==================== block 1
==> src/rtl/trap_ctrl_if.sv <==
// Trap controller bus interface.
// Groups the request/mask inputs, the Execute-stage status and the redirect/flush outputs.
//   master : pipeline side (drives irq, mask_we, mask_wdata, PCE, validE, retE)
//   slave  : trap_ctrl side (drives addressSrc, address, Flush*, in_trap, cur_id, pending)
interface trap_ctrl_if #(
  parameter int unsigned NUM_IRQ = 4
) ();
  logic [NUM_IRQ-1:0] irq;
  logic               mask_we;
  logic [NUM_IRQ-1:0] mask_wdata;
  logic [31:0]        PCE;
  logic               validE;
  logic               retE;
  logic               addressSrc;
  logic [31:0]        address;
  logic               FlushD;
  logic               FlushE;
  logic               FlushM;
  logic               in_trap;
  logic [3:0]         cur_id;
  logic [NUM_IRQ-1:0] pending;

  modport master (
    output irq, mask_we, mask_wdata, PCE, validE, retE,
    input  addressSrc, address, FlushD, FlushE, FlushM, in_trap, cur_id, pending
  );

  modport slave (
    input  irq, mask_we, mask_wdata, PCE, validE, retE,
    output addressSrc, address, FlushD, FlushE, FlushM, in_trap, cur_id, pending
  );
endinterface

==> src/rtl/trap_ctrl.sv <==
// Trap/interrupt controller for the 5-stage pipeline.
// Edge-detects NUM_IRQ request lines into pending bits, masks them, redirects fetch to a
// per-source vector (lowest index wins), saves the Execute PC and returns to it on retE.
// Ports:
//   clk, rst_n : clock and synchronous active-low reset
//   bus        : trap_ctrl_if.slave (requests, mask write, Execute status, redirect/flush outputs)
// Optional feature: define TRAP_NESTING_EN to turn the return PC into a NEST_DEPTH-entry LIFO
// and allow preemption by a higher-priority (lower id) source.
module trap_ctrl #(
  parameter int unsigned        NUM_IRQ    = 4,
  parameter logic [31:0]        ISR_BASE   = 32'd76,
  parameter logic [31:0]        VEC_STRIDE = 32'd16,
  parameter logic [NUM_IRQ-1:0] MASK_RESET = '1,
  parameter int unsigned        NEST_DEPTH = 4
) (
  input logic        clk,
  input logic        rst_n,
  trap_ctrl_if.slave bus
);

  if (NUM_IRQ < 1 || NUM_IRQ > 16 || NEST_DEPTH < 1) begin : g_param_err
    $error("trap_ctrl: parameter out of range");
  end

  typedef enum logic [0:0] {StIdle, StTrap} state_e;

  state_e             state_q, state_d;
  logic [NUM_IRQ-1:0] irq_q, pending_q, pending_d, mask_q;
  logic [NUM_IRQ-1:0] eligible, win_oh;
  logic [3:0]         win_id, cur_id_q;
  logic               any_elig, take_ok, take, ret;
  logic [31:0]        ret_pc;

`ifdef TRAP_NESTING_EN
  localparam int unsigned SpW  = $clog2(NEST_DEPTH + 1);
  localparam int unsigned IdxW = (NEST_DEPTH > 1) ? $clog2(NEST_DEPTH) : 1;

  logic [31:0]   stk_pc_q [NEST_DEPTH];
  logic [3:0]    stk_id_q [NEST_DEPTH];
  logic [SpW-1:0] sp_q;
  logic [IdxW-1:0] top_idx, push_idx;

  assign top_idx  = IdxW'(sp_q - 1'b1);
  assign push_idx = IdxW'(sp_q);
  assign ret_pc   = stk_pc_q[top_idx];
`else
  logic [31:0] epc_q;

  assign ret_pc = epc_q;
`endif

  // Priority select: lowest eligible index wins.
  always_comb begin
    eligible = pending_q & mask_q;
    any_elig = |eligible;
    win_id   = '0;
    for (int i = NUM_IRQ - 1; i >= 0; i--) begin
      if (eligible[i]) win_id = 4'(i);
    end
    win_oh = NUM_IRQ'(1) << win_id;
  end

  // Return beats take; bubbles never take since PCE is no valid return point.
  always_comb begin
    ret     = (state_q == StTrap) & bus.retE;
    take_ok = bus.validE & ~bus.retE & any_elig;
`ifdef TRAP_NESTING_EN
    take    = take_ok & ((state_q == StIdle) |
                         ((win_id < cur_id_q) & (sp_q < SpW'(NEST_DEPTH))));
`else
    take    = take_ok & (state_q == StIdle);
`endif
    // A fresh edge in the take cycle re-sets the bit being cleared.
    pending_d = (pending_q & ~(take ? win_oh : '0)) | (bus.irq & ~irq_q);
  end

  // FSM state register.
  always_ff @(posedge clk) begin
    if (!rst_n) state_q <= StIdle;
    else        state_q <= state_d;
  end

  // FSM next state.
  always_comb begin
    state_d = state_q;
    unique case (state_q)
      StIdle: if (take) state_d = StTrap;
      StTrap: begin
        if (ret) begin
`ifdef TRAP_NESTING_EN
          if (sp_q == SpW'(1)) state_d = StIdle;
`else
          state_d = StIdle;
`endif
        end
      end
      default: state_d = StIdle;
    endcase
  end

  // FSM outputs.
  always_comb begin
    bus.addressSrc = rst_n & (take | ret);
    bus.address    = ret ? ret_pc : ISR_BASE + 32'(win_id) * VEC_STRIDE;
    bus.FlushD     = bus.addressSrc;
    bus.FlushE     = bus.addressSrc;
    bus.FlushM     = bus.addressSrc;
    bus.in_trap    = (state_q != StIdle);
    bus.cur_id     = cur_id_q;
    bus.pending    = pending_q;
  end

  // Datapath registers.
  always_ff @(posedge clk) begin
    if (!rst_n) begin
      irq_q     <= '0;
      pending_q <= '0;
      mask_q    <= MASK_RESET;
      cur_id_q  <= '0;
`ifdef TRAP_NESTING_EN
      sp_q      <= '0;
      for (int i = 0; i < int'(NEST_DEPTH); i++) begin
        stk_pc_q[i] <= '0;
        stk_id_q[i] <= '0;
      end
`else
      epc_q     <= '0;
`endif
    end else begin
      irq_q     <= bus.irq;
      pending_q <= pending_d;
      if (bus.mask_we) mask_q <= bus.mask_wdata;
      if (take) begin
        cur_id_q <= win_id;
`ifdef TRAP_NESTING_EN
        stk_pc_q[push_idx] <= bus.PCE;
        stk_id_q[push_idx] <= cur_id_q;
        sp_q               <= sp_q + 1'b1;
`else
        epc_q    <= bus.PCE;
`endif
      end else if (ret) begin
`ifdef TRAP_NESTING_EN
        cur_id_q <= stk_id_q[top_idx];
        sp_q     <= sp_q - 1'b1;
`else
        cur_id_q <= '0;
`endif
      end
    end
  end

endmodule

==> src/flat_wrapper.sv <==
// flat-port wrapper written by rule: the top's interface ports become plain ports
module trap_ctrl_flat 
#(
  parameter int unsigned        NUM_IRQ    = 4,
  parameter logic [31:0]        ISR_BASE   = 32'd76,
  parameter logic [31:0]        VEC_STRIDE = 32'd16,
  parameter logic [NUM_IRQ-1:0] MASK_RESET = '1,
  parameter int unsigned        NEST_DEPTH = 4
)
  (clk, rst_n, bus_irq, bus_mask_we, bus_mask_wdata, bus_PCE, bus_validE, bus_retE, bus_addressSrc, bus_address, bus_FlushD, bus_FlushE, bus_FlushM, bus_in_trap, bus_cur_id, bus_pending);
  trap_ctrl_if #(.NUM_IRQ(NUM_IRQ)) bus_i ();
  input logic clk;
  input logic rst_n;
  input wire logic [$bits(bus_i.irq)-1:0] bus_irq;
  input wire logic [$bits(bus_i.mask_we)-1:0] bus_mask_we;
  input wire logic [$bits(bus_i.mask_wdata)-1:0] bus_mask_wdata;
  input wire logic [$bits(bus_i.PCE)-1:0] bus_PCE;
  input wire logic [$bits(bus_i.validE)-1:0] bus_validE;
  input wire logic [$bits(bus_i.retE)-1:0] bus_retE;
  output wire logic [$bits(bus_i.addressSrc)-1:0] bus_addressSrc;
  output wire logic [$bits(bus_i.address)-1:0] bus_address;
  output wire logic [$bits(bus_i.FlushD)-1:0] bus_FlushD;
  output wire logic [$bits(bus_i.FlushE)-1:0] bus_FlushE;
  output wire logic [$bits(bus_i.FlushM)-1:0] bus_FlushM;
  output wire logic [$bits(bus_i.in_trap)-1:0] bus_in_trap;
  output wire logic [$bits(bus_i.cur_id)-1:0] bus_cur_id;
  output wire logic [$bits(bus_i.pending)-1:0] bus_pending;
  assign bus_i.irq = bus_irq;
  assign bus_i.mask_we = bus_mask_we;
  assign bus_i.mask_wdata = bus_mask_wdata;
  assign bus_i.PCE = bus_PCE;
  assign bus_i.validE = bus_validE;
  assign bus_i.retE = bus_retE;
  assign bus_addressSrc = bus_i.addressSrc;
  assign bus_address = bus_i.address;
  assign bus_FlushD = bus_i.FlushD;
  assign bus_FlushE = bus_i.FlushE;
  assign bus_FlushM = bus_i.FlushM;
  assign bus_in_trap = bus_i.in_trap;
  assign bus_cur_id = bus_i.cur_id;
  assign bus_pending = bus_i.pending;
  trap_ctrl #(.NUM_IRQ(NUM_IRQ), .ISR_BASE(ISR_BASE), .VEC_STRIDE(VEC_STRIDE), .MASK_RESET(MASK_RESET), .NEST_DEPTH(NEST_DEPTH)) u_core (.clk(clk), .rst_n(rst_n), .bus(bus_i));
endmodule
==> config.mk <==
export PLATFORM = sky130hd
export DESIGN_NAME = trap_ctrl_flat
export DESIGN_NICKNAME = d
export VERILOG_FILES = /design/src/rtl/trap_ctrl_if.sv /design/src/rtl/trap_ctrl.sv /design/src/flat_wrapper.sv
export SDC_FILE = /design/constraint.sdc
export NUM_CORES = 1
export LEC_CHECK = 0
export CAP_MARGIN = 0
export CORE_AREA = 2 2 80 82
export DETAILED_ROUTE_END_ITERATION = 7
export DIE_AREA = 0 0 82 84
export PLACE_DENSITY = 0.65
export REMOVE_ABC_BUFFERS = 1
export SLEW_MARGIN = 30
export SYNTH_ARGS = -nofsm -noshare
export SYNTH_HDL_FRONTEND = slang
export SYNTH_SLANG_ARGS = --single-unit
export TNS_END_PERCENT = 100
==> constraint.sdc <==
create_clock -name clk -period 3.8 [get_ports clk]
set_input_delay 0.76 -clock clk [delete_from_list [all_inputs] [get_ports clk]]
set_output_delay 0.76 -clock clk [all_outputs]
set_load 0.05 [all_outputs]
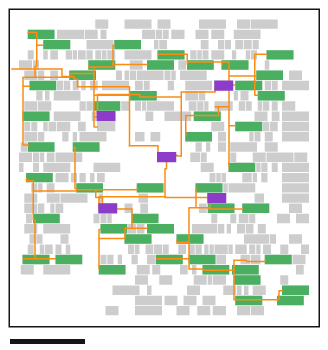
**Above:** block 1 (routed clock nets over the placement).
Scale bar: 20 um.
legend:
  orange:
    item: clock wires
    length: 595 um
  green:
    item: flip-flops
    count: 47
  purple:
    item: clock-net drivers
    count: 5
routed clock nets: 6
clock share of power: 0.300
clock latency (worst-skew pair): 0.30 ns
Clock Skew: 0.00398 ns
clock group total power: 0.327 mW

==> notes.md <==
fresh numbers from the pnr run: CP max stage cell clkdlybuf4s50_1, Required @ worst endpoint 3.04 ns, chip area roughly 7000 um2, hold path start u_core.epc_q[26], status finished clean, flip-flops with a built-in enable 0, Clock-cell share 0.0297, Power Sequential 0.537 mW, power after layout ~1.1 mW, Design Area, Final between 3000 and 4000 um2, Routability Congestion between 0.6 and 0.7, Dominant comb cell simple AND/OR/NAND/NOR gates, area of the mapped netlist 2060 um2, Yosys top cell by area dfxtp_1, kind of critical path in -> out, final setup vio count 0, antenna-violating nets left 0, H-tree levels 2, FF-to-FF setup slack 1.85 ns, filler instances around 580, met1 usage in global routing 0.196, total global-route track usage 0.155, fp_density 0.338, Crit Path Max Fanout 8, pre-CTS setup slack 0.525 ns, synth-to-layout area growth 63.7%, # hold bufs at CTS 0, total gr overflow 0, critical path's top delay family buffers and inverters, final core occ 0.553, grt met3 use 0.0649, worst path cell trace clkdlybuf4s50_1, nor3b_4, a21boi_4, o21a_1, buf_12, Final period util 0.857, Crit path arrival time 2.50 ns, Reg2Reg Depth 5, vias per inst 4.80, commonest non-fill, non-tap cell in the layout clkdlybuf4s50_1, Slew headroom 0.508, Resize count post-CTS 0, post-route setup slack 0.545 ns, vias in the first global route 1803, max reg flops 32
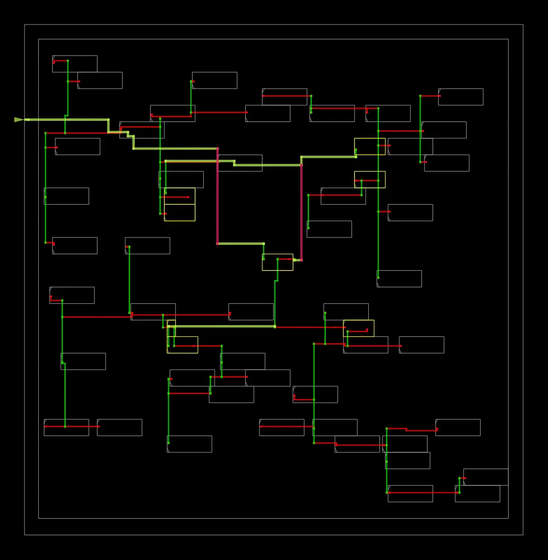
**Above:** block 1 (the clock network).
Flops: 47
cts bufs inserted: 5
clock buf count: 8


==================== block 2
**Block 2: routed clock nets over the placement**

Scale bar: 20 um.
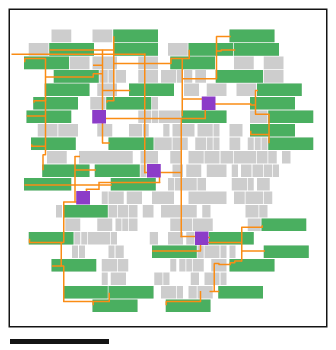
**Block 2: the clock network**

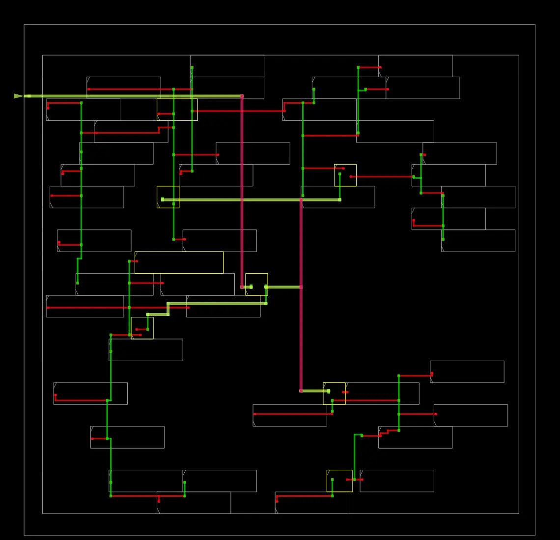
## src/rtl/uart_pkg.sv

```systemverilog
// rtl/uart_pkg.sv - shared UART state encoding and baud-rate derivation
package uart_pkg;

    // Receiver/transmitter frame states
    typedef enum logic [2:0] {
        S_IDLE  = 3'd0,
        S_START = 3'd1,
        S_DATA  = 3'd2,
        S_STOP  = 3'd3,
        S_DONE  = 3'd4
    } uart_state_t;

    // Bits per frame payload (8N1)
    localparam int UART_DATA_BITS = 8;

    // Clock cycles per serial bit
    function automatic int calc_bps_cnt(input int clk_freq, input int baud);
        return clk_freq / baud;
    endfunction

    // Clock cycles to the middle of the start bit
    function automatic int calc_half_cnt(input int clk_freq, input int baud);
        return (clk_freq / baud) / 2;
    endfunction

    // Baud counter width; never narrower than one bit
    function automatic int calc_cnt_w(input int bps_cnt);
        return (bps_cnt <= 1) ? 1 : $clog2(bps_cnt);
    endfunction

endpackage

```

## src/rtl/uart_baud_cnt.sv

```systemverilog
// rtl/uart_baud_cnt.sv - baud counter with clear and half/full terminal counts
module uart_baud_cnt #(
    parameter int BPS_CNT  = 10,
    parameter int HALF_CNT = 5,
    parameter int CNT_W    = 4
) (
    input  logic i_clk,
    input  logic i_rstn,
    input  logic i_clr,
    output logic o_half_tc,
    output logic o_full_tc
);

    localparam logic [CNT_W-1:0] HALF_TC = CNT_W'(HALF_CNT - 1);
    localparam logic [CNT_W-1:0] FULL_TC = CNT_W'(BPS_CNT - 1);

    logic [CNT_W-1:0] r_cnt;
    logic             w_full;

    assign w_full    = (r_cnt == FULL_TC);
    assign o_half_tc = (r_cnt == HALF_TC);
    assign o_full_tc = w_full;

    // Free-running count 0..BPS_CNT-1 with wrap; clear wins over counting
    always_ff @(posedge i_clk or negedge i_rstn) begin
        if (!i_rstn) begin
            r_cnt <= '0;
        end else if (i_clr || w_full) begin
            r_cnt <= '0;
        end else begin
            r_cnt <= r_cnt + CNT_W'(1);
        end
    end

endmodule

```

## src/rtl/uart_rx_byte.sv

```systemverilog
// rtl/uart_rx_byte.sv - 8N1 UART byte receiver with framing-error strobe
module uart_rx_byte
    import uart_pkg::*;
#(
    parameter int CLK_FREQ = 50_000_000,
    parameter int BAUD     = 9600
) (
    input  logic       CLK,
    input  logic       RSTn,
    input  logic       RX_Pin_In,
    input  logic       RX_En_Sig,
    output logic [7:0] RX_Data,
    output logic       RX_Done_Sig,
    output logic       RX_Err_Sig
);

    localparam int BPS_CNT  = calc_bps_cnt(CLK_FREQ, BAUD);
    localparam int HALF_CNT = calc_half_cnt(CLK_FREQ, BAUD);
    localparam int CNT_W    = calc_cnt_w(BPS_CNT);

    // Synchronizer and edge-detect flops; all reset to the idle-high line level
    logic r_rx_meta;
    logic r_rx_sync;
    logic r_rx_prev;

    logic        w_rx;
    logic        w_fall;
    logic        w_cnt_clr;
    logic        w_half_tc;
    logic        w_full_tc;

    uart_state_t r_state;
    logic [2:0]  r_bit_idx;
    logic [7:0]  r_shift;
    logic [7:0]  r_rx_data;
    logic        r_done;
    logic        r_err;

    assign w_rx   = r_rx_sync;
    assign w_fall = r_rx_prev & ~r_rx_sync;

    // Counter idles at zero outside a frame and restarts at the start-bit midpoint
    assign w_cnt_clr = (r_state == S_IDLE) || (r_state == S_DONE) ||
                       ((r_state == S_START) && w_half_tc);

    uart_baud_cnt #(
        .BPS_CNT  (BPS_CNT),
        .HALF_CNT (HALF_CNT),
        .CNT_W    (CNT_W)
    ) u_baud_cnt (
        .i_clk     (CLK),
        .i_rstn    (RSTn),
        .i_clr     (w_cnt_clr),
        .o_half_tc (w_half_tc),
        .o_full_tc (w_full_tc)
    );

    // Two-flop synchronizer plus a delayed copy for falling-edge detection
    always_ff @(posedge CLK or negedge RSTn) begin
        if (!RSTn) begin
            r_rx_meta <= 1'b1;
            r_rx_sync <= 1'b1;
            r_rx_prev <= 1'b1;
        end else begin
            r_rx_meta <= RX_Pin_In;
            r_rx_sync <= r_rx_meta;
            r_rx_prev <= r_rx_sync;
        end
    end

    // Frame FSM with registered data and one-cycle done/error strobes
    always_ff @(posedge CLK or negedge RSTn) begin
        if (!RSTn) begin
            r_state   <= S_IDLE;
            r_bit_idx <= 3'd0;
            r_shift   <= 8'h00;
            r_rx_data <= 8'h00;
            r_done    <= 1'b0;
            r_err     <= 1'b0;
        end else begin
            r_done <= 1'b0;
            r_err  <= 1'b0;
            case (r_state)
                S_IDLE: begin
                    if (RX_En_Sig && w_fall) begin
                        r_state <= S_START;
                    end
                end
                S_START: begin
                    if (!RX_En_Sig) begin
                        r_state <= S_IDLE;
                    end else if (w_half_tc) begin
                        // A high line at mid start bit means the edge was a glitch
                        if (!w_rx) begin
                            r_state   <= S_DATA;
                            r_bit_idx <= 3'd0;
                        end else begin
                            r_state <= S_IDLE;
                        end
                    end
                end
                S_DATA: begin
                    if (!RX_En_Sig) begin
                        r_state <= S_IDLE;
                    end else if (w_full_tc) begin
                        r_shift[r_bit_idx] <= w_rx;
                        if (r_bit_idx == 3'(UART_DATA_BITS - 1)) begin
                            r_state <= S_STOP;
                        end else begin
                            r_bit_idx <= r_bit_idx + 3'd1;
                        end
                    end
                end
                S_STOP: begin
                    if (!RX_En_Sig) begin
                        r_state <= S_IDLE;
                    end else if (w_full_tc) begin
                        if (w_rx) begin
                            r_rx_data <= r_shift;
                            r_done    <= 1'b1;
                            r_state   <= S_DONE;
                        end else begin
                            r_err   <= 1'b1;
                            r_state <= S_IDLE;
                        end
                    end
                end
                S_DONE: begin
                    // Done strobe is high for this single cycle; edges here are ignored
                    r_state <= S_IDLE;
                end
                default: begin
                    r_state <= S_IDLE;
                end
            endcase
        end
    end

    assign RX_Data     = r_rx_data;
    assign RX_Done_Sig = r_done;
    assign RX_Err_Sig  = r_err;

endmodule
```

## config.mk

```make
export PLATFORM = sky130hd
export DESIGN_NAME = uart_rx_byte
export DESIGN_NICKNAME = d
export VERILOG_FILES = /design/src/rtl/uart_pkg.sv /design/src/rtl/uart_baud_cnt.sv /design/src/rtl/uart_rx_byte.sv
export SDC_FILE = /design/constraint.sdc
export NUM_CORES = 1
export LEC_CHECK = 0
export CAP_MARGIN = 20
export CORE_MARGIN = 2
export CORE_UTILIZATION = 56
export DETAILED_ROUTE_END_ITERATION = 8
export DONT_BUFFER_PORTS = 1
export MAX_ROUTING_LAYER = met4
export PLACE_DENSITY = 0.69
export SYNTH_ARGS = -nofsm -noshare
export SYNTH_HDL_FRONTEND = slang
export SYNTH_SLANG_ARGS = --single-unit
```

## constraint.sdc

```tcl
create_clock -name CLK -period 3.61 [get_ports CLK]
set_input_delay 0.722 -clock CLK [delete_from_list [all_inputs] [get_ports CLK]]
set_output_delay 0.722 -clock CLK [all_outputs]
set_load 0.01 [all_outputs]
```

==> notes.md <==
fresh numbers from the pnr run: placed cell area 1990 um2, Power Sequential 0.550 mW, fin. max-slew vios 0, antenna-violating nets left 0, Non-clk bufs 0, Crit path arrival time 2.43 ns, switch share 0.300, Reg2Reg Depth 5, CP max stage cell and3_1, combinational power share 0.173, internal power around 0.73 mW, Synth warnings 0, clock buf count 6, Avg Inst Size Synth 11.1 um2, CP bufs+invs 0, Critical Path Sink RX_Data[4], row cnt 21, critical path's top delay family simple AND/OR/NAND/NOR gates, Detail Placement HPWL 2340 um, status finished clean, drt pass-1 iters 4, Dominant comb cell simple AND/OR/NAND/NOR gates, Resize count post-CTS 0, dpl cells 215, Tool Warnings 26, dominant register cell dfrtp_1, nets roughly 180, layout cells sized above 1 0.198, RSZ-0062 raised after global routing false, GRT busiest layer met2, Logic cell area 913 um2, XOR-XNOR Cells, Area Fraction 0.0483, CORE AREA roughly 3400 um2, Port Buffers 0, # Taps ~46, vias per inst between 5 and 6, max reg flops 13, commonest non-fill, non-tap cell in the layout dfrtp_1, Synth top cell by count dfrtp_1, Die Ht 63.7 um, Max Cap Viol 0
## Picture notes: 'routed clock nets over the placement' of block 2
legend:
  orange:
    item: clock wires
    length: 455 um
  green:
    item: flip-flops
    count: 40
  purple:
    item: clock-net drivers
    count: 5
routed clock nets: 6
flops lie: all over the die
Clock Skew: 0.0148 ns
clock latency (worst-skew pair): 0.35 ns

## Picture notes: 'the clock network' of block 2
# clock sinks: 40
clock group total power: 0.315 mW
cts bufs inserted: 5


==================== block 3
**Block 3: the clock network**

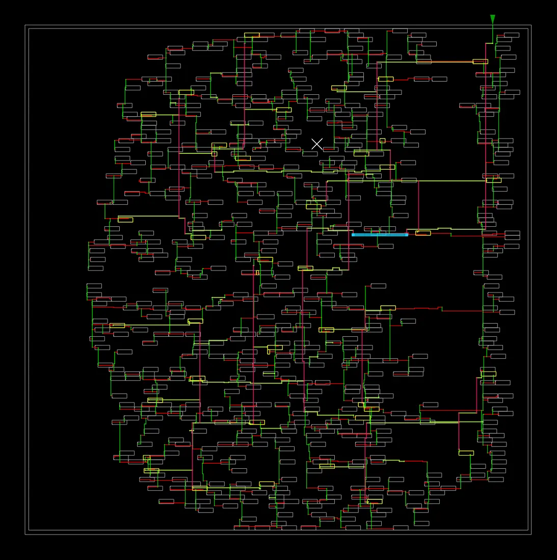
**Block 3: placement by cell class**

Scale bar: 100 um.
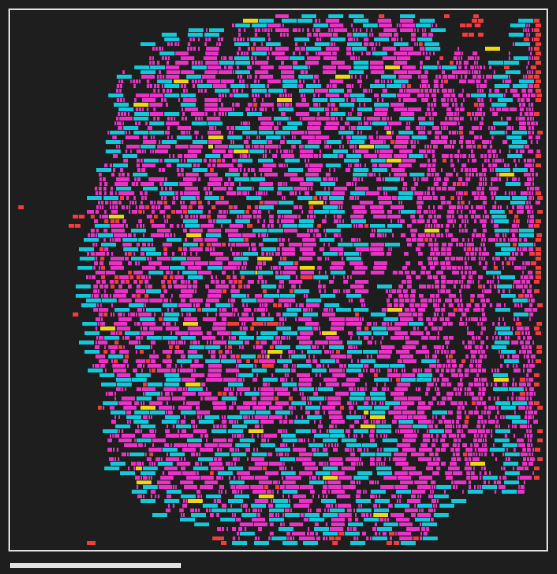
**Block 3: routed clock nets over the placement**

Scale bar: 100 um.
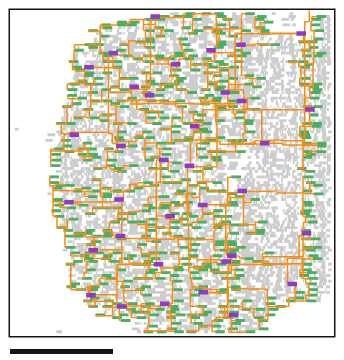
--- config.mk ---
export PLATFORM = sky130hd
export DESIGN_NAME = sha256_msg_sched
export DESIGN_NICKNAME = d
export VERILOG_FILES = /design/src/rtl/sha256_msg_sched.sv
export SDC_FILE = /design/constraint.sdc
export NUM_CORES = 2
export LEC_CHECK = 0
export CORE_AREA = 2 2 311 313
export CTS_CLUSTER_DIAMETER = 150
export CTS_CLUSTER_SIZE = 20
export DETAILED_ROUTE_END_ITERATION = 8
export DIE_AREA = 0 0 313 315
export HOLD_SLACK_MARGIN = 0.1
export PLACE_DENSITY = 0.68
export SYNTH_ARGS = -nofsm -noshare
export SYNTH_HDL_FRONTEND = slang
export SYNTH_SLANG_ARGS = --single-unit
--- constraint.sdc ---
create_clock -name clk -period 10.07 [get_ports clk]
set_input_delay 2.5175 -clock clk [delete_from_list [all_inputs] [get_ports clk]]
set_output_delay 2.5175 -clock clk [all_outputs]
set_load 0.03 [all_outputs]
--- src/rtl/sha256_msg_sched.sv ---
// sha256_msg_sched: SHA-256 message-schedule expansion unit with a 16-word sliding window; define SHA256_SCHED_LIMIT_EN to cap NEXTs per block at NUM_EXPAND
module sha256_msg_sched #(
   parameter int NUM_EXPAND = 48
) (
   input  logic        clk,
   input  logic        rst,
   input  logic        req_valid,
   output logic        req_ready,
   input  logic [7:0]  req_id,
   input  logic [9:0]  req_function_id,
   input  logic [31:0] rs1,
   input  logic [31:0] rs2,
   output logic        resp_valid,
   input  logic        resp_ready,
   output logic [7:0]  resp_id,
   output logic        resp_status,
   output logic [31:0] resp_data
);
   localparam int CW = $clog2(NUM_EXPAND + 1);
   typedef enum logic [1:0] {IDLE, CALC, RESP} state_t;
   state_t state, state_nx;
   logic [31:0] win [16];
   logic [3:0]  head;
   logic [31:0] p0, p1, s0, s1;
   logic [1:0]  fn;
   logic        accept, limit_hit;
   logic        unused;
   function automatic logic [31:0] sig0(input logic [31:0] x);
      return {x[6:0], x[31:7]} ^ {x[17:0], x[31:18]} ^ (x >> 3);
   endfunction
   function automatic logic [31:0] sig1(input logic [31:0] x);
      return {x[16:0], x[31:17]} ^ {x[18:0], x[31:19]} ^ (x >> 10);
   endfunction
   assign fn         = req_function_id[1:0];
   assign req_ready  = state == IDLE;
   assign resp_valid = state == RESP;
   assign accept     = req_valid && req_ready;
   assign resp_data  = p0 + p1;
   assign unused     = ^{rs2[31:4], req_function_id[9:2]} ^ (CW == 0);
   assign s0 = sig1(win[head + 4'd14]) + win[head + 4'd9];
   assign s1 = sig0(win[head + 4'd1]) + win[head];
`ifdef SHA256_SCHED_LIMIT_EN
   logic [CW-1:0] count;
   assign limit_hit = count == CW'(NUM_EXPAND);
   // count of executed NEXTs since INIT; stops advancing once the limit is hit
   always_ff @(posedge clk or negedge rst)
      if (!rst) count <= '0;
      else if (accept && fn == 2'd0) count <= '0;
      else if (state == CALC && !limit_hit) count <= count + CW'(1);
`else
   assign limit_hit = 1'b0;
`endif
   // state register
   always_ff @(posedge clk or negedge rst)
      if (!rst) state <= IDLE;
      else state <= state_nx;
   // next state: NEXT takes an extra CALC cycle, everything else answers directly
   always_comb begin
      state_nx = state;
      case (state)
         IDLE:    state_nx = !req_valid ? IDLE : (fn == 2'd2 ? CALC : RESP);
         CALC:    state_nx = RESP;
         RESP:    state_nx = resp_ready ? IDLE : RESP;
         default: state_nx = IDLE;
      endcase
   end
   // window, head and response registers; resp_data is always p0 + p1
   always_ff @(posedge clk or negedge rst)
      if (!rst) begin
         head        <= '0;
         p0          <= '0;
         p1          <= '0;
         resp_id     <= '0;
         resp_status <= 1'b0;
         for (int i = 0; i < 16; i++) win[i] <= '0;
      end else if (accept) begin
         resp_id     <= req_id;
         resp_status <= fn == 2'd3;
         p0          <= fn == 2'd1 ? rs1 : '0;
         p1          <= '0;
         if (fn == 2'd0) head <= '0;
         if (fn == 2'd1) win[rs2[3:0]] <= rs1;
      end else if (state == CALC) begin
         resp_status <= limit_hit;
         p0          <= limit_hit ? '0 : s0;
         p1          <= limit_hit ? '0 : s1;
         if (!limit_hit) begin
            win[head] <= s0 + s1;
            head      <= head + 4'd1;
         end
      end
endmodule

==> notes.md <==
fresh numbers from the pnr run: area of the mapped netlist 46300 um2, hold path start resp_id[6], Complex Gates by Area 0.178, total global-route track usage 0.411, Detail Placement HPWL between 100000 and 150000 um, most used cell, CP a21oi_1, Flops 591, dominant register cell dfrtp_1, Synth top cell by count nor2_1, Routability Congestion between 1 and 1.5, vias in the first global route 42200, dpl cells 5618, # hold bufs at CTS 0, total gr overflow 0, Resize count post-CTS 0, Post-synth ARST share 1.00, post-route setup slack 0.696 ns, Max Used Layer met5, CORE AREA 95700 um2, Netlist cell types 75, most numerous logic cells after layout 776 x nor2_1, 587 x dfrtp_1, 502 x mux4_2, status complete, but fails checks, Dominant comb cell multiplexers, violated checks DRC, CP bufs+invs 2, Design Area, Final 49700 um2, remaining routing DRC violations 3, synth-to-layout area growth 7.20%, Crit path arrival time 9.94 ns, critical path's top delay family AND-OR/OR-AND gates, drt pass-1 iters 9, worst-margin pin slew 1.24 ns, CTS tree done, Max Cap Viol 0
About 'the clock network' of block 3:
cts bufs inserted: 35
clock buf count: 37

About 'placement by cell class' of block 3:
legend:
  magenta:
    class: remaining logic cells
    cells: 3512
  yellow:
    class: clock drivers and dummy loads
    cells: 41
  red:
    class: remaining buffers and delay cells
    cells: 239
  cyan:
    class: registers
    cells: 591
final core occ: 0.519
flop share of the area: 0.298

About 'routed clock nets over the placement' of block 3:
legend:
  purple:
    item: clock-net drivers
    count: 35
  green:
    item: flip-flops
    count: 591
  orange:
    item: clock wires
    length: 8270 um
flops lie: all over the die
clock latency (worst-skew pair): 0.66 ns


==================== block 4
<file path="src/rtl/fetch_pkg.sv">
// Shared types for the instruction-fetch front end.
//   fetch_state_e  : fetcher FSM states (IDLE / REQ / DROP)
//   CNT_W()        : width of an occupancy counter able to hold 0..depth
//   fetch_entry_t  : {pc, word} queue entry at the default 32/32 widths;
//                    the top builds the same shape at its configured widths
package fetch_pkg;

  typedef enum logic [1:0] {
    IDLE = 2'd0,
    REQ  = 2'd1,
    DROP = 2'd2
  } fetch_state_e;

  function automatic int CNT_W(input int depth);
    return $clog2(depth + 1);
  endfunction

  localparam int ENTRY_ADDR_W = 32;
  localparam int ENTRY_DATA_W = 32;

  typedef struct packed {
    logic [ENTRY_ADDR_W-1:0] pc;
    logic [ENTRY_DATA_W-1:0] word;
  } fetch_entry_t;

endpackage

</file>
<file path="src/rtl/prefetch_fifo.sv">
// First-word-fall-through synchronous FIFO with flush.
//   clk, rst      : clock, asynchronous active-low reset
//   flush_i       : empties the queue at the edge; overrides push/pop
//   push_i/wdata_i: write an entry (ignored when full)
//   pop_i         : drop the head entry (ignored when empty)
//   rdata_o       : head entry, zero when empty
//   count_o       : occupied entries; full_o / empty_o status flags
module prefetch_fifo
  import fetch_pkg::*;
#(
  parameter int WIDTH = 64,
  parameter int DEPTH = 4
) (
  input  logic                    clk,
  input  logic                    rst,
  input  logic                    flush_i,
  input  logic                    push_i,
  input  logic [WIDTH-1:0]        wdata_i,
  input  logic                    pop_i,
  output logic [WIDTH-1:0]        rdata_o,
  output logic [CNT_W(DEPTH)-1:0] count_o,
  output logic                    full_o,
  output logic                    empty_o
);

  localparam int PTR_W = $clog2(DEPTH);
  localparam int CW    = CNT_W(DEPTH);

  logic [WIDTH-1:0] mem_q [DEPTH];
  logic [PTR_W-1:0] wr_ptr_q;
  logic [PTR_W-1:0] rd_ptr_q;
  logic [CW-1:0]    count_q;
  logic             do_push;
  logic             do_pop;

  assign empty_o = (count_q == '0);
  assign full_o  = (count_q == CW'(DEPTH));
  assign do_push = push_i & ~full_o & ~flush_i;
  assign do_pop  = pop_i & ~empty_o & ~flush_i;
  assign count_o = count_q;
  assign rdata_o = empty_o ? '0 : mem_q[rd_ptr_q];

  // Pointers are log2(DEPTH) bits wide and wrap naturally (DEPTH is 2^n).
  always_ff @(posedge clk or negedge rst) begin
    if (!rst) begin
      wr_ptr_q <= '0;
      rd_ptr_q <= '0;
      count_q  <= '0;
    end else if (flush_i) begin
      wr_ptr_q <= '0;
      rd_ptr_q <= '0;
      count_q  <= '0;
    end else begin
      if (do_push) wr_ptr_q <= wr_ptr_q + PTR_W'(1);
      if (do_pop)  rd_ptr_q <= rd_ptr_q + PTR_W'(1);
      count_q <= count_q + CW'(do_push) - CW'(do_pop);
    end
  end

  // Storage carries no reset; the head is only exposed when count is nonzero.
  always_ff @(posedge clk) begin
    if (do_push) mem_q[wr_ptr_q] <= wdata_i;
  end

endmodule

</file>
<file path="src/rtl/fetch_prefetch_unit.sv">
// Decoupled instruction fetcher: sequential PC generation, req/ack memory
// handshake with arbitrary wait states, and a DEPTH-entry FWFT queue of
// {pc, word} feeding decode over valid/ready.
//   clk, rst                 : clock, asynchronous active-low reset
//   mem_req/mem_addr         : fetch request, held (address stable) until ack
//   mem_ack/mem_rdata        : response strobe and word, sampled while mem_req
//   redirect/redirect_pc     : flush queue and restart fetch at redirect_pc
//   ins_valid/ins_ready      : head-of-queue handshake
//   instruction/ins_pc       : head word and its PC, zero when empty
//   fifo_count               : occupied queue entries
module fetch_prefetch_unit
  import fetch_pkg::*;
#(
  parameter int                ADDR_W   = 32,
  parameter int                DATA_W   = 32,
  parameter int                DEPTH    = 4,
  parameter logic [ADDR_W-1:0] RESET_PC = '0,
  parameter int                PC_STEP  = 4
) (
  input  logic                    clk,
  input  logic                    rst,
  output logic                    mem_req,
  output logic [ADDR_W-1:0]       mem_addr,
  input  logic                    mem_ack,
  input  logic [DATA_W-1:0]       mem_rdata,
  input  logic                    redirect,
  input  logic [ADDR_W-1:0]       redirect_pc,
  output logic                    ins_valid,
  input  logic                    ins_ready,
  output logic [DATA_W-1:0]       instruction,
  output logic [ADDR_W-1:0]       ins_pc,
  output logic [CNT_W(DEPTH)-1:0] fifo_count
);

  localparam int CW = CNT_W(DEPTH);

  typedef struct packed {
    logic [ADDR_W-1:0] pc;
    logic [DATA_W-1:0] word;
  } entry_t;

  fetch_state_e      state_q, state_d;
  logic [ADDR_W-1:0] fetch_pc_q, fetch_pc_d;
  logic              mem_req_q, mem_req_d;
  logic [ADDR_W-1:0] mem_addr_q, mem_addr_d;
  logic [ADDR_W-1:0] pc_next;

  entry_t            wr_entry;
  entry_t            rd_entry;
  logic              q_push;
  logic              q_pop;
  logic              q_flush;
  logic              q_full;
  logic              q_empty;
  logic [CW-1:0]     q_count;
  logic [CW:0]       occ_after;

  prefetch_fifo #(
    .WIDTH (ADDR_W + DATA_W),
    .DEPTH (DEPTH)
  ) u_fifo (
    .clk     (clk),
    .rst     (rst),
    .flush_i (q_flush),
    .push_i  (q_push),
    .wdata_i (wr_entry),
    .pop_i   (q_pop),
    .rdata_o (rd_entry),
    .count_o (q_count),
    .full_o  (q_full),
    .empty_o (q_empty)
  );

  assign q_pop   = ins_ready & ~q_empty;
  assign q_flush = redirect;
  assign pc_next = fetch_pc_q + ADDR_W'(PC_STEP);

  // Occupancy after this cycle's push and any concurrent pop; decides whether
  // the next request can be issued back-to-back.
  assign occ_after = {1'b0, q_count} + (CW+1)'(1) - (CW+1)'(q_pop);

  always_comb begin
    state_d       = state_q;
    fetch_pc_d    = fetch_pc_q;
    mem_req_d     = mem_req_q;
    mem_addr_d    = mem_addr_q;
    q_push        = 1'b0;
    wr_entry.pc   = mem_addr_q;
    wr_entry.word = mem_rdata;

    if (redirect) fetch_pc_d = redirect_pc;

    unique case (state_q)
      IDLE: begin
        // No word is ever outstanding here, so space is just "not full".
        if (!redirect && !q_full) begin
          state_d    = REQ;
          mem_req_d  = 1'b1;
          mem_addr_d = fetch_pc_q;
        end
      end
      REQ: begin
        if (mem_ack) begin
          if (redirect) begin
            // Response belongs to the old stream: discard it.
            state_d   = IDLE;
            mem_req_d = 1'b0;
          end else begin
            q_push     = 1'b1;
            fetch_pc_d = pc_next;
            if (occ_after < (CW+1)'(DEPTH)) begin
              mem_addr_d = pc_next;
            end else begin
              state_d   = IDLE;
              mem_req_d = 1'b0;
            end
          end
        end else if (redirect) begin
          // Handshake cannot be abandoned: keep requesting the old address
          // and throw its data away when it finally arrives.
          state_d = DROP;
        end
      end
      DROP: begin
        if (mem_ack) begin
          state_d   = IDLE;
          mem_req_d = 1'b0;
        end
      end
      default: begin
        state_d   = IDLE;
        mem_req_d = 1'b0;
      end
    endcase
  end

  always_ff @(posedge clk or negedge rst) begin
    if (!rst) begin
      state_q    <= IDLE;
      fetch_pc_q <= RESET_PC;
      mem_req_q  <= 1'b0;
      mem_addr_q <= RESET_PC;
    end else begin
      state_q    <= state_d;
      fetch_pc_q <= fetch_pc_d;
      mem_req_q  <= mem_req_d;
      mem_addr_q <= mem_addr_d;
    end
  end

  assign mem_req     = mem_req_q;
  assign mem_addr    = mem_addr_q;
  assign ins_valid   = ~q_empty;
  assign instruction = rd_entry.word;
  assign ins_pc      = rd_entry.pc;
  assign fifo_count  = q_count;

endmodule

</file>
<file path="config.mk">
export PLATFORM = sky130hd
export DESIGN_NAME = fetch_prefetch_unit
export DESIGN_NICKNAME = d
export VERILOG_FILES = /design/src/rtl/fetch_pkg.sv /design/src/rtl/prefetch_fifo.sv /design/src/rtl/fetch_prefetch_unit.sv
export SDC_FILE = /design/constraint.sdc
export NUM_CORES = 1
export LEC_CHECK = 0
export CAP_MARGIN = 20
export CORE_ASPECT_RATIO = 1.25
export CORE_MARGIN = 8
export CORE_UTILIZATION = 35
export CTS_CLUSTER_SIZE = 40
export DETAILED_ROUTE_END_ITERATION = 8
export PLACE_DENSITY = 0.56
export SLEW_MARGIN = 20
export SYNTH_ARGS = -nofsm -noshare
export SYNTH_HDL_FRONTEND = slang
export SYNTH_HIERARCHICAL = 1
export SYNTH_SLANG_ARGS = --single-unit
</file>
<file path="constraint.sdc">
create_clock -name clk -period 3.7 [get_ports clk]
set_input_delay 0.555 -clock clk [delete_from_list [all_inputs] [get_ports clk]]
set_output_delay 0.555 -clock clk [all_outputs]
set_load 0.01 [all_outputs]
</file>
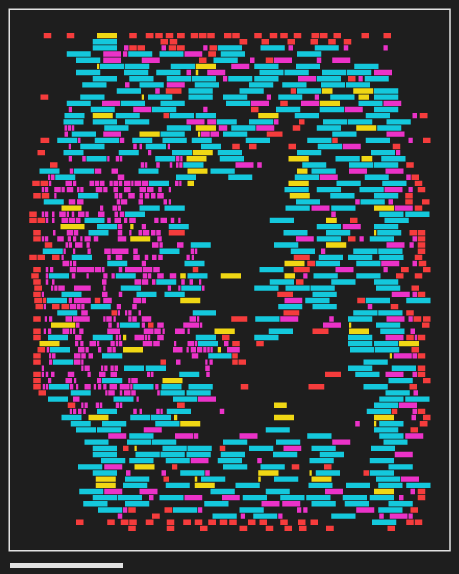
**Above:** block 4 (placement by cell class).
Scale bar: 50 um.
legend:
  red:
    class: remaining buffers and delay cells
    cells: 197
  cyan:
    class: registers
    cells: 330
  yellow:
    class: clock drivers and dummy loads
    cells: 66
  magenta:
    class: remaining logic cells
    cells: 474
final core occ: 0.446
row cnt: 81
flop share of the area: 0.548
Design Area, Final: 17400 um2
CORE AREA: 39100 um2

==> notes.md <==
fresh numbers from the pnr run: status finished clean, final wirelength between 30000 and 40000 um, worst vdd ir about 340 uV, dpl cells 1499, Tool Warnings 29, Crit Path Max Fanout ~50, grt met3 use 0.0254, post-route setup slack 0.369 ns, Worst path max stage delay 0.96 ns, Resize count post-CTS 0, top cells by instance count after synthesis 256 x edfxtp_1, 74 x dfrtp_1, 68 x nor2b_1, 64 x mux4_2, 50 x nor2_1, CP Capture Type primary output, Final period util 0.900, yosys stat cell total 855, first-pass GRT wire length 49100 um, placed cell area 16200 um2, cells after synthesis 855, dominant register cell edfxtp_1, pwr dens 506 nW/um2, number of non-clock inverters 8, synth-to-layout area growth 25.9%, remaining routing DRC violations 0, FF-to-FF End u_fifo/count_o[2], Complex Gates by Area 0.0261, worst hold margin 0.0549 ns, via count 7583, Leading cell kind registers, Required @ worst endpoint ~3.1 ns, filler instances 3520, Mapped Nets 932, critical path's top delay family flip-flops, Logic cell area 3980 um2, NonClk Buf Share 0.117, # hold bufs at CTS 0, Synth warnings 6, Flops 330, max reg flops 256, area share, top type 0.555, chip area 46200 um2, largest net degree at the start of global routing 75, Clock Skew approximately 0.018 ns, post-layout minimum cycle time approximately 3.3 ns, Detail Placement HPWL 20700 um, adder share 0.00777

==================== block 5
--- src/rtl/control_sequencer.sv ---
// Hardwired multi-cycle controller for the 8-bit datapath: two-byte fetch, then one or two execute cycles.
// Control outputs decode state and IR directly, so an asynchronous reset releases memory in the same cycle.
module control_sequencer #(
  parameter bit RESET_IDLE = 1'b1
) (
  input  logic        clk,
  input  logic        rst,
  input  logic        start,
  input  logic [15:0] ir_in,
  input  logic [3:0]  flag_in,
  output logic [1:0]  outasel,
  output logic [1:0]  outbsel,
  output logic [1:0]  funsel_arf,
  output logic [1:0]  funsel_rf,
  output logic [1:0]  funsel_IR,
  output logic [3:0]  regsel_arf,
  output logic [3:0]  regsel_rf,
  output logic [3:0]  rf_tsel,
  output logic [2:0]  rf_o1sel,
  output logic [2:0]  rf_o2sel,
  output logic [3:0]  funsel_alu,
  output logic        IR_enable,
  output logic        IR_lh,
  output logic [1:0]  MUXSelA,
  output logic [1:0]  MUXSelB,
  output logic        MUXSelC,
  output logic        wrMEM,
  output logic        csMEM,
  output logic        halted,
  output logic [2:0]  t_state
);

  typedef enum logic [2:0] {
    S_IDLE    = 3'b000,
    S_FETCH_L = 3'b001,
    S_FETCH_H = 3'b010,
    S_EXEC1   = 3'b011,
    S_EXEC2   = 3'b100,
    S_HALT    = 3'b101
  } state_t;

  localparam logic [3:0] OP_LDI = 4'h1;
  localparam logic [3:0] OP_LDM = 4'h2;
  localparam logic [3:0] OP_STM = 4'h3;
  localparam logic [3:0] OP_ADD = 4'h4;
  localparam logic [3:0] OP_SUB = 4'h5;
  localparam logic [3:0] OP_AND = 4'h6;
  localparam logic [3:0] OP_OR  = 4'h7;
  localparam logic [3:0] OP_XOR = 4'h8;
  localparam logic [3:0] OP_INC = 4'h9;
  localparam logic [3:0] OP_DEC = 4'hA;
  localparam logic [3:0] OP_BRA = 4'hB;
  localparam logic [3:0] OP_BEQ = 4'hC;
  localparam logic [3:0] OP_HLT = 4'hD;

  function automatic logic [3:0] alu_fun(input logic [3:0] op);
    case (op)
      OP_ADD:  alu_fun = 4'b0100;
      OP_SUB:  alu_fun = 4'b0101;
      OP_AND:  alu_fun = 4'b0111;
      OP_OR:   alu_fun = 4'b1000;
      OP_XOR:  alu_fun = 4'b1010;
      default: alu_fun = 4'b0000;
    endcase
  endfunction

  state_t      r_state;
  logic        r_z;
  logic [3:0]  w_op;
  logic [3:0]  w_dst_en;
  logic [2:0]  w_dst_sel;
  logic [2:0]  w_src_sel;
  logic        w_is_alu;
  logic        w_two_cycle;
  logic        w_unused_bits;

  assign w_op          = ir_in[15:12];
  assign w_dst_en      = 4'b1000 >> ir_in[11:10];
  assign w_dst_sel     = {1'b1, ir_in[11:10]};
  assign w_src_sel     = {1'b1, ir_in[9:8]};
  assign w_is_alu      = (w_op >= OP_ADD) && (w_op <= OP_XOR);
  assign w_two_cycle   = w_is_alu || (w_op == OP_LDM) || (w_op == OP_STM);
  assign w_unused_bits = ^{ir_in[7:0], flag_in[2:0]};
  assign t_state       = r_state;

  // State sequencing and the branch Z flag, sampled only when an ALU result lands.
  always_ff @(posedge clk or posedge rst) begin
    if (rst) begin
      r_state <= RESET_IDLE ? S_IDLE : S_FETCH_L;
      r_z     <= 1'b0;
    end else begin
      case (r_state)
        S_IDLE: begin
          if (start) r_state <= S_FETCH_L;
          else       r_state <= S_IDLE;
        end
        S_FETCH_L: r_state <= S_FETCH_H;
        S_FETCH_H: r_state <= S_EXEC1;
        S_EXEC1: begin
          if (w_op == OP_HLT)   r_state <= S_HALT;
          else if (w_two_cycle) r_state <= S_EXEC2;
          else                  r_state <= S_FETCH_L;
        end
        S_EXEC2: begin
          r_state <= S_FETCH_L;
          if (w_is_alu) r_z <= flag_in[3];
        end
        S_HALT:  r_state <= S_HALT;
        default: r_state <= S_IDLE;
      endcase
    end
  end

  // Control decode of the current state and instruction.
  always_comb begin
    outasel    = 2'b00;
    outbsel    = 2'b00;
    funsel_arf = 2'b01;
    funsel_rf  = 2'b01;
    funsel_IR  = 2'b01;
    regsel_arf = 4'b0000;
    regsel_rf  = 4'b0000;
    rf_tsel    = 4'b0000;
    rf_o1sel   = 3'b000;
    rf_o2sel   = 3'b000;
    funsel_alu = 4'b0000;
    IR_enable  = 1'b0;
    IR_lh      = 1'b0;
    MUXSelA    = 2'b00;
    MUXSelB    = 2'b00;
    MUXSelC    = 1'b0;
    wrMEM      = 1'b0;
    csMEM      = 1'b1;
    halted     = 1'b0;
    case (r_state)
      S_FETCH_L, S_FETCH_H: begin
        outbsel    = 2'b11;
        csMEM      = 1'b0;
        IR_enable  = 1'b1;
        IR_lh      = (r_state == S_FETCH_H);
        regsel_arf = 4'b0001;
        funsel_arf = 2'b11;
      end
      S_EXEC1: begin
        case (w_op)
          OP_LDI: begin
            MUXSelA   = 2'b10;
            regsel_rf = w_dst_en;
          end
          OP_LDM, OP_STM: begin
            MUXSelB    = 2'b10;
            regsel_arf = 4'b1000;
            funsel_arf = 2'b01;
            if (w_op == OP_STM) begin
              rf_o1sel   = w_src_sel;
              MUXSelC    = 1'b0;
              funsel_alu = 4'b0000;
            end else begin
              rf_o1sel   = 3'b000;
            end
          end
          OP_ADD, OP_SUB, OP_AND, OP_OR, OP_XOR: begin
            rf_o1sel   = w_dst_sel;
            rf_o2sel   = w_src_sel;
            MUXSelC    = 1'b0;
            funsel_alu = alu_fun(w_op);
          end
          OP_INC, OP_DEC: begin
            regsel_rf = w_dst_en;
            funsel_rf = (w_op == OP_INC) ? 2'b11 : 2'b10;
          end
          OP_BRA, OP_BEQ: begin
            // BEQ falls through as a NOP unless the last ALU result was zero.
            if ((w_op == OP_BRA) || r_z) begin
              MUXSelB    = 2'b10;
              regsel_arf = 4'b0001;
              funsel_arf = 2'b01;
            end else begin
              regsel_arf = 4'b0000;
            end
          end
          default: begin
            regsel_arf = 4'b0000;
          end
        endcase
      end
      S_EXEC2: begin
        case (w_op)
          OP_LDM: begin
            outbsel   = 2'b00;
            csMEM     = 1'b0;
            MUXSelA   = 2'b01;
            regsel_rf = w_dst_en;
          end
          OP_STM: begin
            rf_o1sel   = w_src_sel;
            MUXSelC    = 1'b0;
            funsel_alu = 4'b0000;
            outbsel    = 2'b00;
            csMEM      = 1'b0;
            wrMEM      = 1'b1;
          end
          OP_ADD, OP_SUB, OP_AND, OP_OR, OP_XOR: begin
            rf_o1sel   = w_dst_sel;
            rf_o2sel   = w_src_sel;
            MUXSelC    = 1'b0;
            funsel_alu = alu_fun(w_op);
            MUXSelA    = 2'b00;
            regsel_rf  = w_dst_en;
          end
          default: begin
            regsel_rf = 4'b0000;
          end
        endcase
      end
      S_HALT: halted = 1'b1;
      default: halted = 1'b0;
    endcase
  end

endmodule

--- config.mk ---
export PLATFORM = sky130hd
export DESIGN_NAME = control_sequencer
export DESIGN_NICKNAME = d
export VERILOG_FILES = /design/src/rtl/control_sequencer.sv
export SDC_FILE = /design/constraint.sdc
export NUM_CORES = 1
export LEC_CHECK = 0
export CAP_MARGIN = 25
export CORE_ASPECT_RATIO = 0.9
export CORE_MARGIN = 4
export CORE_UTILIZATION = 33
export DETAILED_ROUTE_END_ITERATION = 10
export PLACE_DENSITY_LB_ADDON = 0.05
export SETUP_SLACK_MARGIN = 0.02
export SKIP_LAST_GASP = 1
export SLEW_MARGIN = 20
export SYNTH_ARGS = -nofsm -noshare
export SYNTH_HDL_FRONTEND = slang
export SYNTH_SLANG_ARGS = --single-unit
--- constraint.sdc ---
create_clock -name clk -period 4.23 [get_ports clk]
set_input_delay 0.846 -clock clk [delete_from_list [all_inputs] [get_ports clk]]
set_output_delay 0.846 -clock clk [all_outputs]
set_load 0.005 [all_outputs]
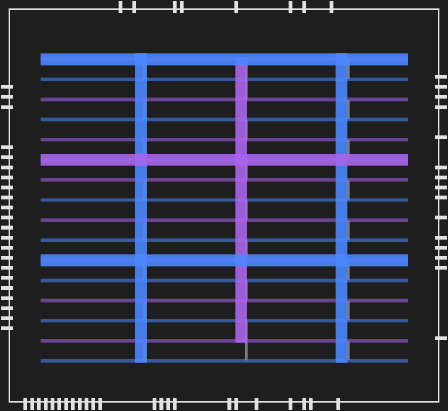
**Above:** block 5 (floorplan with the power grid).
Pins as bars on the die edge. Tap cells in grey.
legend:
  purple:
    net: VDD
  blue:
    net: VSS
met4 straps: 3
signal pins: 68
rows: 15
met5 straps: 3
Die Ht: 52.9 um
die width: 57.9 um
worst vdd ir: 348 uV
CORE AREA: 2030 um2

==> notes.md <==
fresh numbers from the pnr run: status finished clean, DR WL met2 930 um, Final period util 0.921, Worst path max stage delay 0.71 ns, Ports 68, layout cells sized above 1 0.0822, Detail Placement HPWL ~1700 um, final wirelength 2180 um, max reg flops 3, post-layout minimum cycle time between 3 and 4 ns, net switching power approximately 0.21 mW, drt pass-1 iters 4, Crit Path Max Fanout 12, area share, top type 0.162, # clock sinks 4, NonClk Buf Share 0.397, RSZ-0062 raised after global routing false, pwr dens approximately 470 nW/um2, CTS Buffer Depth 2, CP bufs+invs 2, worst hold margin 0.517 ns, vias in the first global route 762, area of the mapped netlist 739 um2, Hold WC Path Type reg -> reg, final setup vio count 0, Register Area 100 um2, fp_density 0.365, GRT busiest layer met2, WL met3 215 um

==================== block 6
==> config.mk <==
export PLATFORM = sky130hd
export DESIGN_NAME = seq_detector_mealy_param
export DESIGN_NICKNAME = d
export VERILOG_FILES = /design/src/rtl/seq_det_pkg.sv /design/src/rtl/seq_det_sat_counter.sv /design/src/rtl/seq_detector_mealy_param.sv
export SDC_FILE = /design/constraint.sdc
export NUM_CORES = 1
export LEC_CHECK = 0
export ABC_AREA = 1
export CAP_MARGIN = 30
export CORE_AREA = 2 2 39 41
export DETAILED_ROUTE_END_ITERATION = 10
export DIE_AREA = 0 0 41 43
export GPL_ROUTABILITY_DRIVEN = 0
export PLACE_DENSITY = 0.49
export SYNTH_ARGS = -nofsm -noshare
export SYNTH_HDL_FRONTEND = slang
export SYNTH_HIERARCHICAL = 1
export SYNTH_SLANG_ARGS = --single-unit
export TNS_END_PERCENT = 20
==> constraint.sdc <==
create_clock -name clk -period 1 [get_ports clk]
set_input_delay 0.25 -clock clk [delete_from_list [all_inputs] [get_ports clk]]
set_output_delay 0.25 -clock clk [all_outputs]
set_load 0.02 [all_outputs]
==> src/rtl/seq_det_pkg.sv <==
// Shared definitions for the serial pattern detector: KMP transition and border
// functions, evaluated only at elaboration to build constant next-state tables.
package seq_det_pkg;

  localparam int SEQ_DET_MAX_LEN = 16;

  // Wide enough for any matched-prefix length of a pattern up to 16 bits.
  typedef logic [3:0] seq_det_idx_t;

  // Longest proper prefix of the pattern that is a suffix of
  // (first k pattern bits, then b). Bit 0 of the sequence is pattern[len-1].
  // The result is capped below len; the full-match case is handled separately.
  function automatic seq_det_idx_t seq_det_next(input logic [15:0] pattern,
                                                input int len,
                                                input seq_det_idx_t k,
                                                input logic b);
    int   best;
    int   kk;
    int   idx;
    logic ok;
    logic sb;
    best = 0;
    kk   = int'(k);
    for (int j = 1; j < SEQ_DET_MAX_LEN; j++) begin
      if (j <= kk + 1 && j < len) begin
        ok = 1'b1;
        for (int t = 0; t < SEQ_DET_MAX_LEN; t++) begin
          if (t < j) begin
            idx = kk + 1 - j + t;
            sb  = (idx == kk) ? b : pattern[len-1-idx];
            if (sb != pattern[len-1-t]) ok = 1'b0;
          end
        end
        if (ok) best = j;
      end
    end
    return seq_det_idx_t'(best);
  endfunction

  // Longest proper border of the whole pattern: where an overlapping search
  // resumes after a full match.
  function automatic seq_det_idx_t seq_det_border(input logic [15:0] pattern,
                                                  input int len);
    return seq_det_next(pattern, len, seq_det_idx_t'(len - 1), pattern[0]);
  endfunction

endpackage

==> src/rtl/seq_det_sat_counter.sv <==
// Saturating event counter, zeroed by async reset or synchronous clr.
// Counts one per cycle with inc high and sticks at all-ones.
module seq_det_sat_counter #(
  parameter int CNT_W = 8
) (
  input  logic             clk,
  input  logic             reset,
  input  logic             clr,
  input  logic             inc,
  output logic [CNT_W-1:0] cnt
);

  always_ff @(posedge clk or posedge reset) begin
    if (reset) begin
      cnt <= '0;
    end else if (clr) begin
      cnt <= '0;
    end else if (inc && (cnt != {CNT_W{1'b1}})) begin
      cnt <= cnt + CNT_W'(1);
    end
  end

endmodule

==> src/rtl/seq_detector_mealy_param.sv <==
// Mealy detector for a LEN-bit serial pattern (KMP automaton); match is same-cycle,
// match_q one cycle later. SEQ_DET_MATCH_COUNT_EN adds a saturating match counter.
module seq_detector_mealy_param
  import seq_det_pkg::*;
#(
  parameter int             LEN     = 4,
  parameter logic [LEN-1:0] PATTERN = 4'b1101,
  parameter int             CNT_W   = 8
) (
  input  logic             clk,
  input  logic             reset,
  input  logic             clear,
  input  logic             din_valid,
  input  logic             din,
  input  logic             overlap_en,
  output logic             match,
  output logic             match_q,
  output logic [CNT_W-1:0] match_cnt
);

  localparam int            SW     = (LEN > 2) ? $clog2(LEN) : 1;
  localparam logic [SW-1:0] LAST_K = SW'(LEN - 1);
  localparam seq_det_idx_t  BORDER = seq_det_border(16'(PATTERN), LEN);
  localparam logic [SW-1:0] BORDER_K = BORDER[SW-1:0];

  logic [SW-1:0] k;
  logic [SW-1:0] k_nomatch;
  logic [SW-1:0] k_nxt;
  logic          k_legal;
  logic [SW-1:0] delta0 [LEN];
  logic [SW-1:0] delta1 [LEN];

  // Constant transition table, one entry per (k, bit); ties off to wiring.
  for (genvar i = 0; i < LEN; i++) begin : g_delta
    localparam seq_det_idx_t D0 = seq_det_next(16'(PATTERN), LEN, seq_det_idx_t'(i), 1'b0);
    localparam seq_det_idx_t D1 = seq_det_next(16'(PATTERN), LEN, seq_det_idx_t'(i), 1'b1);
    assign delta0[i] = D0[SW-1:0];
    assign delta1[i] = D1[SW-1:0];
  end

  always_comb begin
    k_nomatch = '0;
    k_legal   = 1'b0;
    for (int i = 0; i < LEN; i++) begin
      if (k == SW'(i)) begin
        k_nomatch = din ? delta1[i] : delta0[i];
        k_legal   = 1'b1;
      end
    end
  end

  assign match = din_valid && (k == LAST_K) && (din == PATTERN[0]);

  // Illegal encodings recover to idle regardless of din_valid.
  always_comb begin
    k_nxt = k;
    if (!k_legal) begin
      k_nxt = '0;
    end else if (din_valid) begin
      if (match) k_nxt = overlap_en ? BORDER_K : '0;
      else       k_nxt = k_nomatch;
    end
  end

  always_ff @(posedge clk or posedge reset) begin
    if (reset) begin
      k       <= '0;
      match_q <= 1'b0;
    end else if (clear) begin
      k       <= '0;
      match_q <= 1'b0;
    end else begin
      k       <= k_nxt;
      match_q <= match;
    end
  end

`ifdef SEQ_DET_MATCH_COUNT_EN
  seq_det_sat_counter #(
    .CNT_W (CNT_W)
  ) u_match_cnt (
    .clk   (clk),
    .reset (reset),
    .clr   (clear),
    .inc   (match),
    .cnt   (match_cnt)
  );
`else
  assign match_cnt = '0;
`endif

endmodule

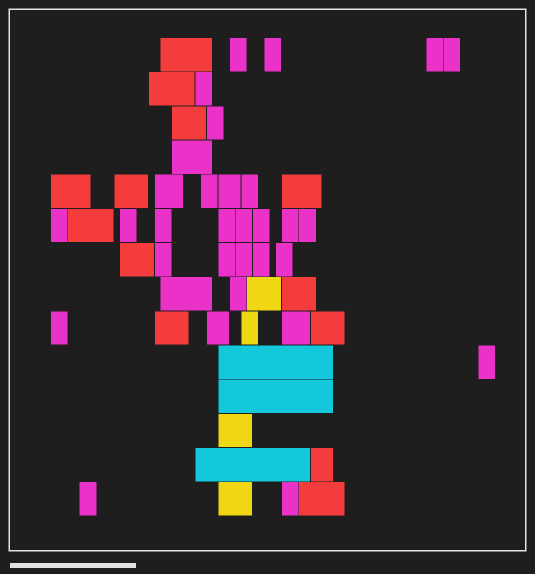
**Above:** block 6 (placement by cell class).
Scale bar: 10 um.
legend:
  red:
    class: remaining buffers and delay cells
    cells: 13
  yellow:
    class: clock drivers and dummy loads
    cells: 4
  magenta:
    class: remaining logic cells
    cells: 32
  cyan:
    class: registers
    cells: 3
CORE AREA: 1380 um2
row cnt: 14

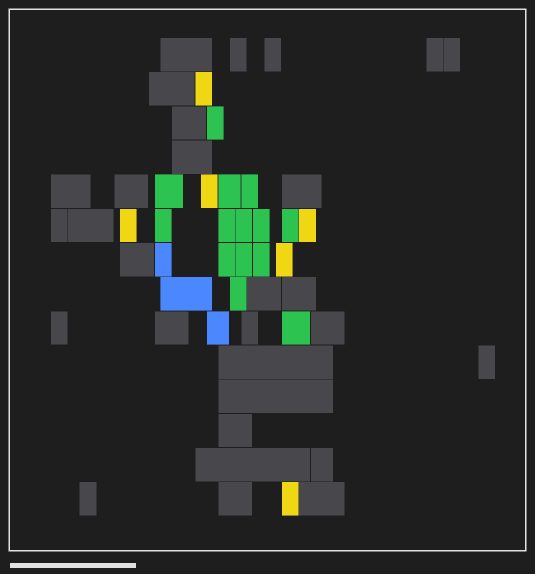
**Above:** block 6 (selected gate families).
Scale bar: 10 um.
legend:
  blue:
    family: nor cells
    cells: 3
  green:
    family: nand cells
    cells: 14
    most_used: nand2_1
    where: centre
  yellow:
    family: inv cells
    cells: 6
    most_used: inv_1
non-filler cells, final: 68
multi-input logic portion of the cell area: 0.318

==> notes.md <==
fresh numbers from the pnr run: violated checks setup timing, drt pass-1 iters 3, FF-to-FF setup slack 0 ns, final core occ 0.268, clock share of power 0.492, post-route setup slack -0.128 ns, max reg flops 2, clock latency (worst-skew pair) 0.23 ns, cells after synthesis 36, placed cell area roughly 340 um2, status complete, but fails checks, Avg Inst Size Synth 6.60 um2, top cells by instance count after synthesis 12 x nand2_1, 8 x buf_4, 6 x inv_1, 3 x dfrtp_1, Final Hold Fails 0, area of the mapped netlist about 240 um2, Worst path max stage delay 0.35 ns, final setup vio count 2, met1 usage in global routing 0.0548, Clock-cell share 0.0709, combinational cell power 0.0851 mW, CP Capture Type primary output, Critical Path Sink match, CP startpoint kind flop, pre-CTS setup slack -0.822 ns, CP max stage cell dfrtp_1, vias per inst between 3 and 4, filler instances 164, switch share 0.264, Complex Gates by Area 0.0211, fin. max-slew vios 0, Design Area, Final 370 um2, area share, top type 0.316, adder share 0, antenna-violating nets left 0, total gr overflow 0, Max Used Layer met3, Crit. path cell count 3, Yosys top cell by area dfrtp_1, Top Consumer the clock network, worst path cell trace nand2_2, nor2_4, buf_6, Resize count post-CTS 15, Hold WC Path Type in -> async, Reg clk slew, reported paths 0.04 ns, clock group total power 0.206 mW

==================== block 7
File: src/rtl/note_sequencer.sv
// Melody sequencer: fetches note words from an external ROM, offers each note to a tone
// generator over a valid/ready handshake, then times note and gap lengths in sample-tick units.
// Build option: define NOTE_SEQUENCER_LOOP_EN to loop the song forever and count passes.
module note_sequencer #(
   parameter int SONG_LEN     = 25,
   parameter int BEAT_SAMPLES = 5468,
   parameter int SHORT_UNITS  = 3,
   parameter int LONG_UNITS   = 7,
   parameter int GAP_UNITS    = 1
) (
   input  logic       clk,
   input  logic       rst,
   input  logic       sample_tick,
   input  logic       start,
   input  logic       stop,
   output logic [4:0] rom_addr,
   input  logic [3:0] rom_data,
   output logic       tone_valid,
   input  logic       tone_ready,
   output logic [2:0] tone_note,
   output logic       tone_gate,
   output logic       busy,
   output logic [7:0] loop_count,
   output logic [2:0] state_dbg
);

   typedef enum logic [2:0] {
      IDLE      = 3'd0,
      FETCH     = 3'd1,
      WAIT_DATA = 3'd2,
      LOAD      = 3'd3,
      NOTE      = 3'd4,
      GAP       = 3'd5
   } state_t;

   localparam int SAMP_W    = (BEAT_SAMPLES > 1) ? $clog2(BEAT_SAMPLES) : 1;
   localparam int MAX_NOTE  = (LONG_UNITS > SHORT_UNITS) ? LONG_UNITS : SHORT_UNITS;
   localparam int MAX_UNITS = (MAX_NOTE > GAP_UNITS) ? MAX_NOTE : GAP_UNITS;
   localparam int UNIT_W    = (MAX_UNITS > 1) ? $clog2(MAX_UNITS) : 1;

   localparam logic [SAMP_W-1:0] SAMP_LAST  = SAMP_W'(BEAT_SAMPLES - 1);
   localparam logic [UNIT_W-1:0] SHORT_LAST = UNIT_W'(SHORT_UNITS - 1);
   localparam logic [UNIT_W-1:0] LONG_LAST  = UNIT_W'(LONG_UNITS - 1);
   localparam logic [UNIT_W-1:0] GAP_LAST   = UNIT_W'(GAP_UNITS - 1);
   localparam logic [4:0]        POS_LAST   = 5'(SONG_LEN - 1);

   state_t            state;
   logic [4:0]        pos;
   logic [SAMP_W-1:0] samp_cnt;
   logic [UNIT_W-1:0] unit_cnt;
   logic              long_q;
   logic [UNIT_W-1:0] note_last;
   logic              unit_done;

   assign state_dbg = state;
   assign note_last = long_q ? LONG_LAST : SHORT_LAST;
   assign unit_done = sample_tick && (samp_cnt == SAMP_LAST);

   // Handshake: tone_note is offered while tone_valid is high and is held stable until a cycle
   // in which tone_valid and tone_ready are both high; that cycle is the transfer.
   always_ff @(posedge clk) begin
      if (rst) begin
         state      <= IDLE;
         pos        <= '0;
         samp_cnt   <= '0;
         unit_cnt   <= '0;
         long_q     <= 1'b0;
         rom_addr   <= '0;
         tone_valid <= 1'b0;
         tone_note  <= '0;
         tone_gate  <= 1'b0;
         busy       <= 1'b0;
         loop_count <= '0;
      end else if (state != IDLE && stop) begin
         state      <= IDLE;
         tone_valid <= 1'b0;
         tone_gate  <= 1'b0;
         busy       <= 1'b0;
      end else begin
         case (state)
            IDLE: begin
               if (start && !stop) begin
                  state    <= FETCH;
                  pos      <= '0;
                  rom_addr <= '0;
                  busy     <= 1'b1;
               end
            end
            FETCH: state <= WAIT_DATA;
            WAIT_DATA: begin
               tone_note  <= rom_data[3:1];
               long_q     <= rom_data[0];
               tone_valid <= 1'b1;
               state      <= LOAD;
            end
            LOAD: begin
               if (tone_ready) begin
                  tone_valid <= 1'b0;
                  tone_gate  <= 1'b1;
                  samp_cnt   <= '0;
                  unit_cnt   <= '0;
                  state      <= NOTE;
               end
            end
            NOTE: begin
               if (unit_done) begin
                  samp_cnt <= '0;
                  if (unit_cnt == note_last) begin
                     unit_cnt  <= '0;
                     tone_gate <= 1'b0;
                     state     <= GAP;
                  end else begin
                     unit_cnt <= unit_cnt + 1'b1;
                  end
               end else if (sample_tick) begin
                  samp_cnt <= samp_cnt + 1'b1;
               end
            end
            GAP: begin
               if (unit_done) begin
                  samp_cnt <= '0;
                  if (unit_cnt == GAP_LAST) begin
                     unit_cnt <= '0;
                     if (pos < POS_LAST) begin
                        pos      <= pos + 5'd1;
                        rom_addr <= pos + 5'd1;
                        state    <= FETCH;
                     end else begin
`ifdef NOTE_SEQUENCER_LOOP_EN
                        pos        <= '0;
                        rom_addr   <= '0;
                        loop_count <= loop_count + 8'd1;
                        state      <= FETCH;
`else
                        state <= IDLE;
                        busy  <= 1'b0;
`endif
                     end
                  end else begin
                     unit_cnt <= unit_cnt + 1'b1;
                  end
               end else if (sample_tick) begin
                  samp_cnt <= samp_cnt + 1'b1;
               end
            end
            default: begin
               state      <= IDLE;
               tone_valid <= 1'b0;
               tone_gate  <= 1'b0;
               busy       <= 1'b0;
            end
         endcase
      end
   end

endmodule

File: config.mk
export PLATFORM = sky130hd
export DESIGN_NAME = note_sequencer
export DESIGN_NICKNAME = d
export VERILOG_FILES = /design/src/rtl/note_sequencer.sv
export SDC_FILE = /design/constraint.sdc
export NUM_CORES = 1
export LEC_CHECK = 0
export CORE_ASPECT_RATIO = 0.7
export CORE_UTILIZATION = 45
export CTS_CLUSTER_SIZE = 10
export DETAILED_ROUTE_END_ITERATION = 6
export GPL_ROUTABILITY_DRIVEN = 0
export PLACE_DENSITY = 0.7
export SYNTH_ARGS = -nofsm -noshare
export SYNTH_HDL_FRONTEND = slang
export SYNTH_SLANG_ARGS = --single-unit
File: constraint.sdc
create_clock -name clk -period 3.66 [get_ports clk]
set_clock_uncertainty 0.2 [all_clocks]
set_input_delay 0.732 -clock clk [delete_from_list [all_inputs] [get_ports clk]]
set_output_delay 0.732 -clock clk [all_outputs]
set_load 0.005 [all_outputs]
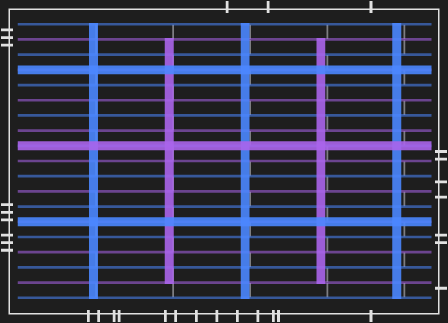
**Above:** block 7 (floorplan with the power grid).
Pins as bars on the die edge. Tap cells in grey.
legend:
  purple:
    net: VDD
  blue:
    net: VSS
tap cells: 50
rows: 18
met1 rails: 19
met4 straps: 5
worst vdd ir: 248 uV
CORE AREA: 3630 um2

==> notes.md <==
fresh numbers from the pnr run: status finished clean, Max Fclk roughly 0.38 GHz, # clock sinks 31, multi-input logic portion of the cell area 0.498, final wirelength 3710 um, Critical Path Sink pos[3], critical path's top delay family simple AND/OR/NAND/NOR gates, Non-clk bufs 24, die width 76.6 um, setup bufs post-CTS 0, CP bufs+invs 2, Max Used Layer met4, Detail Placement HPWL 2630 um, total global-route track usage 0.198, number of non-clock inverters 9, # Taps 50, vias in the first global route 1323, CTS Buffer Depth 2, cts bufs inserted 5, top cells by instance count after synthesis 31 x dfxtp_1, 26 x nor2_1, 14 x nand2_1, 10 x a21oi_1, 9 x inv_1, dominant register cell dfxtp_1, clock latency (worst-skew pair) between 0.2 and 0.3 ns, Worst path max stage delay 0.57 ns, met2 usage 0.300, XOR-XNOR Cells, Area Fraction 0.0599, adder share 0.0357, GRT busiest layer met2

==================== block 8
## config.mk

```make
export PLATFORM = sky130hd
export DESIGN_NAME = i2c_slave_byte_flat
export DESIGN_NICKNAME = d
export VERILOG_FILES = /design/src/rtl/i2c_slave_byte_if.sv /design/src/rtl/i2c_slave_byte.sv /design/src/flat_wrapper.sv
export SDC_FILE = /design/constraint.sdc
export NUM_CORES = 1
export LEC_CHECK = 0
export CORE_ASPECT_RATIO = 0.6
export CORE_UTILIZATION = 50
export DETAILED_ROUTE_END_ITERATION = 8
export GPL_ROUTABILITY_DRIVEN = 1
export PLACE_DENSITY = 0.73
export SETUP_SLACK_MARGIN = 0.3
export SYNTH_ARGS = -nofsm -noshare
export SYNTH_HDL_FRONTEND = slang
export SYNTH_SLANG_ARGS = --single-unit
```

## constraint.sdc

```tcl
create_clock -name clk_i -period 2.4 [get_ports clk_i]
set_input_delay 0.24 -clock clk_i [delete_from_list [all_inputs] [get_ports clk_i]]
set_output_delay 0.24 -clock clk_i [all_outputs]
set_load 0.05 [all_outputs]
```

## src/rtl/i2c_slave_byte_if.sv

```systemverilog
// i2c_slave_byte_if
//   Pin and user-side bundle for the i2c_slave_byte target.
//   Bus side (open drain, resolved outside the target):
//     sda_i / scl_i   : resolved bus levels seen by the target
//     sda_o / scl_o   : output levels, always 0 (open drain)
//     sda_oe / scl_oe : 1 = pull the line low (scl_oe is always 0)
//   User side:
//     wr_data_o / wr_valid_o : received write byte and its one-cycle strobe
//     rd_data_i / rd_req_o   : byte to transmit and its one-cycle consume strobe
//     busy_o                 : target currently addressed
//     start_o                : one-cycle pulse per START / repeated START
//   Modports: slave (the target), master (bus driver plus user logic).
interface i2c_slave_byte_if;
  logic       sda_i;
  logic       sda_o;
  logic       sda_oe;
  logic       scl_i;
  logic       scl_o;
  logic       scl_oe;
  logic [7:0] wr_data_o;
  logic       wr_valid_o;
  logic [7:0] rd_data_i;
  logic       rd_req_o;
  logic       busy_o;
  logic       start_o;

  modport slave (
    input  sda_i, scl_i, rd_data_i,
    output sda_o, sda_oe, scl_o, scl_oe, wr_data_o, wr_valid_o, rd_req_o, busy_o, start_o
  );

  modport master (
    output sda_i, scl_i, rd_data_i,
    input  sda_o, sda_oe, scl_o, scl_oe, wr_data_o, wr_valid_o, rd_req_o, busy_o, start_o
  );
endinterface

```

## src/rtl/i2c_slave_byte.sv

```systemverilog
// i2c_slave_byte
//   I2C target answering one 7-bit address. SCL/SDA are oversampled on clk_i
//   (clk_i must be at least 20x the SCL frequency); START/STOP are detected
//   from the synchronized levels and override every state. Received write
//   bytes are streamed out on wr_data_o/wr_valid_o; read bytes are fetched
//   from rd_data_i with a one-cycle rd_req_o pulse per byte. No clock
//   stretching: scl_oe and both output levels are tied to 0.
//   Ports:
//     clk_i : system clock
//     rst_i : synchronous, active-high reset
//     bus   : i2c_slave_byte_if.slave (bus pins and user handshake)
//   Parameters:
//     SLAVE_ADDR : 7-bit target address (default 7'h39)
//     FILTER_LEN : glitch filter length in clk_i cycles, present only when
//                  I2C_GLITCH_FILTER_EN is defined
//   Build option:
//     I2C_GLITCH_FILTER_EN : when defined, each synchronized line must hold
//     a new level for FILTER_LEN consecutive samples before it is accepted.
module i2c_slave_byte #(
  parameter logic [6:0] SLAVE_ADDR = 7'h39
`ifdef I2C_GLITCH_FILTER_EN
  ,
  parameter int FILTER_LEN = 4
`endif
) (
  input logic             clk_i,
  input logic             rst_i,
  i2c_slave_byte_if.slave bus
);

  typedef enum logic [2:0] {
    IDLE      = 3'd0,
    ADDR      = 3'd1,
    ADDR_ACK  = 3'd2,
    WR_DATA   = 3'd3,
    WR_ACK    = 3'd4,
    RD_DATA   = 3'd5,
    RD_ACK    = 3'd6,
    WAIT_STOP = 3'd7
  } state_t;

  logic   sda_s1_r, sda_s2_r, scl_s1_r, scl_s2_r;
  logic   sda_f_s, scl_f_s;
  logic   sda_d_r, scl_d_r;
  logic   scl_rise_s, scl_fall_s, start_s, stop_s;

  state_t     state_r, state_n;
  logic [3:0] bit_cnt_r, bit_cnt_n;
  logic [7:0] shift_r, shift_n;
  logic       sda_oe_r, sda_oe_n;
  logic       busy_r, busy_n;
  logic [7:0] wr_data_r, wr_data_n;
  logic       wr_valid_r, wr_valid_n;
  logic       rd_req_r, rd_req_n;
  logic       start_r, start_n;

  // Two-flop synchronizers; reset to the idle-bus level so no edge is seen at reset release.
  always_ff @(posedge clk_i) begin
    if (rst_i) begin
      sda_s1_r <= 1'b1;
      sda_s2_r <= 1'b1;
      scl_s1_r <= 1'b1;
      scl_s2_r <= 1'b1;
    end else begin
      sda_s1_r <= bus.sda_i;
      sda_s2_r <= sda_s1_r;
      scl_s1_r <= bus.scl_i;
      scl_s2_r <= scl_s1_r;
    end
  end

`ifdef I2C_GLITCH_FILTER_EN
  localparam int FCW = $clog2(FILTER_LEN + 1);
  logic           sda_flt_r, scl_flt_r;
  logic [FCW-1:0] sda_cnt_r, scl_cnt_r;

  // Glitch filter: a line flips only after FILTER_LEN consecutive samples disagree with it.
  always_ff @(posedge clk_i) begin
    if (rst_i) begin
      sda_flt_r <= 1'b1;
      scl_flt_r <= 1'b1;
      sda_cnt_r <= '0;
      scl_cnt_r <= '0;
    end else begin
      if (sda_s2_r == sda_flt_r) begin
        sda_cnt_r <= '0;
      end else if (sda_cnt_r == FCW'(FILTER_LEN - 1)) begin
        sda_flt_r <= sda_s2_r;
        sda_cnt_r <= '0;
      end else begin
        sda_cnt_r <= sda_cnt_r + FCW'(1);
      end
      if (scl_s2_r == scl_flt_r) begin
        scl_cnt_r <= '0;
      end else if (scl_cnt_r == FCW'(FILTER_LEN - 1)) begin
        scl_flt_r <= scl_s2_r;
        scl_cnt_r <= '0;
      end else begin
        scl_cnt_r <= scl_cnt_r + FCW'(1);
      end
    end
  end

  assign sda_f_s = sda_flt_r;
  assign scl_f_s = scl_flt_r;
`else
  assign sda_f_s = sda_s2_r;
  assign scl_f_s = scl_s2_r;
`endif

  // Previous accepted levels for edge and START/STOP detection.
  always_ff @(posedge clk_i) begin
    if (rst_i) begin
      sda_d_r <= 1'b1;
      scl_d_r <= 1'b1;
    end else begin
      sda_d_r <= sda_f_s;
      scl_d_r <= scl_f_s;
    end
  end

  assign scl_rise_s = scl_f_s & ~scl_d_r;
  assign scl_fall_s = ~scl_f_s & scl_d_r;
  assign start_s    = scl_f_s & scl_d_r & sda_d_r & ~sda_f_s;
  assign stop_s     = scl_f_s & scl_d_r & ~sda_d_r & sda_f_s;

  // State and datapath registers; every output comes straight from a flop.
  always_ff @(posedge clk_i) begin
    if (rst_i) begin
      state_r    <= IDLE;
      bit_cnt_r  <= 4'd0;
      shift_r    <= 8'd0;
      sda_oe_r   <= 1'b0;
      busy_r     <= 1'b0;
      wr_data_r  <= 8'd0;
      wr_valid_r <= 1'b0;
      rd_req_r   <= 1'b0;
      start_r    <= 1'b0;
    end else begin
      state_r    <= state_n;
      bit_cnt_r  <= bit_cnt_n;
      shift_r    <= shift_n;
      sda_oe_r   <= sda_oe_n;
      busy_r     <= busy_n;
      wr_data_r  <= wr_data_n;
      wr_valid_r <= wr_valid_n;
      rd_req_r   <= rd_req_n;
      start_r    <= start_n;
    end
  end

  // Next-state logic. Bits are sampled on SCL rise; SDA only changes on SCL fall.
  always_comb begin
    state_n    = state_r;
    bit_cnt_n  = bit_cnt_r;
    shift_n    = shift_r;
    sda_oe_n   = sda_oe_r;
    busy_n     = busy_r;
    wr_data_n  = wr_data_r;
    wr_valid_n = 1'b0;
    rd_req_n   = 1'b0;
    start_n    = 1'b0;
    if (start_s) begin
      state_n   = ADDR;
      bit_cnt_n = 4'd0;
      shift_n   = 8'd0;
      sda_oe_n  = 1'b0;
      busy_n    = 1'b0;
      start_n   = 1'b1;
    end else if (stop_s) begin
      state_n   = IDLE;
      bit_cnt_n = 4'd0;
      sda_oe_n  = 1'b0;
      busy_n    = 1'b0;
    end else begin
      case (state_r)
        IDLE, WAIT_STOP: begin
          sda_oe_n = 1'b0;
          busy_n   = 1'b0;
        end
        ADDR: begin
          // bit_cnt_r == 8 marks a complete address byte waiting for the ACK slot.
          if (scl_rise_s && (bit_cnt_r != 4'd8)) begin
            shift_n   = {shift_r[6:0], sda_f_s};
            bit_cnt_n = bit_cnt_r + 4'd1;
          end else if (scl_fall_s && (bit_cnt_r == 4'd8)) begin
            if (shift_r[7:1] == SLAVE_ADDR) begin
              sda_oe_n = 1'b1;
              busy_n   = 1'b1;
              state_n  = ADDR_ACK;
            end else begin
              state_n = WAIT_STOP;
            end
          end else begin
            state_n = ADDR;
          end
        end
        ADDR_ACK: begin
          // shift_r[0] still holds the R/W bit of the address byte.
          if (scl_fall_s) begin
            bit_cnt_n = 4'd0;
            if (shift_r[0] == 1'b0) begin
              sda_oe_n = 1'b0;
              state_n  = WR_DATA;
            end else begin
              rd_req_n = 1'b1;
              shift_n  = bus.rd_data_i;
              sda_oe_n = ~bus.rd_data_i[7];
              state_n  = RD_DATA;
            end
          end else begin
            state_n = ADDR_ACK;
          end
        end
        WR_DATA: begin
          if (scl_rise_s && (bit_cnt_r != 4'd8)) begin
            shift_n   = {shift_r[6:0], sda_f_s};
            bit_cnt_n = bit_cnt_r + 4'd1;
            if (bit_cnt_r == 4'd7) begin
              wr_data_n  = {shift_r[6:0], sda_f_s};
              wr_valid_n = 1'b1;
            end else begin
              wr_valid_n = 1'b0;
            end
          end else if (scl_fall_s && (bit_cnt_r == 4'd8)) begin
            sda_oe_n = 1'b1;
            state_n  = WR_ACK;
          end else begin
            state_n = WR_DATA;
          end
        end
        WR_ACK: begin
          if (scl_fall_s) begin
            sda_oe_n  = 1'b0;
            bit_cnt_n = 4'd0;
            state_n   = WR_DATA;
          end else begin
            state_n = WR_ACK;
          end
        end
        RD_DATA: begin
          // bit_cnt_r counts bits already clocked out; shift_r[7] is on the bus.
          if (scl_fall_s) begin
            if (bit_cnt_r == 4'd7) begin
              sda_oe_n  = 1'b0;
              bit_cnt_n = 4'd0;
              state_n   = RD_ACK;
            end else begin
              shift_n   = {shift_r[6:0], 1'b0};
              sda_oe_n  = ~shift_r[6];
              bit_cnt_n = bit_cnt_r + 4'd1;
            end
          end else begin
            state_n = RD_DATA;
          end
        end
        RD_ACK: begin
          // bit_cnt_r == 1 records that the master ACKed and the next byte is due.
          if (scl_rise_s) begin
            if (sda_f_s) begin
              busy_n  = 1'b0;
              state_n = WAIT_STOP;
            end else begin
              bit_cnt_n = 4'd1;
            end
          end else if (scl_fall_s && (bit_cnt_r == 4'd1)) begin
            rd_req_n  = 1'b1;
            shift_n   = bus.rd_data_i;
            sda_oe_n  = ~bus.rd_data_i[7];
            bit_cnt_n = 4'd0;
            state_n   = RD_DATA;
          end else begin
            state_n = RD_ACK;
          end
        end
        default: begin
          state_n   = IDLE;
          bit_cnt_n = 4'd0;
          sda_oe_n  = 1'b0;
          busy_n    = 1'b0;
        end
      endcase
    end
  end

  assign bus.sda_o      = 1'b0;
  assign bus.scl_o      = 1'b0;
  assign bus.scl_oe     = 1'b0;
  assign bus.sda_oe     = sda_oe_r;
  assign bus.busy_o     = busy_r;
  assign bus.wr_data_o  = wr_data_r;
  assign bus.wr_valid_o = wr_valid_r;
  assign bus.rd_req_o   = rd_req_r;
  assign bus.start_o    = start_r;

endmodule

```

## src/flat_wrapper.sv

```systemverilog
// flat-port wrapper written by rule: the top's interface ports become plain ports
module i2c_slave_byte_flat 
#(
  parameter logic [6:0] SLAVE_ADDR = 7'h39

)
  (clk_i, rst_i, bus_sda_i, bus_scl_i, bus_rd_data_i, bus_sda_o, bus_sda_oe, bus_scl_o, bus_scl_oe, bus_wr_data_o, bus_wr_valid_o, bus_rd_req_o, bus_busy_o, bus_start_o);
  i2c_slave_byte_if bus_i ();
  input logic clk_i;
  input logic rst_i;
  input wire logic [$bits(bus_i.sda_i)-1:0] bus_sda_i;
  input wire logic [$bits(bus_i.scl_i)-1:0] bus_scl_i;
  input wire logic [$bits(bus_i.rd_data_i)-1:0] bus_rd_data_i;
  output wire logic [$bits(bus_i.sda_o)-1:0] bus_sda_o;
  output wire logic [$bits(bus_i.sda_oe)-1:0] bus_sda_oe;
  output wire logic [$bits(bus_i.scl_o)-1:0] bus_scl_o;
  output wire logic [$bits(bus_i.scl_oe)-1:0] bus_scl_oe;
  output wire logic [$bits(bus_i.wr_data_o)-1:0] bus_wr_data_o;
  output wire logic [$bits(bus_i.wr_valid_o)-1:0] bus_wr_valid_o;
  output wire logic [$bits(bus_i.rd_req_o)-1:0] bus_rd_req_o;
  output wire logic [$bits(bus_i.busy_o)-1:0] bus_busy_o;
  output wire logic [$bits(bus_i.start_o)-1:0] bus_start_o;
  assign bus_i.sda_i = bus_sda_i;
  assign bus_i.scl_i = bus_scl_i;
  assign bus_i.rd_data_i = bus_rd_data_i;
  assign bus_sda_o = bus_i.sda_o;
  assign bus_sda_oe = bus_i.sda_oe;
  assign bus_scl_o = bus_i.scl_o;
  assign bus_scl_oe = bus_i.scl_oe;
  assign bus_wr_data_o = bus_i.wr_data_o;
  assign bus_wr_valid_o = bus_i.wr_valid_o;
  assign bus_rd_req_o = bus_i.rd_req_o;
  assign bus_busy_o = bus_i.busy_o;
  assign bus_start_o = bus_i.start_o;
  i2c_slave_byte #(.SLAVE_ADDR(SLAVE_ADDR)) u_core (.clk_i(clk_i), .rst_i(rst_i), .bus(bus_i));
endmodule
```

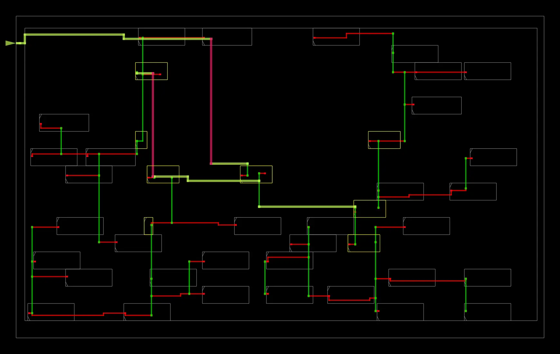
**Above:** block 8 (the clock network).
Clock Skew: 0.00296 ns
# clock sinks: 34
cts bufs inserted: 5
Flops: 34
clock group total power: 0.436 mW

==> notes.md <==
fresh numbers from the pnr run: remaining routing DRC violations 0, critical path's top delay family AND-OR/OR-AND gates, status finished clean, #MultiIn Comb 179, Die Ht 50.9 um, # hold bufs at CTS 0, clock latency (worst-skew pair) 0.28 ns, placed cell area 2300 um2, Resize count post-CTS 2, layout cells sized above 1 0.189, final core occ 0.651, FF-to-FF End u_core.shift_r[3], Crit. path cell count 8, DRT iter0 DRCs between 100 and 150, Required @ worst endpoint 2.57 ns, Top Consumer registers, Critical Path Sink u_core.shift_r[3], final wirelength 5030 um, cells after synthesis 233, Crit path arrival time between 2 and 2.5 ns, Slew headroom 0.644, Max Used Layer met4, clock buf count 7, Yosys top cell by area dfxtp_1, Worst Setup SP u_core.bit_cnt_r[1], CP bufs+invs 3, Pleak 0.840 nW, switch share 0.361, chip area 4240 um2, row cnt 17, adder share 0.0239, Complex Gates by Area 0.250, vias in the first global route roughly 1600, CTS Buffer Depth 2, most numerous logic cells after layout 30 x dfxtp_1, 28 x nor2_1, 24 x clkdlybuf4s50_1
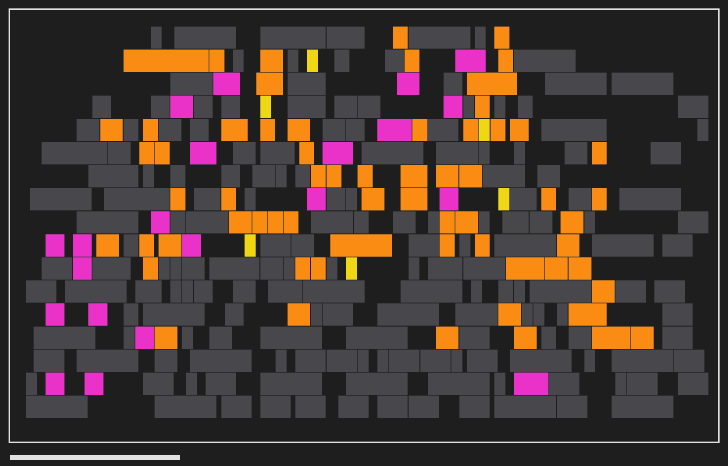
**Above:** block 8 (selected gate families).
Scale bar: 20 um.
legend:
  orange:
    family: aoi and oai cells
    cells: 64
  yellow:
    family: inv cells
    cells: 6
    most_used: inv_1
  magenta:
    family: and/or cells
    cells: 21
    most_used: or2_2
multi-input logic portion of the cell area: 0.505
non-filler cells, final: 312
commonest non-fill, non-tap cell in the layout: dfxtp_1


==================== block 9
**Block 9: placement by cell class**

Scale bar: 20 um.
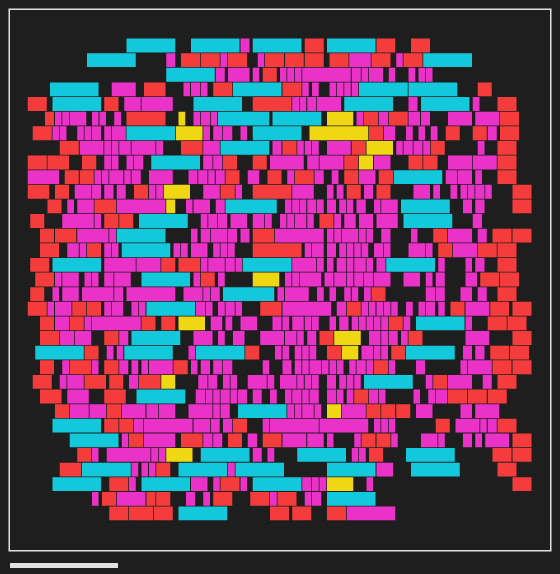
**Block 9: floorplan with the power grid**

Pins as bars on the die edge. Tap cells in grey.
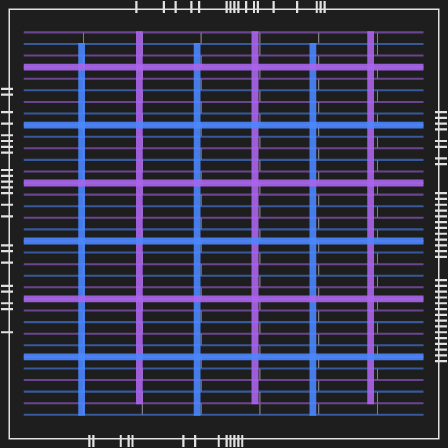
[config.mk]
export PLATFORM = sky130hd
export DESIGN_NAME = turbo_intlv_addr_seq_flat
export DESIGN_NICKNAME = d
export VERILOG_FILES = /design/src/rtl/turbo_intlv_pkg.sv /design/src/rtl/turbo_intlv_addr_seq_if.sv /design/src/rtl/turbo_intlv_addr_seq.sv /design/src/flat_wrapper.sv
export SDC_FILE = /design/constraint.sdc
export NUM_CORES = 1
export LEC_CHECK = 0
export ABC_AREA = 1
export CORE_MARGIN = 3
export CORE_UTILIZATION = 47
export CTS_CLUSTER_DIAMETER = 100
export DETAILED_ROUTE_END_ITERATION = 8
export PLACE_DENSITY = 0.74
export SLEW_MARGIN = 20
export SYNTH_ARGS = -nofsm -noshare
export SYNTH_HDL_FRONTEND = slang
export SYNTH_SLANG_ARGS = --single-unit
[constraint.sdc]
create_clock -name clk -period 2.1 [get_ports clk]
set_input_delay 0.42 -clock clk [delete_from_list [all_inputs] [get_ports clk]]
set_output_delay 0.42 -clock clk [all_outputs]
set_load 0.02 [all_outputs]
[src/rtl/turbo_intlv_pkg.sv]
// Shared definitions for the turbo interleaver RX address path.
// Holds the sequencer state encoding, default widths and the HPGP block table layout.
package turbo_intlv_pkg;

    localparam int A_WIDTH_DEF = 13;
    localparam int D_WIDTH_DEF = 13;

    typedef enum logic [1:0] {
        IDLE = 2'd0,
        RUN  = 2'd1,
        FIN  = 2'd2
    } state_t;

    // HPGP block lengths in table entries
    localparam int PB16_LEN  = 128;
    localparam int PB136_LEN = 1088;
    localparam int PB520_LEN = 4160;

    // Permutation tables are packed back to back in the RAM
    localparam int PB16_BASE  = 0;
    localparam int PB136_BASE = PB16_BASE + PB16_LEN;
    localparam int PB520_BASE = PB136_BASE + PB136_LEN;

endpackage

[src/rtl/turbo_intlv_addr_seq_if.sv]
// Downstream stream of (natural index, interleaved address) pairs.
// The master drives the pair and valid; the slave returns ready.
interface turbo_intlv_addr_seq_if
    import turbo_intlv_pkg::*;
#(
    parameter int A_WIDTH = A_WIDTH_DEF,
    parameter int D_WIDTH = D_WIDTH_DEF
);
    logic               out_valid;
    logic               out_ready;
    logic [A_WIDTH-1:0] out_idx;
    logic [D_WIDTH-1:0] out_addr;
    logic               out_last;

    modport master (
        output out_valid,
        output out_idx,
        output out_addr,
        output out_last,
        input  out_ready
    );

    modport slave (
        input  out_valid,
        input  out_idx,
        input  out_addr,
        input  out_last,
        output out_ready
    );
endinterface

[src/rtl/turbo_intlv_addr_seq.sv]
// Walks a permutation table in RAM and streams (index, interleaved address) pairs.
// Latency: first pair valid 2 cycles after start; 1 pair/cycle when unstalled.
// Backpressure: RAM reads pause while a pair is held, so RAM rdata carries the stall.
module turbo_intlv_addr_seq
    import turbo_intlv_pkg::*;
#(
    parameter int A_WIDTH = A_WIDTH_DEF,
    parameter int D_WIDTH = D_WIDTH_DEF
) (
    input  logic                    clk,
    input  logic                    n_rst,
    input  logic                    start,
    input  logic [A_WIDTH-1:0]      base,
    input  logic [A_WIDTH-1:0]      len,
    output logic                    busy,
    output logic                    done,
    output logic                    err,
    output logic                    ram_ren,
    output logic [A_WIDTH-1:0]      ram_raddr,
    input  logic [D_WIDTH-1:0]      ram_rdata,
    turbo_intlv_addr_seq_if.master  ob
);

    state_t             state_q, state_d;
    logic [A_WIDTH-1:0] base_q, len_q, rd_cnt_q, idx_q;
    logic               vld_q, last_q, err_q, zero_done_q;
    logic               accept, start_ok;

    assign accept   = vld_q && ob.out_ready;
    assign start_ok = (state_q == IDLE) && start && (len != '0);

    assign ram_ren   = (state_q == RUN) && (rd_cnt_q < len_q) && (!vld_q || ob.out_ready);
    assign ram_raddr = base_q + rd_cnt_q;

    always_comb begin
        state_d = state_q;
        case (state_q)
            IDLE:    if (start_ok) state_d = RUN;
            RUN:     if (accept && last_q) state_d = FIN;
            FIN:     state_d = IDLE;
            default: state_d = IDLE;
        endcase
    end

    always_ff @(posedge clk or negedge n_rst) begin
        if (!n_rst) begin
            state_q     <= IDLE;
            base_q      <= '0;
            len_q       <= '0;
            rd_cnt_q    <= '0;
            idx_q       <= '0;
            vld_q       <= 1'b0;
            last_q      <= 1'b0;
            err_q       <= 1'b0;
            zero_done_q <= 1'b0;
        end else begin
            state_q     <= state_d;
            // An empty block finishes without ever leaving IDLE
            zero_done_q <= (state_q == IDLE) && start && (len == '0);

            if (start_ok) begin
                base_q   <= base;
                len_q    <= len;
                rd_cnt_q <= '0;
                err_q    <= 1'b0;
            end else begin
                if (ram_ren)
                    rd_cnt_q <= rd_cnt_q + 1'b1;
                if (accept && (ram_rdata >= len_q))
                    err_q <= 1'b1;
            end

            if (ram_ren)
                vld_q <= 1'b1;
            else if (accept)
                vld_q <= 1'b0;

            // Index and last flag travel alongside the RAM read so they line up with rdata
            if (ram_ren) begin
                idx_q  <= rd_cnt_q;
                last_q <= (rd_cnt_q == len_q - 1'b1);
            end
        end
    end

    assign busy = (state_q == RUN);
    assign done = (state_q == FIN) || zero_done_q;
    assign err  = err_q;

    assign ob.out_valid = vld_q;
    assign ob.out_idx   = idx_q;
    assign ob.out_addr  = ram_rdata;
    assign ob.out_last  = last_q;

endmodule

[src/flat_wrapper.sv]
// flat-port wrapper written by rule: the top's interface ports become plain ports
module turbo_intlv_addr_seq_flat import turbo_intlv_pkg::*;
#(
    parameter int A_WIDTH = A_WIDTH_DEF,
    parameter int D_WIDTH = D_WIDTH_DEF
)
  (clk, n_rst, start, base, len, busy, done, err, ram_ren, ram_raddr, ram_rdata, ob_out_valid, ob_out_idx, ob_out_addr, ob_out_last, ob_out_ready);
  turbo_intlv_addr_seq_if #(.A_WIDTH(A_WIDTH), .D_WIDTH(D_WIDTH)) ob_i ();
  input  logic clk;
  input  logic n_rst;
  input  logic start;
  input  logic [A_WIDTH-1:0] base;
  input  logic [A_WIDTH-1:0] len;
  output logic busy;
  output logic done;
  output logic err;
  output logic ram_ren;
  output logic [A_WIDTH-1:0] ram_raddr;
  input  logic [D_WIDTH-1:0] ram_rdata;
  output wire logic [$bits(ob_i.out_valid)-1:0] ob_out_valid;
  output wire logic [$bits(ob_i.out_idx)-1:0] ob_out_idx;
  output wire logic [$bits(ob_i.out_addr)-1:0] ob_out_addr;
  output wire logic [$bits(ob_i.out_last)-1:0] ob_out_last;
  input wire logic [$bits(ob_i.out_ready)-1:0] ob_out_ready;
  assign ob_out_valid = ob_i.out_valid;
  assign ob_out_idx = ob_i.out_idx;
  assign ob_out_addr = ob_i.out_addr;
  assign ob_out_last = ob_i.out_last;
  assign ob_i.out_ready = ob_out_ready;
  turbo_intlv_addr_seq #(.A_WIDTH(A_WIDTH), .D_WIDTH(D_WIDTH)) u_core (.clk(clk), .n_rst(n_rst), .start(start), .base(base), .len(len), .busy(busy), .done(done), .err(err), .ram_ren(ram_ren), .ram_raddr(ram_raddr), .ram_rdata(ram_rdata), .ob(ob_i));
endmodule
==> notes.md <==
fresh numbers from the pnr run: status complete, but fails checks, violated checks setup timing, switch share 0.462, worst hold margin 0.0182 ns, setup TNS -3.87 ns, total global-route track usage 0.247, Dominant comb cell simple AND/OR/NAND/NOR gates, Clock-cell share 0.0310, combinational cell power 7.10 mW, met1 usage in global routing 0.305, flip-flops with a built-in enable 0, grt met3 use 0.0381, FF-to-FF Start u_core.rd_cnt_q[7], clock group total power about 1.1 mW, Logic cell area 2650 um2, Avg Inst Size Synth about 7.5 um2, Max Used Layer met4, Post-synth ARST share 1.00, critical path's top delay family adder cells, clock root buffer clkbuf_8, dpl cells ~810, #MultiIn Comb 423, final setup vio count 12, worst path cell trace ha_2, fa_2, nand3_2, nand2_4, a21oi_4, buf_4, o21ai_2, xor2_2, buf_6, top cells by instance count after synthesis 164 x nand2_1, 58 x dfrtp_1, 52 x inv_1, 44 x nor2_1, 40 x ha_1, Ant. Diodes 0, XOR-XNOR Cells, Area Fraction 0.0460, area of the mapped netlist between 4000 and 5000 um2, CTS Buffer Depth 2, Pleak 3.05 nW, Register Area 1460 um2, post-synthesis sequential area ratio 0.346, H-tree levels 3, post-route setup slack -0.453 ns, final wirelength 12500 um, largest net degree at the start of global routing 37, placed cell area 5680 um2, nets about 810, DRT met1 WL 5320 um, adder share 0.124, Reg2Reg Depth 15, Synth top cell by count nand2_1, Detail Placement HPWL between 8000 and 9000 um
About 'placement by cell class' of block 9:
legend:
  yellow:
    class: clock drivers and dummy loads
    cells: 16
  red:
    class: remaining buffers and delay cells
    cells: 176
  cyan:
    class: registers
    cells: 58
  magenta:
    class: remaining logic cells
    cells: 479
CORE AREA: 8420 um2
row cnt: 33
flop share of the area: 0.232
final core occ: 0.743
Design Area, Final: 6260 um2

About 'floorplan with the power grid' of block 9:
legend:
  purple:
    net: VDD
  blue:
    net: VSS
signal pins: 88
met1 rails: 34
met4 straps: 6
worst vdd ir: 1210 uV
die width: 100 um
Die Ht: 100 um


==================== block 10
**Block 10: floorplan with the power grid**

Pins as bars on the die edge. Tap cells in grey.
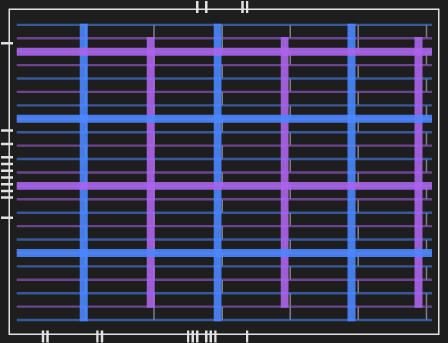
**Block 10: placement by cell class**

Scale bar: 20 um.
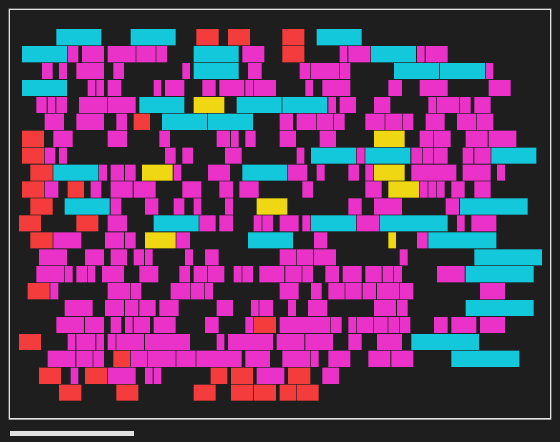
**src/rtl/alu_seq.sv**
```systemverilog
// ============================================================================
// alu_seq -- sequential ALU with iterative multiply and valid/ready handshakes
//
// Accepts one operation per handshake and presents a registered result plus
// flags behind an output valid/ready handshake. Logic, add/sub and shift
// operations finish at the accept edge. MUL runs an iterative shift-add
// multiply, one iteration per clock edge, for WIDTH iterations.
//
// Parameters:
//   WIDTH      data width in bits (>= 2)
//
// Ports:
//   clk        rising-edge clock
//   rst        synchronous active-high reset
//   in_valid   operands and op are valid
//   in_ready   block can accept an operation (combinational)
//   a, b       operands; b is also the shift amount
//   op         000 AND, 001 ADD, 010 SUB, 011 OR, 100 XOR, 101 SHL, 110 SHR, 111 MUL
//   ci         carry-in, used by ADD only
//   out_valid  result and flags are valid
//   out_ready  consumer takes the result
//   result     registered result
//   neg, zero, carry, ovf   registered flags describing result
// ============================================================================
module alu_seq #(
    parameter int WIDTH = 4
) (
    input  logic             clk,
    input  logic             rst,
    input  logic             in_valid,
    output logic             in_ready,
    input  logic [WIDTH-1:0] a,
    input  logic [WIDTH-1:0] b,
    input  logic [2:0]       op,
    input  logic             ci,
    output logic             out_valid,
    input  logic             out_ready,
    output logic [WIDTH-1:0] result,
    output logic             neg,
    output logic             zero,
    output logic             carry,
    output logic             ovf
);

    typedef enum logic [2:0] {
        OP_AND = 3'b000,
        OP_ADD = 3'b001,
        OP_SUB = 3'b010,
        OP_OR  = 3'b011,
        OP_XOR = 3'b100,
        OP_SHL = 3'b101,
        OP_SHR = 3'b110,
        OP_MUL = 3'b111
    } op_t;

    typedef enum logic [1:0] {
        S_IDLE     = 2'd0,
        S_MUL      = 2'd1,
        S_MUL_WAIT = 2'd2
    } state_t;

    localparam int             CW    = $clog2(WIDTH);
    localparam int             MSB   = WIDTH - 1;
    localparam logic [CW-1:0]  LAST  = CW'(WIDTH - 1);
    localparam logic [WIDTH:0] W_VAL = (WIDTH + 1)'(WIDTH);

    state_t state, state_next;

    logic [CW-1:0]        cnt;
    logic [2*WIDTH-1:0]   mcand;
    logic [WIDTH-1:0]     mplier;
    logic [2*WIDTH-1:0]   acc;
    logic [2*WIDTH-1:0]   acc_step;
    logic [2*WIDTH-1:0]   prod;

    logic out_free;
    logic accept;
    logic mul_start;
    logic alu_load;
    logic mul_load;

    // ------------------------------------------------------------------------
    // Handshake
    // ------------------------------------------------------------------------
    // The output register is free when empty or being drained on this edge.
    assign out_free  = !out_valid || out_ready;
    assign in_ready  = (state == S_IDLE) && out_free && !rst;
    assign accept    = in_valid && in_ready;
    assign mul_start = accept && (op == OP_MUL);
    assign alu_load  = accept && (op != OP_MUL);

    // ------------------------------------------------------------------------
    // Single-cycle ALU path
    // ------------------------------------------------------------------------
    logic [WIDTH:0]       sum_add;
    logic [WIDTH:0]       sum_sub;
    logic [2*WIDTH-1:0]   shl_ext;
    logic [2*WIDTH-1:0]   shr_ext;
    logic [CW-1:0]        sh;
    logic                 sh_big;
    logic [WIDTH-1:0]     alu_res;
    logic                 alu_c;
    logic                 alu_o;

    assign sum_add = {1'b0, a} + {1'b0, b} + {{WIDTH{1'b0}}, ci};
    assign sum_sub = {1'b0, a} + {1'b0, ~b} + (WIDTH + 1)'(1);

    // Any shift amount >= WIDTH clears everything; below that, b fits in CW
    // bits. Shifting into a double-width vector leaves the last bit shifted
    // out sitting right next to the result field, and a zero shift puts a
    // zero there, so carry needs no special case for b==0.
    assign sh_big  = ({1'b0, b} >= W_VAL);
    assign sh      = b[CW-1:0];
    assign shl_ext = {{WIDTH{1'b0}}, a} << sh;
    assign shr_ext = {a, {WIDTH{1'b0}}} >> sh;

    // NOTE: every variable gets a default before the case so that no path
    // leaves it unassigned, which would otherwise infer a latch.
    always_comb begin
        alu_res = '0;
        alu_c   = 1'b0;
        alu_o   = 1'b0;
        case (op_t'(op))
            OP_AND: alu_res = a & b;
            OP_ADD: begin
                alu_res = sum_add[WIDTH-1:0];
                alu_c   = sum_add[WIDTH];
                alu_o   = (a[MSB] == b[MSB]) && (sum_add[MSB] != a[MSB]);
            end
            OP_SUB: begin
                alu_res = sum_sub[WIDTH-1:0];
                alu_c   = sum_sub[WIDTH];
                alu_o   = (a[MSB] != b[MSB]) && (sum_sub[MSB] != a[MSB]);
            end
            OP_OR:  alu_res = a | b;
            OP_XOR: alu_res = a ^ b;
            OP_SHL: begin
                if (!sh_big) begin
                    alu_res = shl_ext[WIDTH-1:0];
                    alu_c   = shl_ext[WIDTH];
                end
            end
            OP_SHR: begin
                if (!sh_big) begin
                    alu_res = shr_ext[2*WIDTH-1:WIDTH];
                    alu_c   = shr_ext[WIDTH-1];
                end
            end
            OP_MUL: ;
            default: ;
        endcase
    end

    // ------------------------------------------------------------------------
    // Multiply FSM
    // ------------------------------------------------------------------------
    // NOTE: sequential state is written with non-blocking assignments so that
    // every register samples its inputs from before the edge.
    always_ff @(posedge clk) begin
        if (rst) state <= S_IDLE;
        else     state <= state_next;
    end

    always_comb begin
        state_next = state;
        mul_load   = 1'b0;
        case (state)
            S_IDLE: begin
                if (mul_start) state_next = S_MUL;
            end
            S_MUL: begin
                if (cnt == LAST) begin
                    if (out_free) begin
                        mul_load   = 1'b1;
                        state_next = S_IDLE;
                    end else begin
                        state_next = S_MUL_WAIT;
                    end
                end
            end
            S_MUL_WAIT: begin
                if (out_free) begin
                    mul_load   = 1'b1;
                    state_next = S_IDLE;
                end
            end
            default: state_next = S_IDLE;
        endcase
    end

    // One shift-add iteration: add the shifted multiplicand when the current
    // multiplier LSB is set. On the final iteration the product is acc_step;
    // once parked in MUL_WAIT it is held in acc.
    assign acc_step = mplier[0] ? (acc + mcand) : acc;
    assign prod     = (state == S_MUL) ? acc_step : acc;

    always_ff @(posedge clk) begin
        if (rst)                  cnt <= '0;
        else if (mul_start)       cnt <= '0;
        else if (state == S_MUL)  cnt <= cnt + 1'b1;
    end

    // NOTE: the operand and accumulator registers carry no reset; they are
    // always written at the accept edge before any iteration reads them.
    always_ff @(posedge clk) begin
        if (mul_start) begin
            mcand  <= {{WIDTH{1'b0}}, a};
            mplier <= b;
            acc    <= '0;
        end else if (state == S_MUL) begin
            acc    <= acc_step;
            mcand  <= mcand << 1;
            mplier <= mplier >> 1;
        end
    end

    // ------------------------------------------------------------------------
    // Output register
    // ------------------------------------------------------------------------
    always_ff @(posedge clk) begin
        if (rst) begin
            out_valid <= 1'b0;
            result    <= '0;
            neg       <= 1'b0;
            zero      <= 1'b0;
            carry     <= 1'b0;
            ovf       <= 1'b0;
        end else if (alu_load) begin
            out_valid <= 1'b1;
            result    <= alu_res;
            neg       <= alu_res[MSB];
            zero      <= (alu_res == '0);
            carry     <= alu_c;
            ovf       <= alu_o;
        end else if (mul_load) begin
            out_valid <= 1'b1;
            result    <= prod[WIDTH-1:0];
            neg       <= prod[MSB];
            zero      <= (prod[WIDTH-1:0] == '0);
            carry     <= |prod[2*WIDTH-1:WIDTH];
            ovf       <= 1'b0;
        end else if (out_ready) begin
            out_valid <= 1'b0;
        end
    end

endmodule

```
**config.mk**
```make
export PLATFORM = sky130hd
export DESIGN_NAME = alu_seq
export DESIGN_NICKNAME = d
export VERILOG_FILES = /design/src/rtl/alu_seq.sv
export SDC_FILE = /design/constraint.sdc
export NUM_CORES = 1
export LEC_CHECK = 0
export CELL_PAD_IN_SITES_DETAIL_PLACEMENT = 0
export CELL_PAD_IN_SITES_GLOBAL_PLACEMENT = 1
export CORE_ASPECT_RATIO = 0.75
export CORE_UTILIZATION = 48
export CTS_CLUSTER_DIAMETER = 30
export CTS_CLUSTER_SIZE = 24
export DETAILED_ROUTE_END_ITERATION = 7
export PLACE_DENSITY_LB_ADDON = 0.2
export SYNTH_ARGS = -nofsm -noshare
export SYNTH_HDL_FRONTEND = slang
export SYNTH_SLANG_ARGS = --single-unit
export TNS_END_PERCENT = 5
```
**constraint.sdc**
```tcl
create_clock -name clk -period 4.26 [get_ports clk]
set_clock_uncertainty 0.2 [all_clocks]
set_input_delay 0.852 -clock clk [delete_from_list [all_inputs] [get_ports clk]]
set_output_delay 0.852 -clock clk [all_outputs]
set_load 0.05 [all_outputs]
```
==> notes.md <==
fresh numbers from the pnr run: hold path depth 2, via count 2147, Complex Gates by Area 0.207, FF-to-FF End mplier[3], post-synthesis sequential area ratio 0.279, setup TNS 0 ns, yosys simple share 0.171, #MultiIn Comb 220, WL met3 332 um, layout cells sized above 1 0.0939, status finished clean, RSZ-0062 raised after global routing false, Required @ worst endpoint between 3 and 4 ns, Top Consumer registers, area of the mapped netlist 2590 um2, critical path's top delay family buffers and inverters, Final period util 0.834, Yosys top cell by area dfxtp_1, Final Hold Fails 0, multi-input logic portion of the cell area 0.571, NonClk Buf Share 0.0973, cells after synthesis about 290, setup bufs post-CTS 0, Crit. path cell count 4, Reg power frac 0.381, # hold bufs at CTS 0, area share, top type 0.186, Logic cell area 1690 um2, top cells by instance count after synthesis 24 x dfxtp_1, 24 x ha_1, 23 x a21oi_1, 21 x nor2_1, 19 x inv_1, grt met3 use 0.0402, pre-CTS setup slack roughly 0.56 ns, total global-route track usage 0.228, combinational power share 0.369, switch share 0.340, clock latency (worst-skew pair) 0.28 ns, Reg2Reg Depth 6, # clock sinks 32, drt pass-1 iters 4, worst path cell trace clkdlybuf4s50_1, nor2b_1, nor3_1, clkdlybuf4s50_1, net switching power 0.349 mW, synth-to-layout area growth 14.4%, nets 352, clock buf count 8, power after layout 1.03 mW, hold path start state[1]
Notes on 'floorplan with the power grid' of block 10 above:
legend:
  blue:
    net: VSS
  purple:
    net: VDD
met4 straps: 6
tap cells: 72
signal pins: 26
die width: 86.8 um
Die Ht: 65.6 um

Notes on 'placement by cell class' of block 10 above:
legend:
  magenta:
    class: remaining logic cells
    cells: 239
  red:
    class: remaining buffers and delay cells
    cells: 30
  yellow:
    class: clock drivers and dummy loads
    cells: 8
  cyan:
    class: registers
    cells: 32
final core occ: 0.587
Design Area, Final: 2960 um2


==================== block 11
**Block 11: selected gate families**

Scale bar: 20 um.
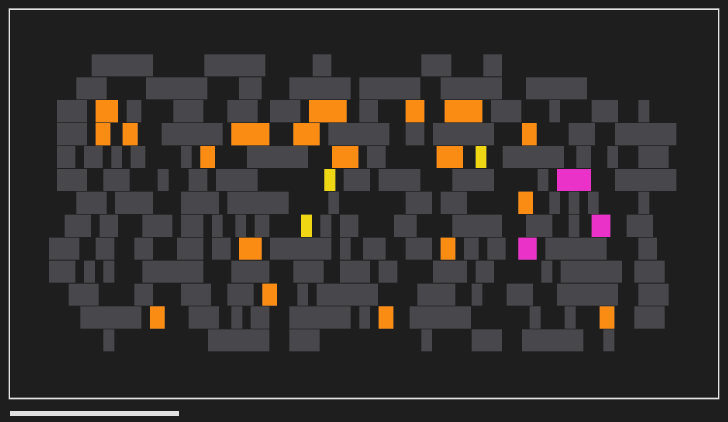
**Block 11: routed clock nets over the placement**

Scale bar: 20 um.
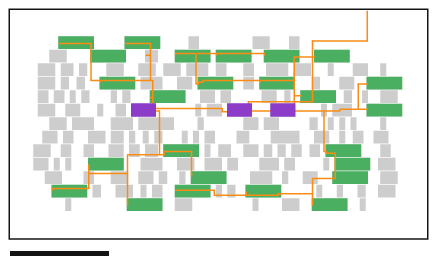
===== config.mk =====
export PLATFORM = sky130hd
export DESIGN_NAME = popcount_accumulator
export DESIGN_NICKNAME = d
export VERILOG_FILES = /design/src/rtl/popcount_accumulator.sv
export SDC_FILE = /design/constraint.sdc
export NUM_CORES = 1
export LEC_CHECK = 0
export CAP_MARGIN = 20
export CELL_PAD_IN_SITES_DETAIL_PLACEMENT = 1
export CELL_PAD_IN_SITES_GLOBAL_PLACEMENT = 1
export CORE_ASPECT_RATIO = 0.5
export CORE_MARGIN = 4
export CORE_UTILIZATION = 43
export CTS_CLUSTER_SIZE = 16
export DETAILED_ROUTE_END_ITERATION = 7
export HOLD_SLACK_MARGIN = 0.12
export PLACE_DENSITY_LB_ADDON = 0.1
export SLEW_MARGIN = 20
export SYNTH_ARGS = -nofsm -noshare
export SYNTH_HDL_FRONTEND = slang
export SYNTH_SLANG_ARGS = --single-unit

===== constraint.sdc =====
create_clock -name clk -period 4 [get_ports clk]
set_clock_uncertainty 0.2 [all_clocks]
set_input_delay 0.4 -clock clk [delete_from_list [all_inputs] [get_ports clk]]
set_output_delay 0.4 -clock clk [all_outputs]
set_load 0.01 [all_outputs]

===== src/rtl/popcount_accumulator.sv =====
// rtl/popcount_accumulator.sv - windowed accumulator for one-hot popcount results
//
// Purpose: decodes the one-hot count lines v..z of the upstream popcount stage,
// sums WINDOW accepted samples and presents each window total on a registered
// valid/ready output. Flags malformed samples and totals dropped under
// backpressure.
//
// Ports:
//   clk         rising-edge clock
//   reset       synchronous, active-high reset
//   ena         sample enable
//   v,w,x,y,z   one-hot count lines (0,1,2,3,4)
//   sum_ready   consumer ready
//   sum_out     window total, stable while sum_valid is high
//   sum_valid   sum_out holds an unconsumed total
//   overrun     sticky: a completed window was dropped
//   onehot_err  sticky: an accepted sample was not exactly one-hot

module popcount_accumulator #(
  parameter int unsigned WINDOW = 16,
  parameter int unsigned SUM_W  = 7
) (
  input  logic             clk,
  input  logic             reset,
  input  logic             ena,
  input  logic             v,
  input  logic             w,
  input  logic             x,
  input  logic             y,
  input  logic             z,
  input  logic             sum_ready,
  output logic [SUM_W-1:0] sum_out,
  output logic             sum_valid,
  output logic             overrun,
  output logic             onehot_err
);

  typedef enum logic {
    ST_EMPTY = 1'b0,
    ST_FULL  = 1'b1
  } state_t;

  localparam logic [7:0] LP_LAST = 8'(WINDOW - 1);

  logic [SUM_W-1:0] r_acc;
  logic [7:0]       r_cnt;
  logic [SUM_W-1:0] r_sum_out;
  logic             r_overrun;
  logic             r_onehot_err;
  state_t           r_state;
  state_t           w_state_next;

  logic [2:0]       w_value;
  logic             w_onehot;
  logic             w_last;
  logic             w_complete;
  logic [SUM_W-1:0] w_sum;
  logic             w_load;
  logic             w_drop;

  // Decode: anything other than exactly one line high counts as zero.
  always_comb begin
    w_value  = 3'd0;
    w_onehot = 1'b1;
    case ({z, y, x, w, v})
      5'b00001: w_value = 3'd0;
      5'b00010: w_value = 3'd1;
      5'b00100: w_value = 3'd2;
      5'b01000: w_value = 3'd3;
      5'b10000: w_value = 3'd4;
      default:  w_onehot = 1'b0;
    endcase
  end

  assign w_sum      = r_acc + SUM_W'(w_value);
  assign w_last     = (r_cnt == LP_LAST);
  assign w_complete = ena & w_last;

  // Window accumulation; wraps straight into the next window on completion.
  always_ff @(posedge clk) begin
    if (reset) begin
      r_acc        <= '0;
      r_cnt        <= 8'd0;
      r_onehot_err <= 1'b0;
    end else if (ena) begin
      r_onehot_err <= r_onehot_err | ~w_onehot;
      if (w_last) begin
        r_acc <= '0;
        r_cnt <= 8'd0;
      end else begin
        r_acc <= w_sum;
        r_cnt <= r_cnt + 8'd1;
      end
    end
  end

  // Output FSM: a completion coinciding with a handshake refills the slot.
  always_comb begin
    w_state_next = r_state;
    w_load       = 1'b0;
    w_drop       = 1'b0;
    case (r_state)
      ST_EMPTY: begin
        if (w_complete) begin
          w_load       = 1'b1;
          w_state_next = ST_FULL;
        end
      end
      ST_FULL: begin
        if (w_complete) begin
          if (sum_ready) begin
            w_load = 1'b1;
          end else begin
            w_drop = 1'b1;
          end
        end else if (sum_ready) begin
          w_state_next = ST_EMPTY;
        end
      end
      default: w_state_next = ST_EMPTY;
    endcase
  end

  always_ff @(posedge clk) begin
    if (reset) begin
      r_state   <= ST_EMPTY;
      r_sum_out <= '0;
      r_overrun <= 1'b0;
    end else begin
      r_state <= w_state_next;
      if (w_load) begin
        r_sum_out <= w_sum;
      end
      if (w_drop) begin
        r_overrun <= 1'b1;
      end
    end
  end

  assign sum_out    = r_sum_out;
  assign sum_valid  = (r_state == ST_FULL);
  assign overrun    = r_overrun;
  assign onehot_err = r_onehot_err;

endmodule


==> notes.md <==
fresh numbers from the pnr run: status finished clean, power after layout 0.449 mW, Final period util 0.690, post-synthesis sequential area ratio 0.403, # clock sinks 25, Ant. Diodes 0, Resize count post-CTS 0, Die Ht 46.0 um, Ports 19, Clock-cell share 0.0327, Logic cell area 704 um2, final setup vio count 0, worst-margin pin slew about 1.0 ns, critical path's top delay family simple AND/OR/NAND/NOR gates, H-tree levels 1, final wirelength between 2000 and 3000 um, # hold bufs at CTS 0, Crit Path Max Fanout 5, area of the mapped netlist 1240 um2, Leading cell kind multi-input combinational cells, via count 1019, #MultiIn Comb 104, Reg power frac 0.567, Complex Gates by Area 0.129, # Taps 37, placed cell area 1440 um2, largest net degree at the start of global routing 27, Post-synth ARST share 0, CTS tree done, Synth warnings 0, cells after synthesis 137, WHS Endpoint overrun
Notes on 'selected gate families' of block 11 above:
legend:
  orange:
    family: aoi and oai cells
    cells: 19
    most_used: a21oi_1
  magenta:
    family: and/or cells
    cells: 3
  yellow:
    family: inv cells
    cells: 3
    most_used: inv_1
non-filler cells, final: 191
commonest non-fill, non-tap cell in the layout: dfxtp_1
multi-input logic portion of the cell area: 0.472

Notes on 'routed clock nets over the placement' of block 11 above:
legend:
  orange:
    item: clock wires
    length: 323 um
  green:
    item: flip-flops
    count: 25
  purple:
    item: clock-net drivers
    count: 3
routed clock nets: 4
clock share of power: 0.348
clock latency (worst-skew pair): 0.27 ns
clock group total power: 0.156 mW



==> screenshots <==
The clock network.
Plate I
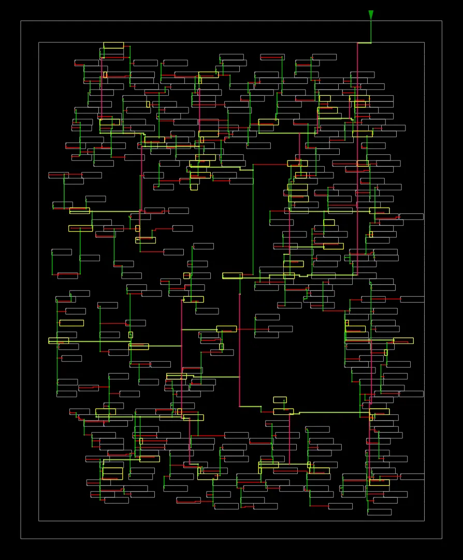
Plate II
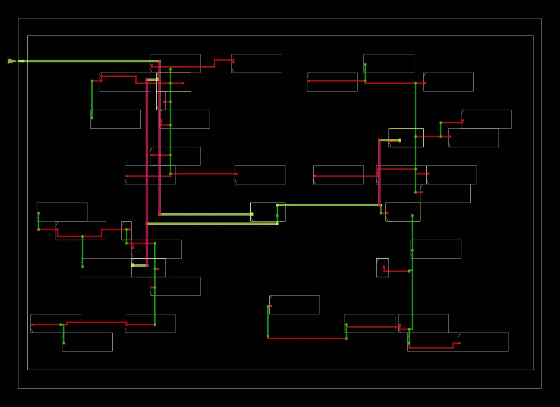
Plate III
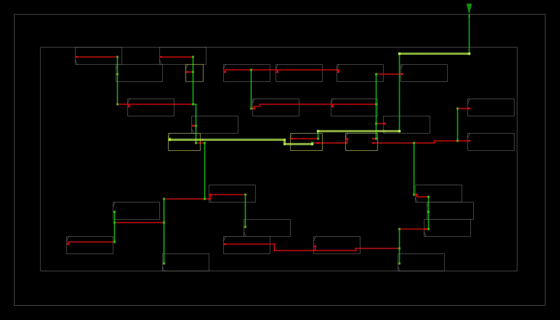
Plate IV
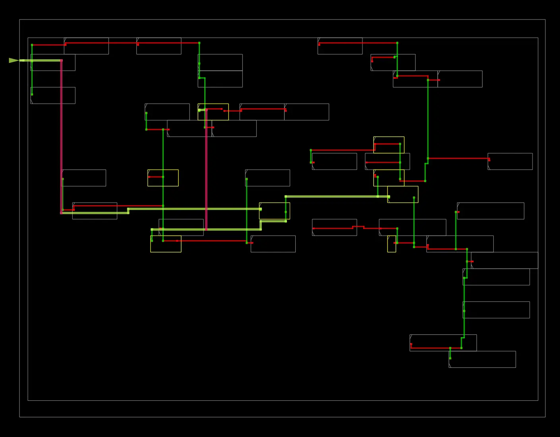
Plate V
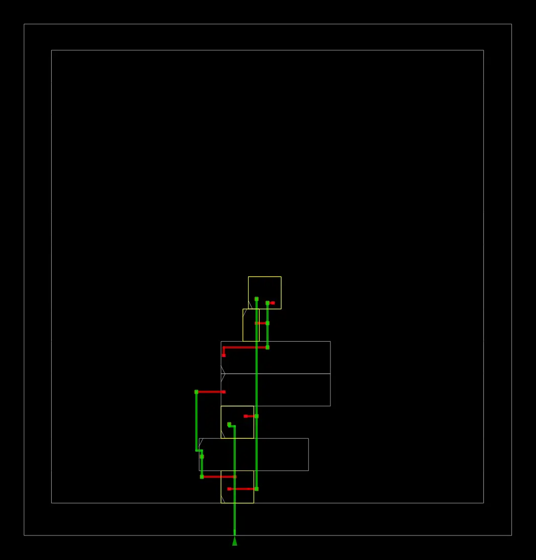
Plate VI
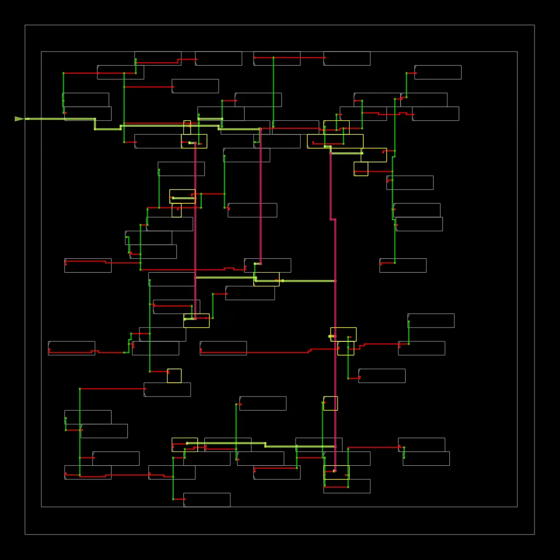
| from | picture |
|---|---|
| block 11 | Plate III |
| block 9 | Plate VI |
| block 10 | Plate IV |
| block 4 | Plate I |
| block 6 | Plate V |
| block 7 | Plate II |


==> gallery <==
Routed clock nets over the placement.
(a)
Scale bar: 20 um.
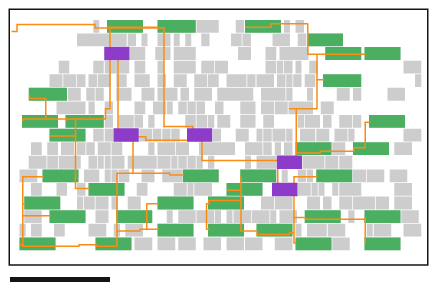
(b)
Scale bar: 10 um.
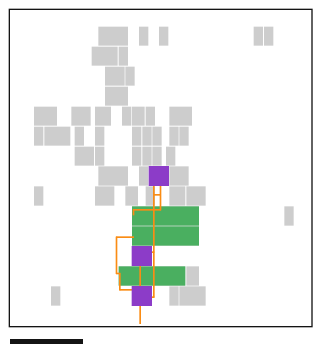
(c)
Scale bar: 20 um.
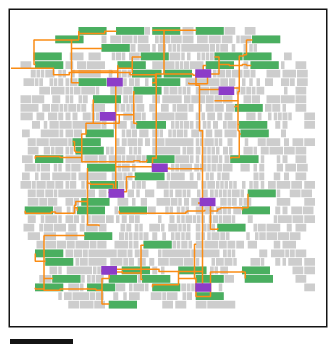
(d)
Scale bar: 20 um.
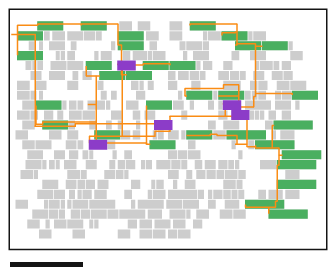
(e)
Scale bar: 50 um.
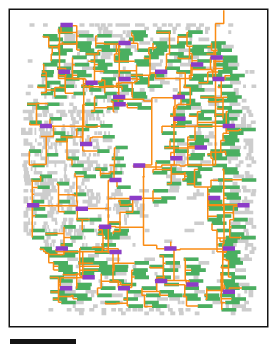
(f)
Scale bar: 20 um.
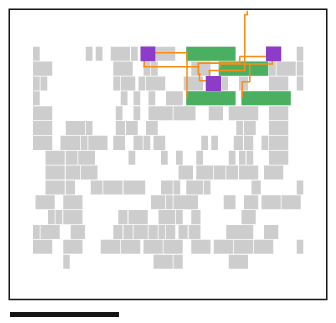
block 6 -> (b)
block 4 -> (e)
block 9 -> (c)
block 8 -> (a)
block 5 -> (f)
block 10 -> (d)
- largest die: (e)
- most sequential cells: (e)

Key to (b):
legend:
  green:
    item: flip-flops
    count: 3
  orange:
    item: clock wires
    length: 50.8 um
  purple:
    item: clock-net drivers
    count: 3
routed clock nets: 4

Power is estimated from default activity; no workload was simulated.
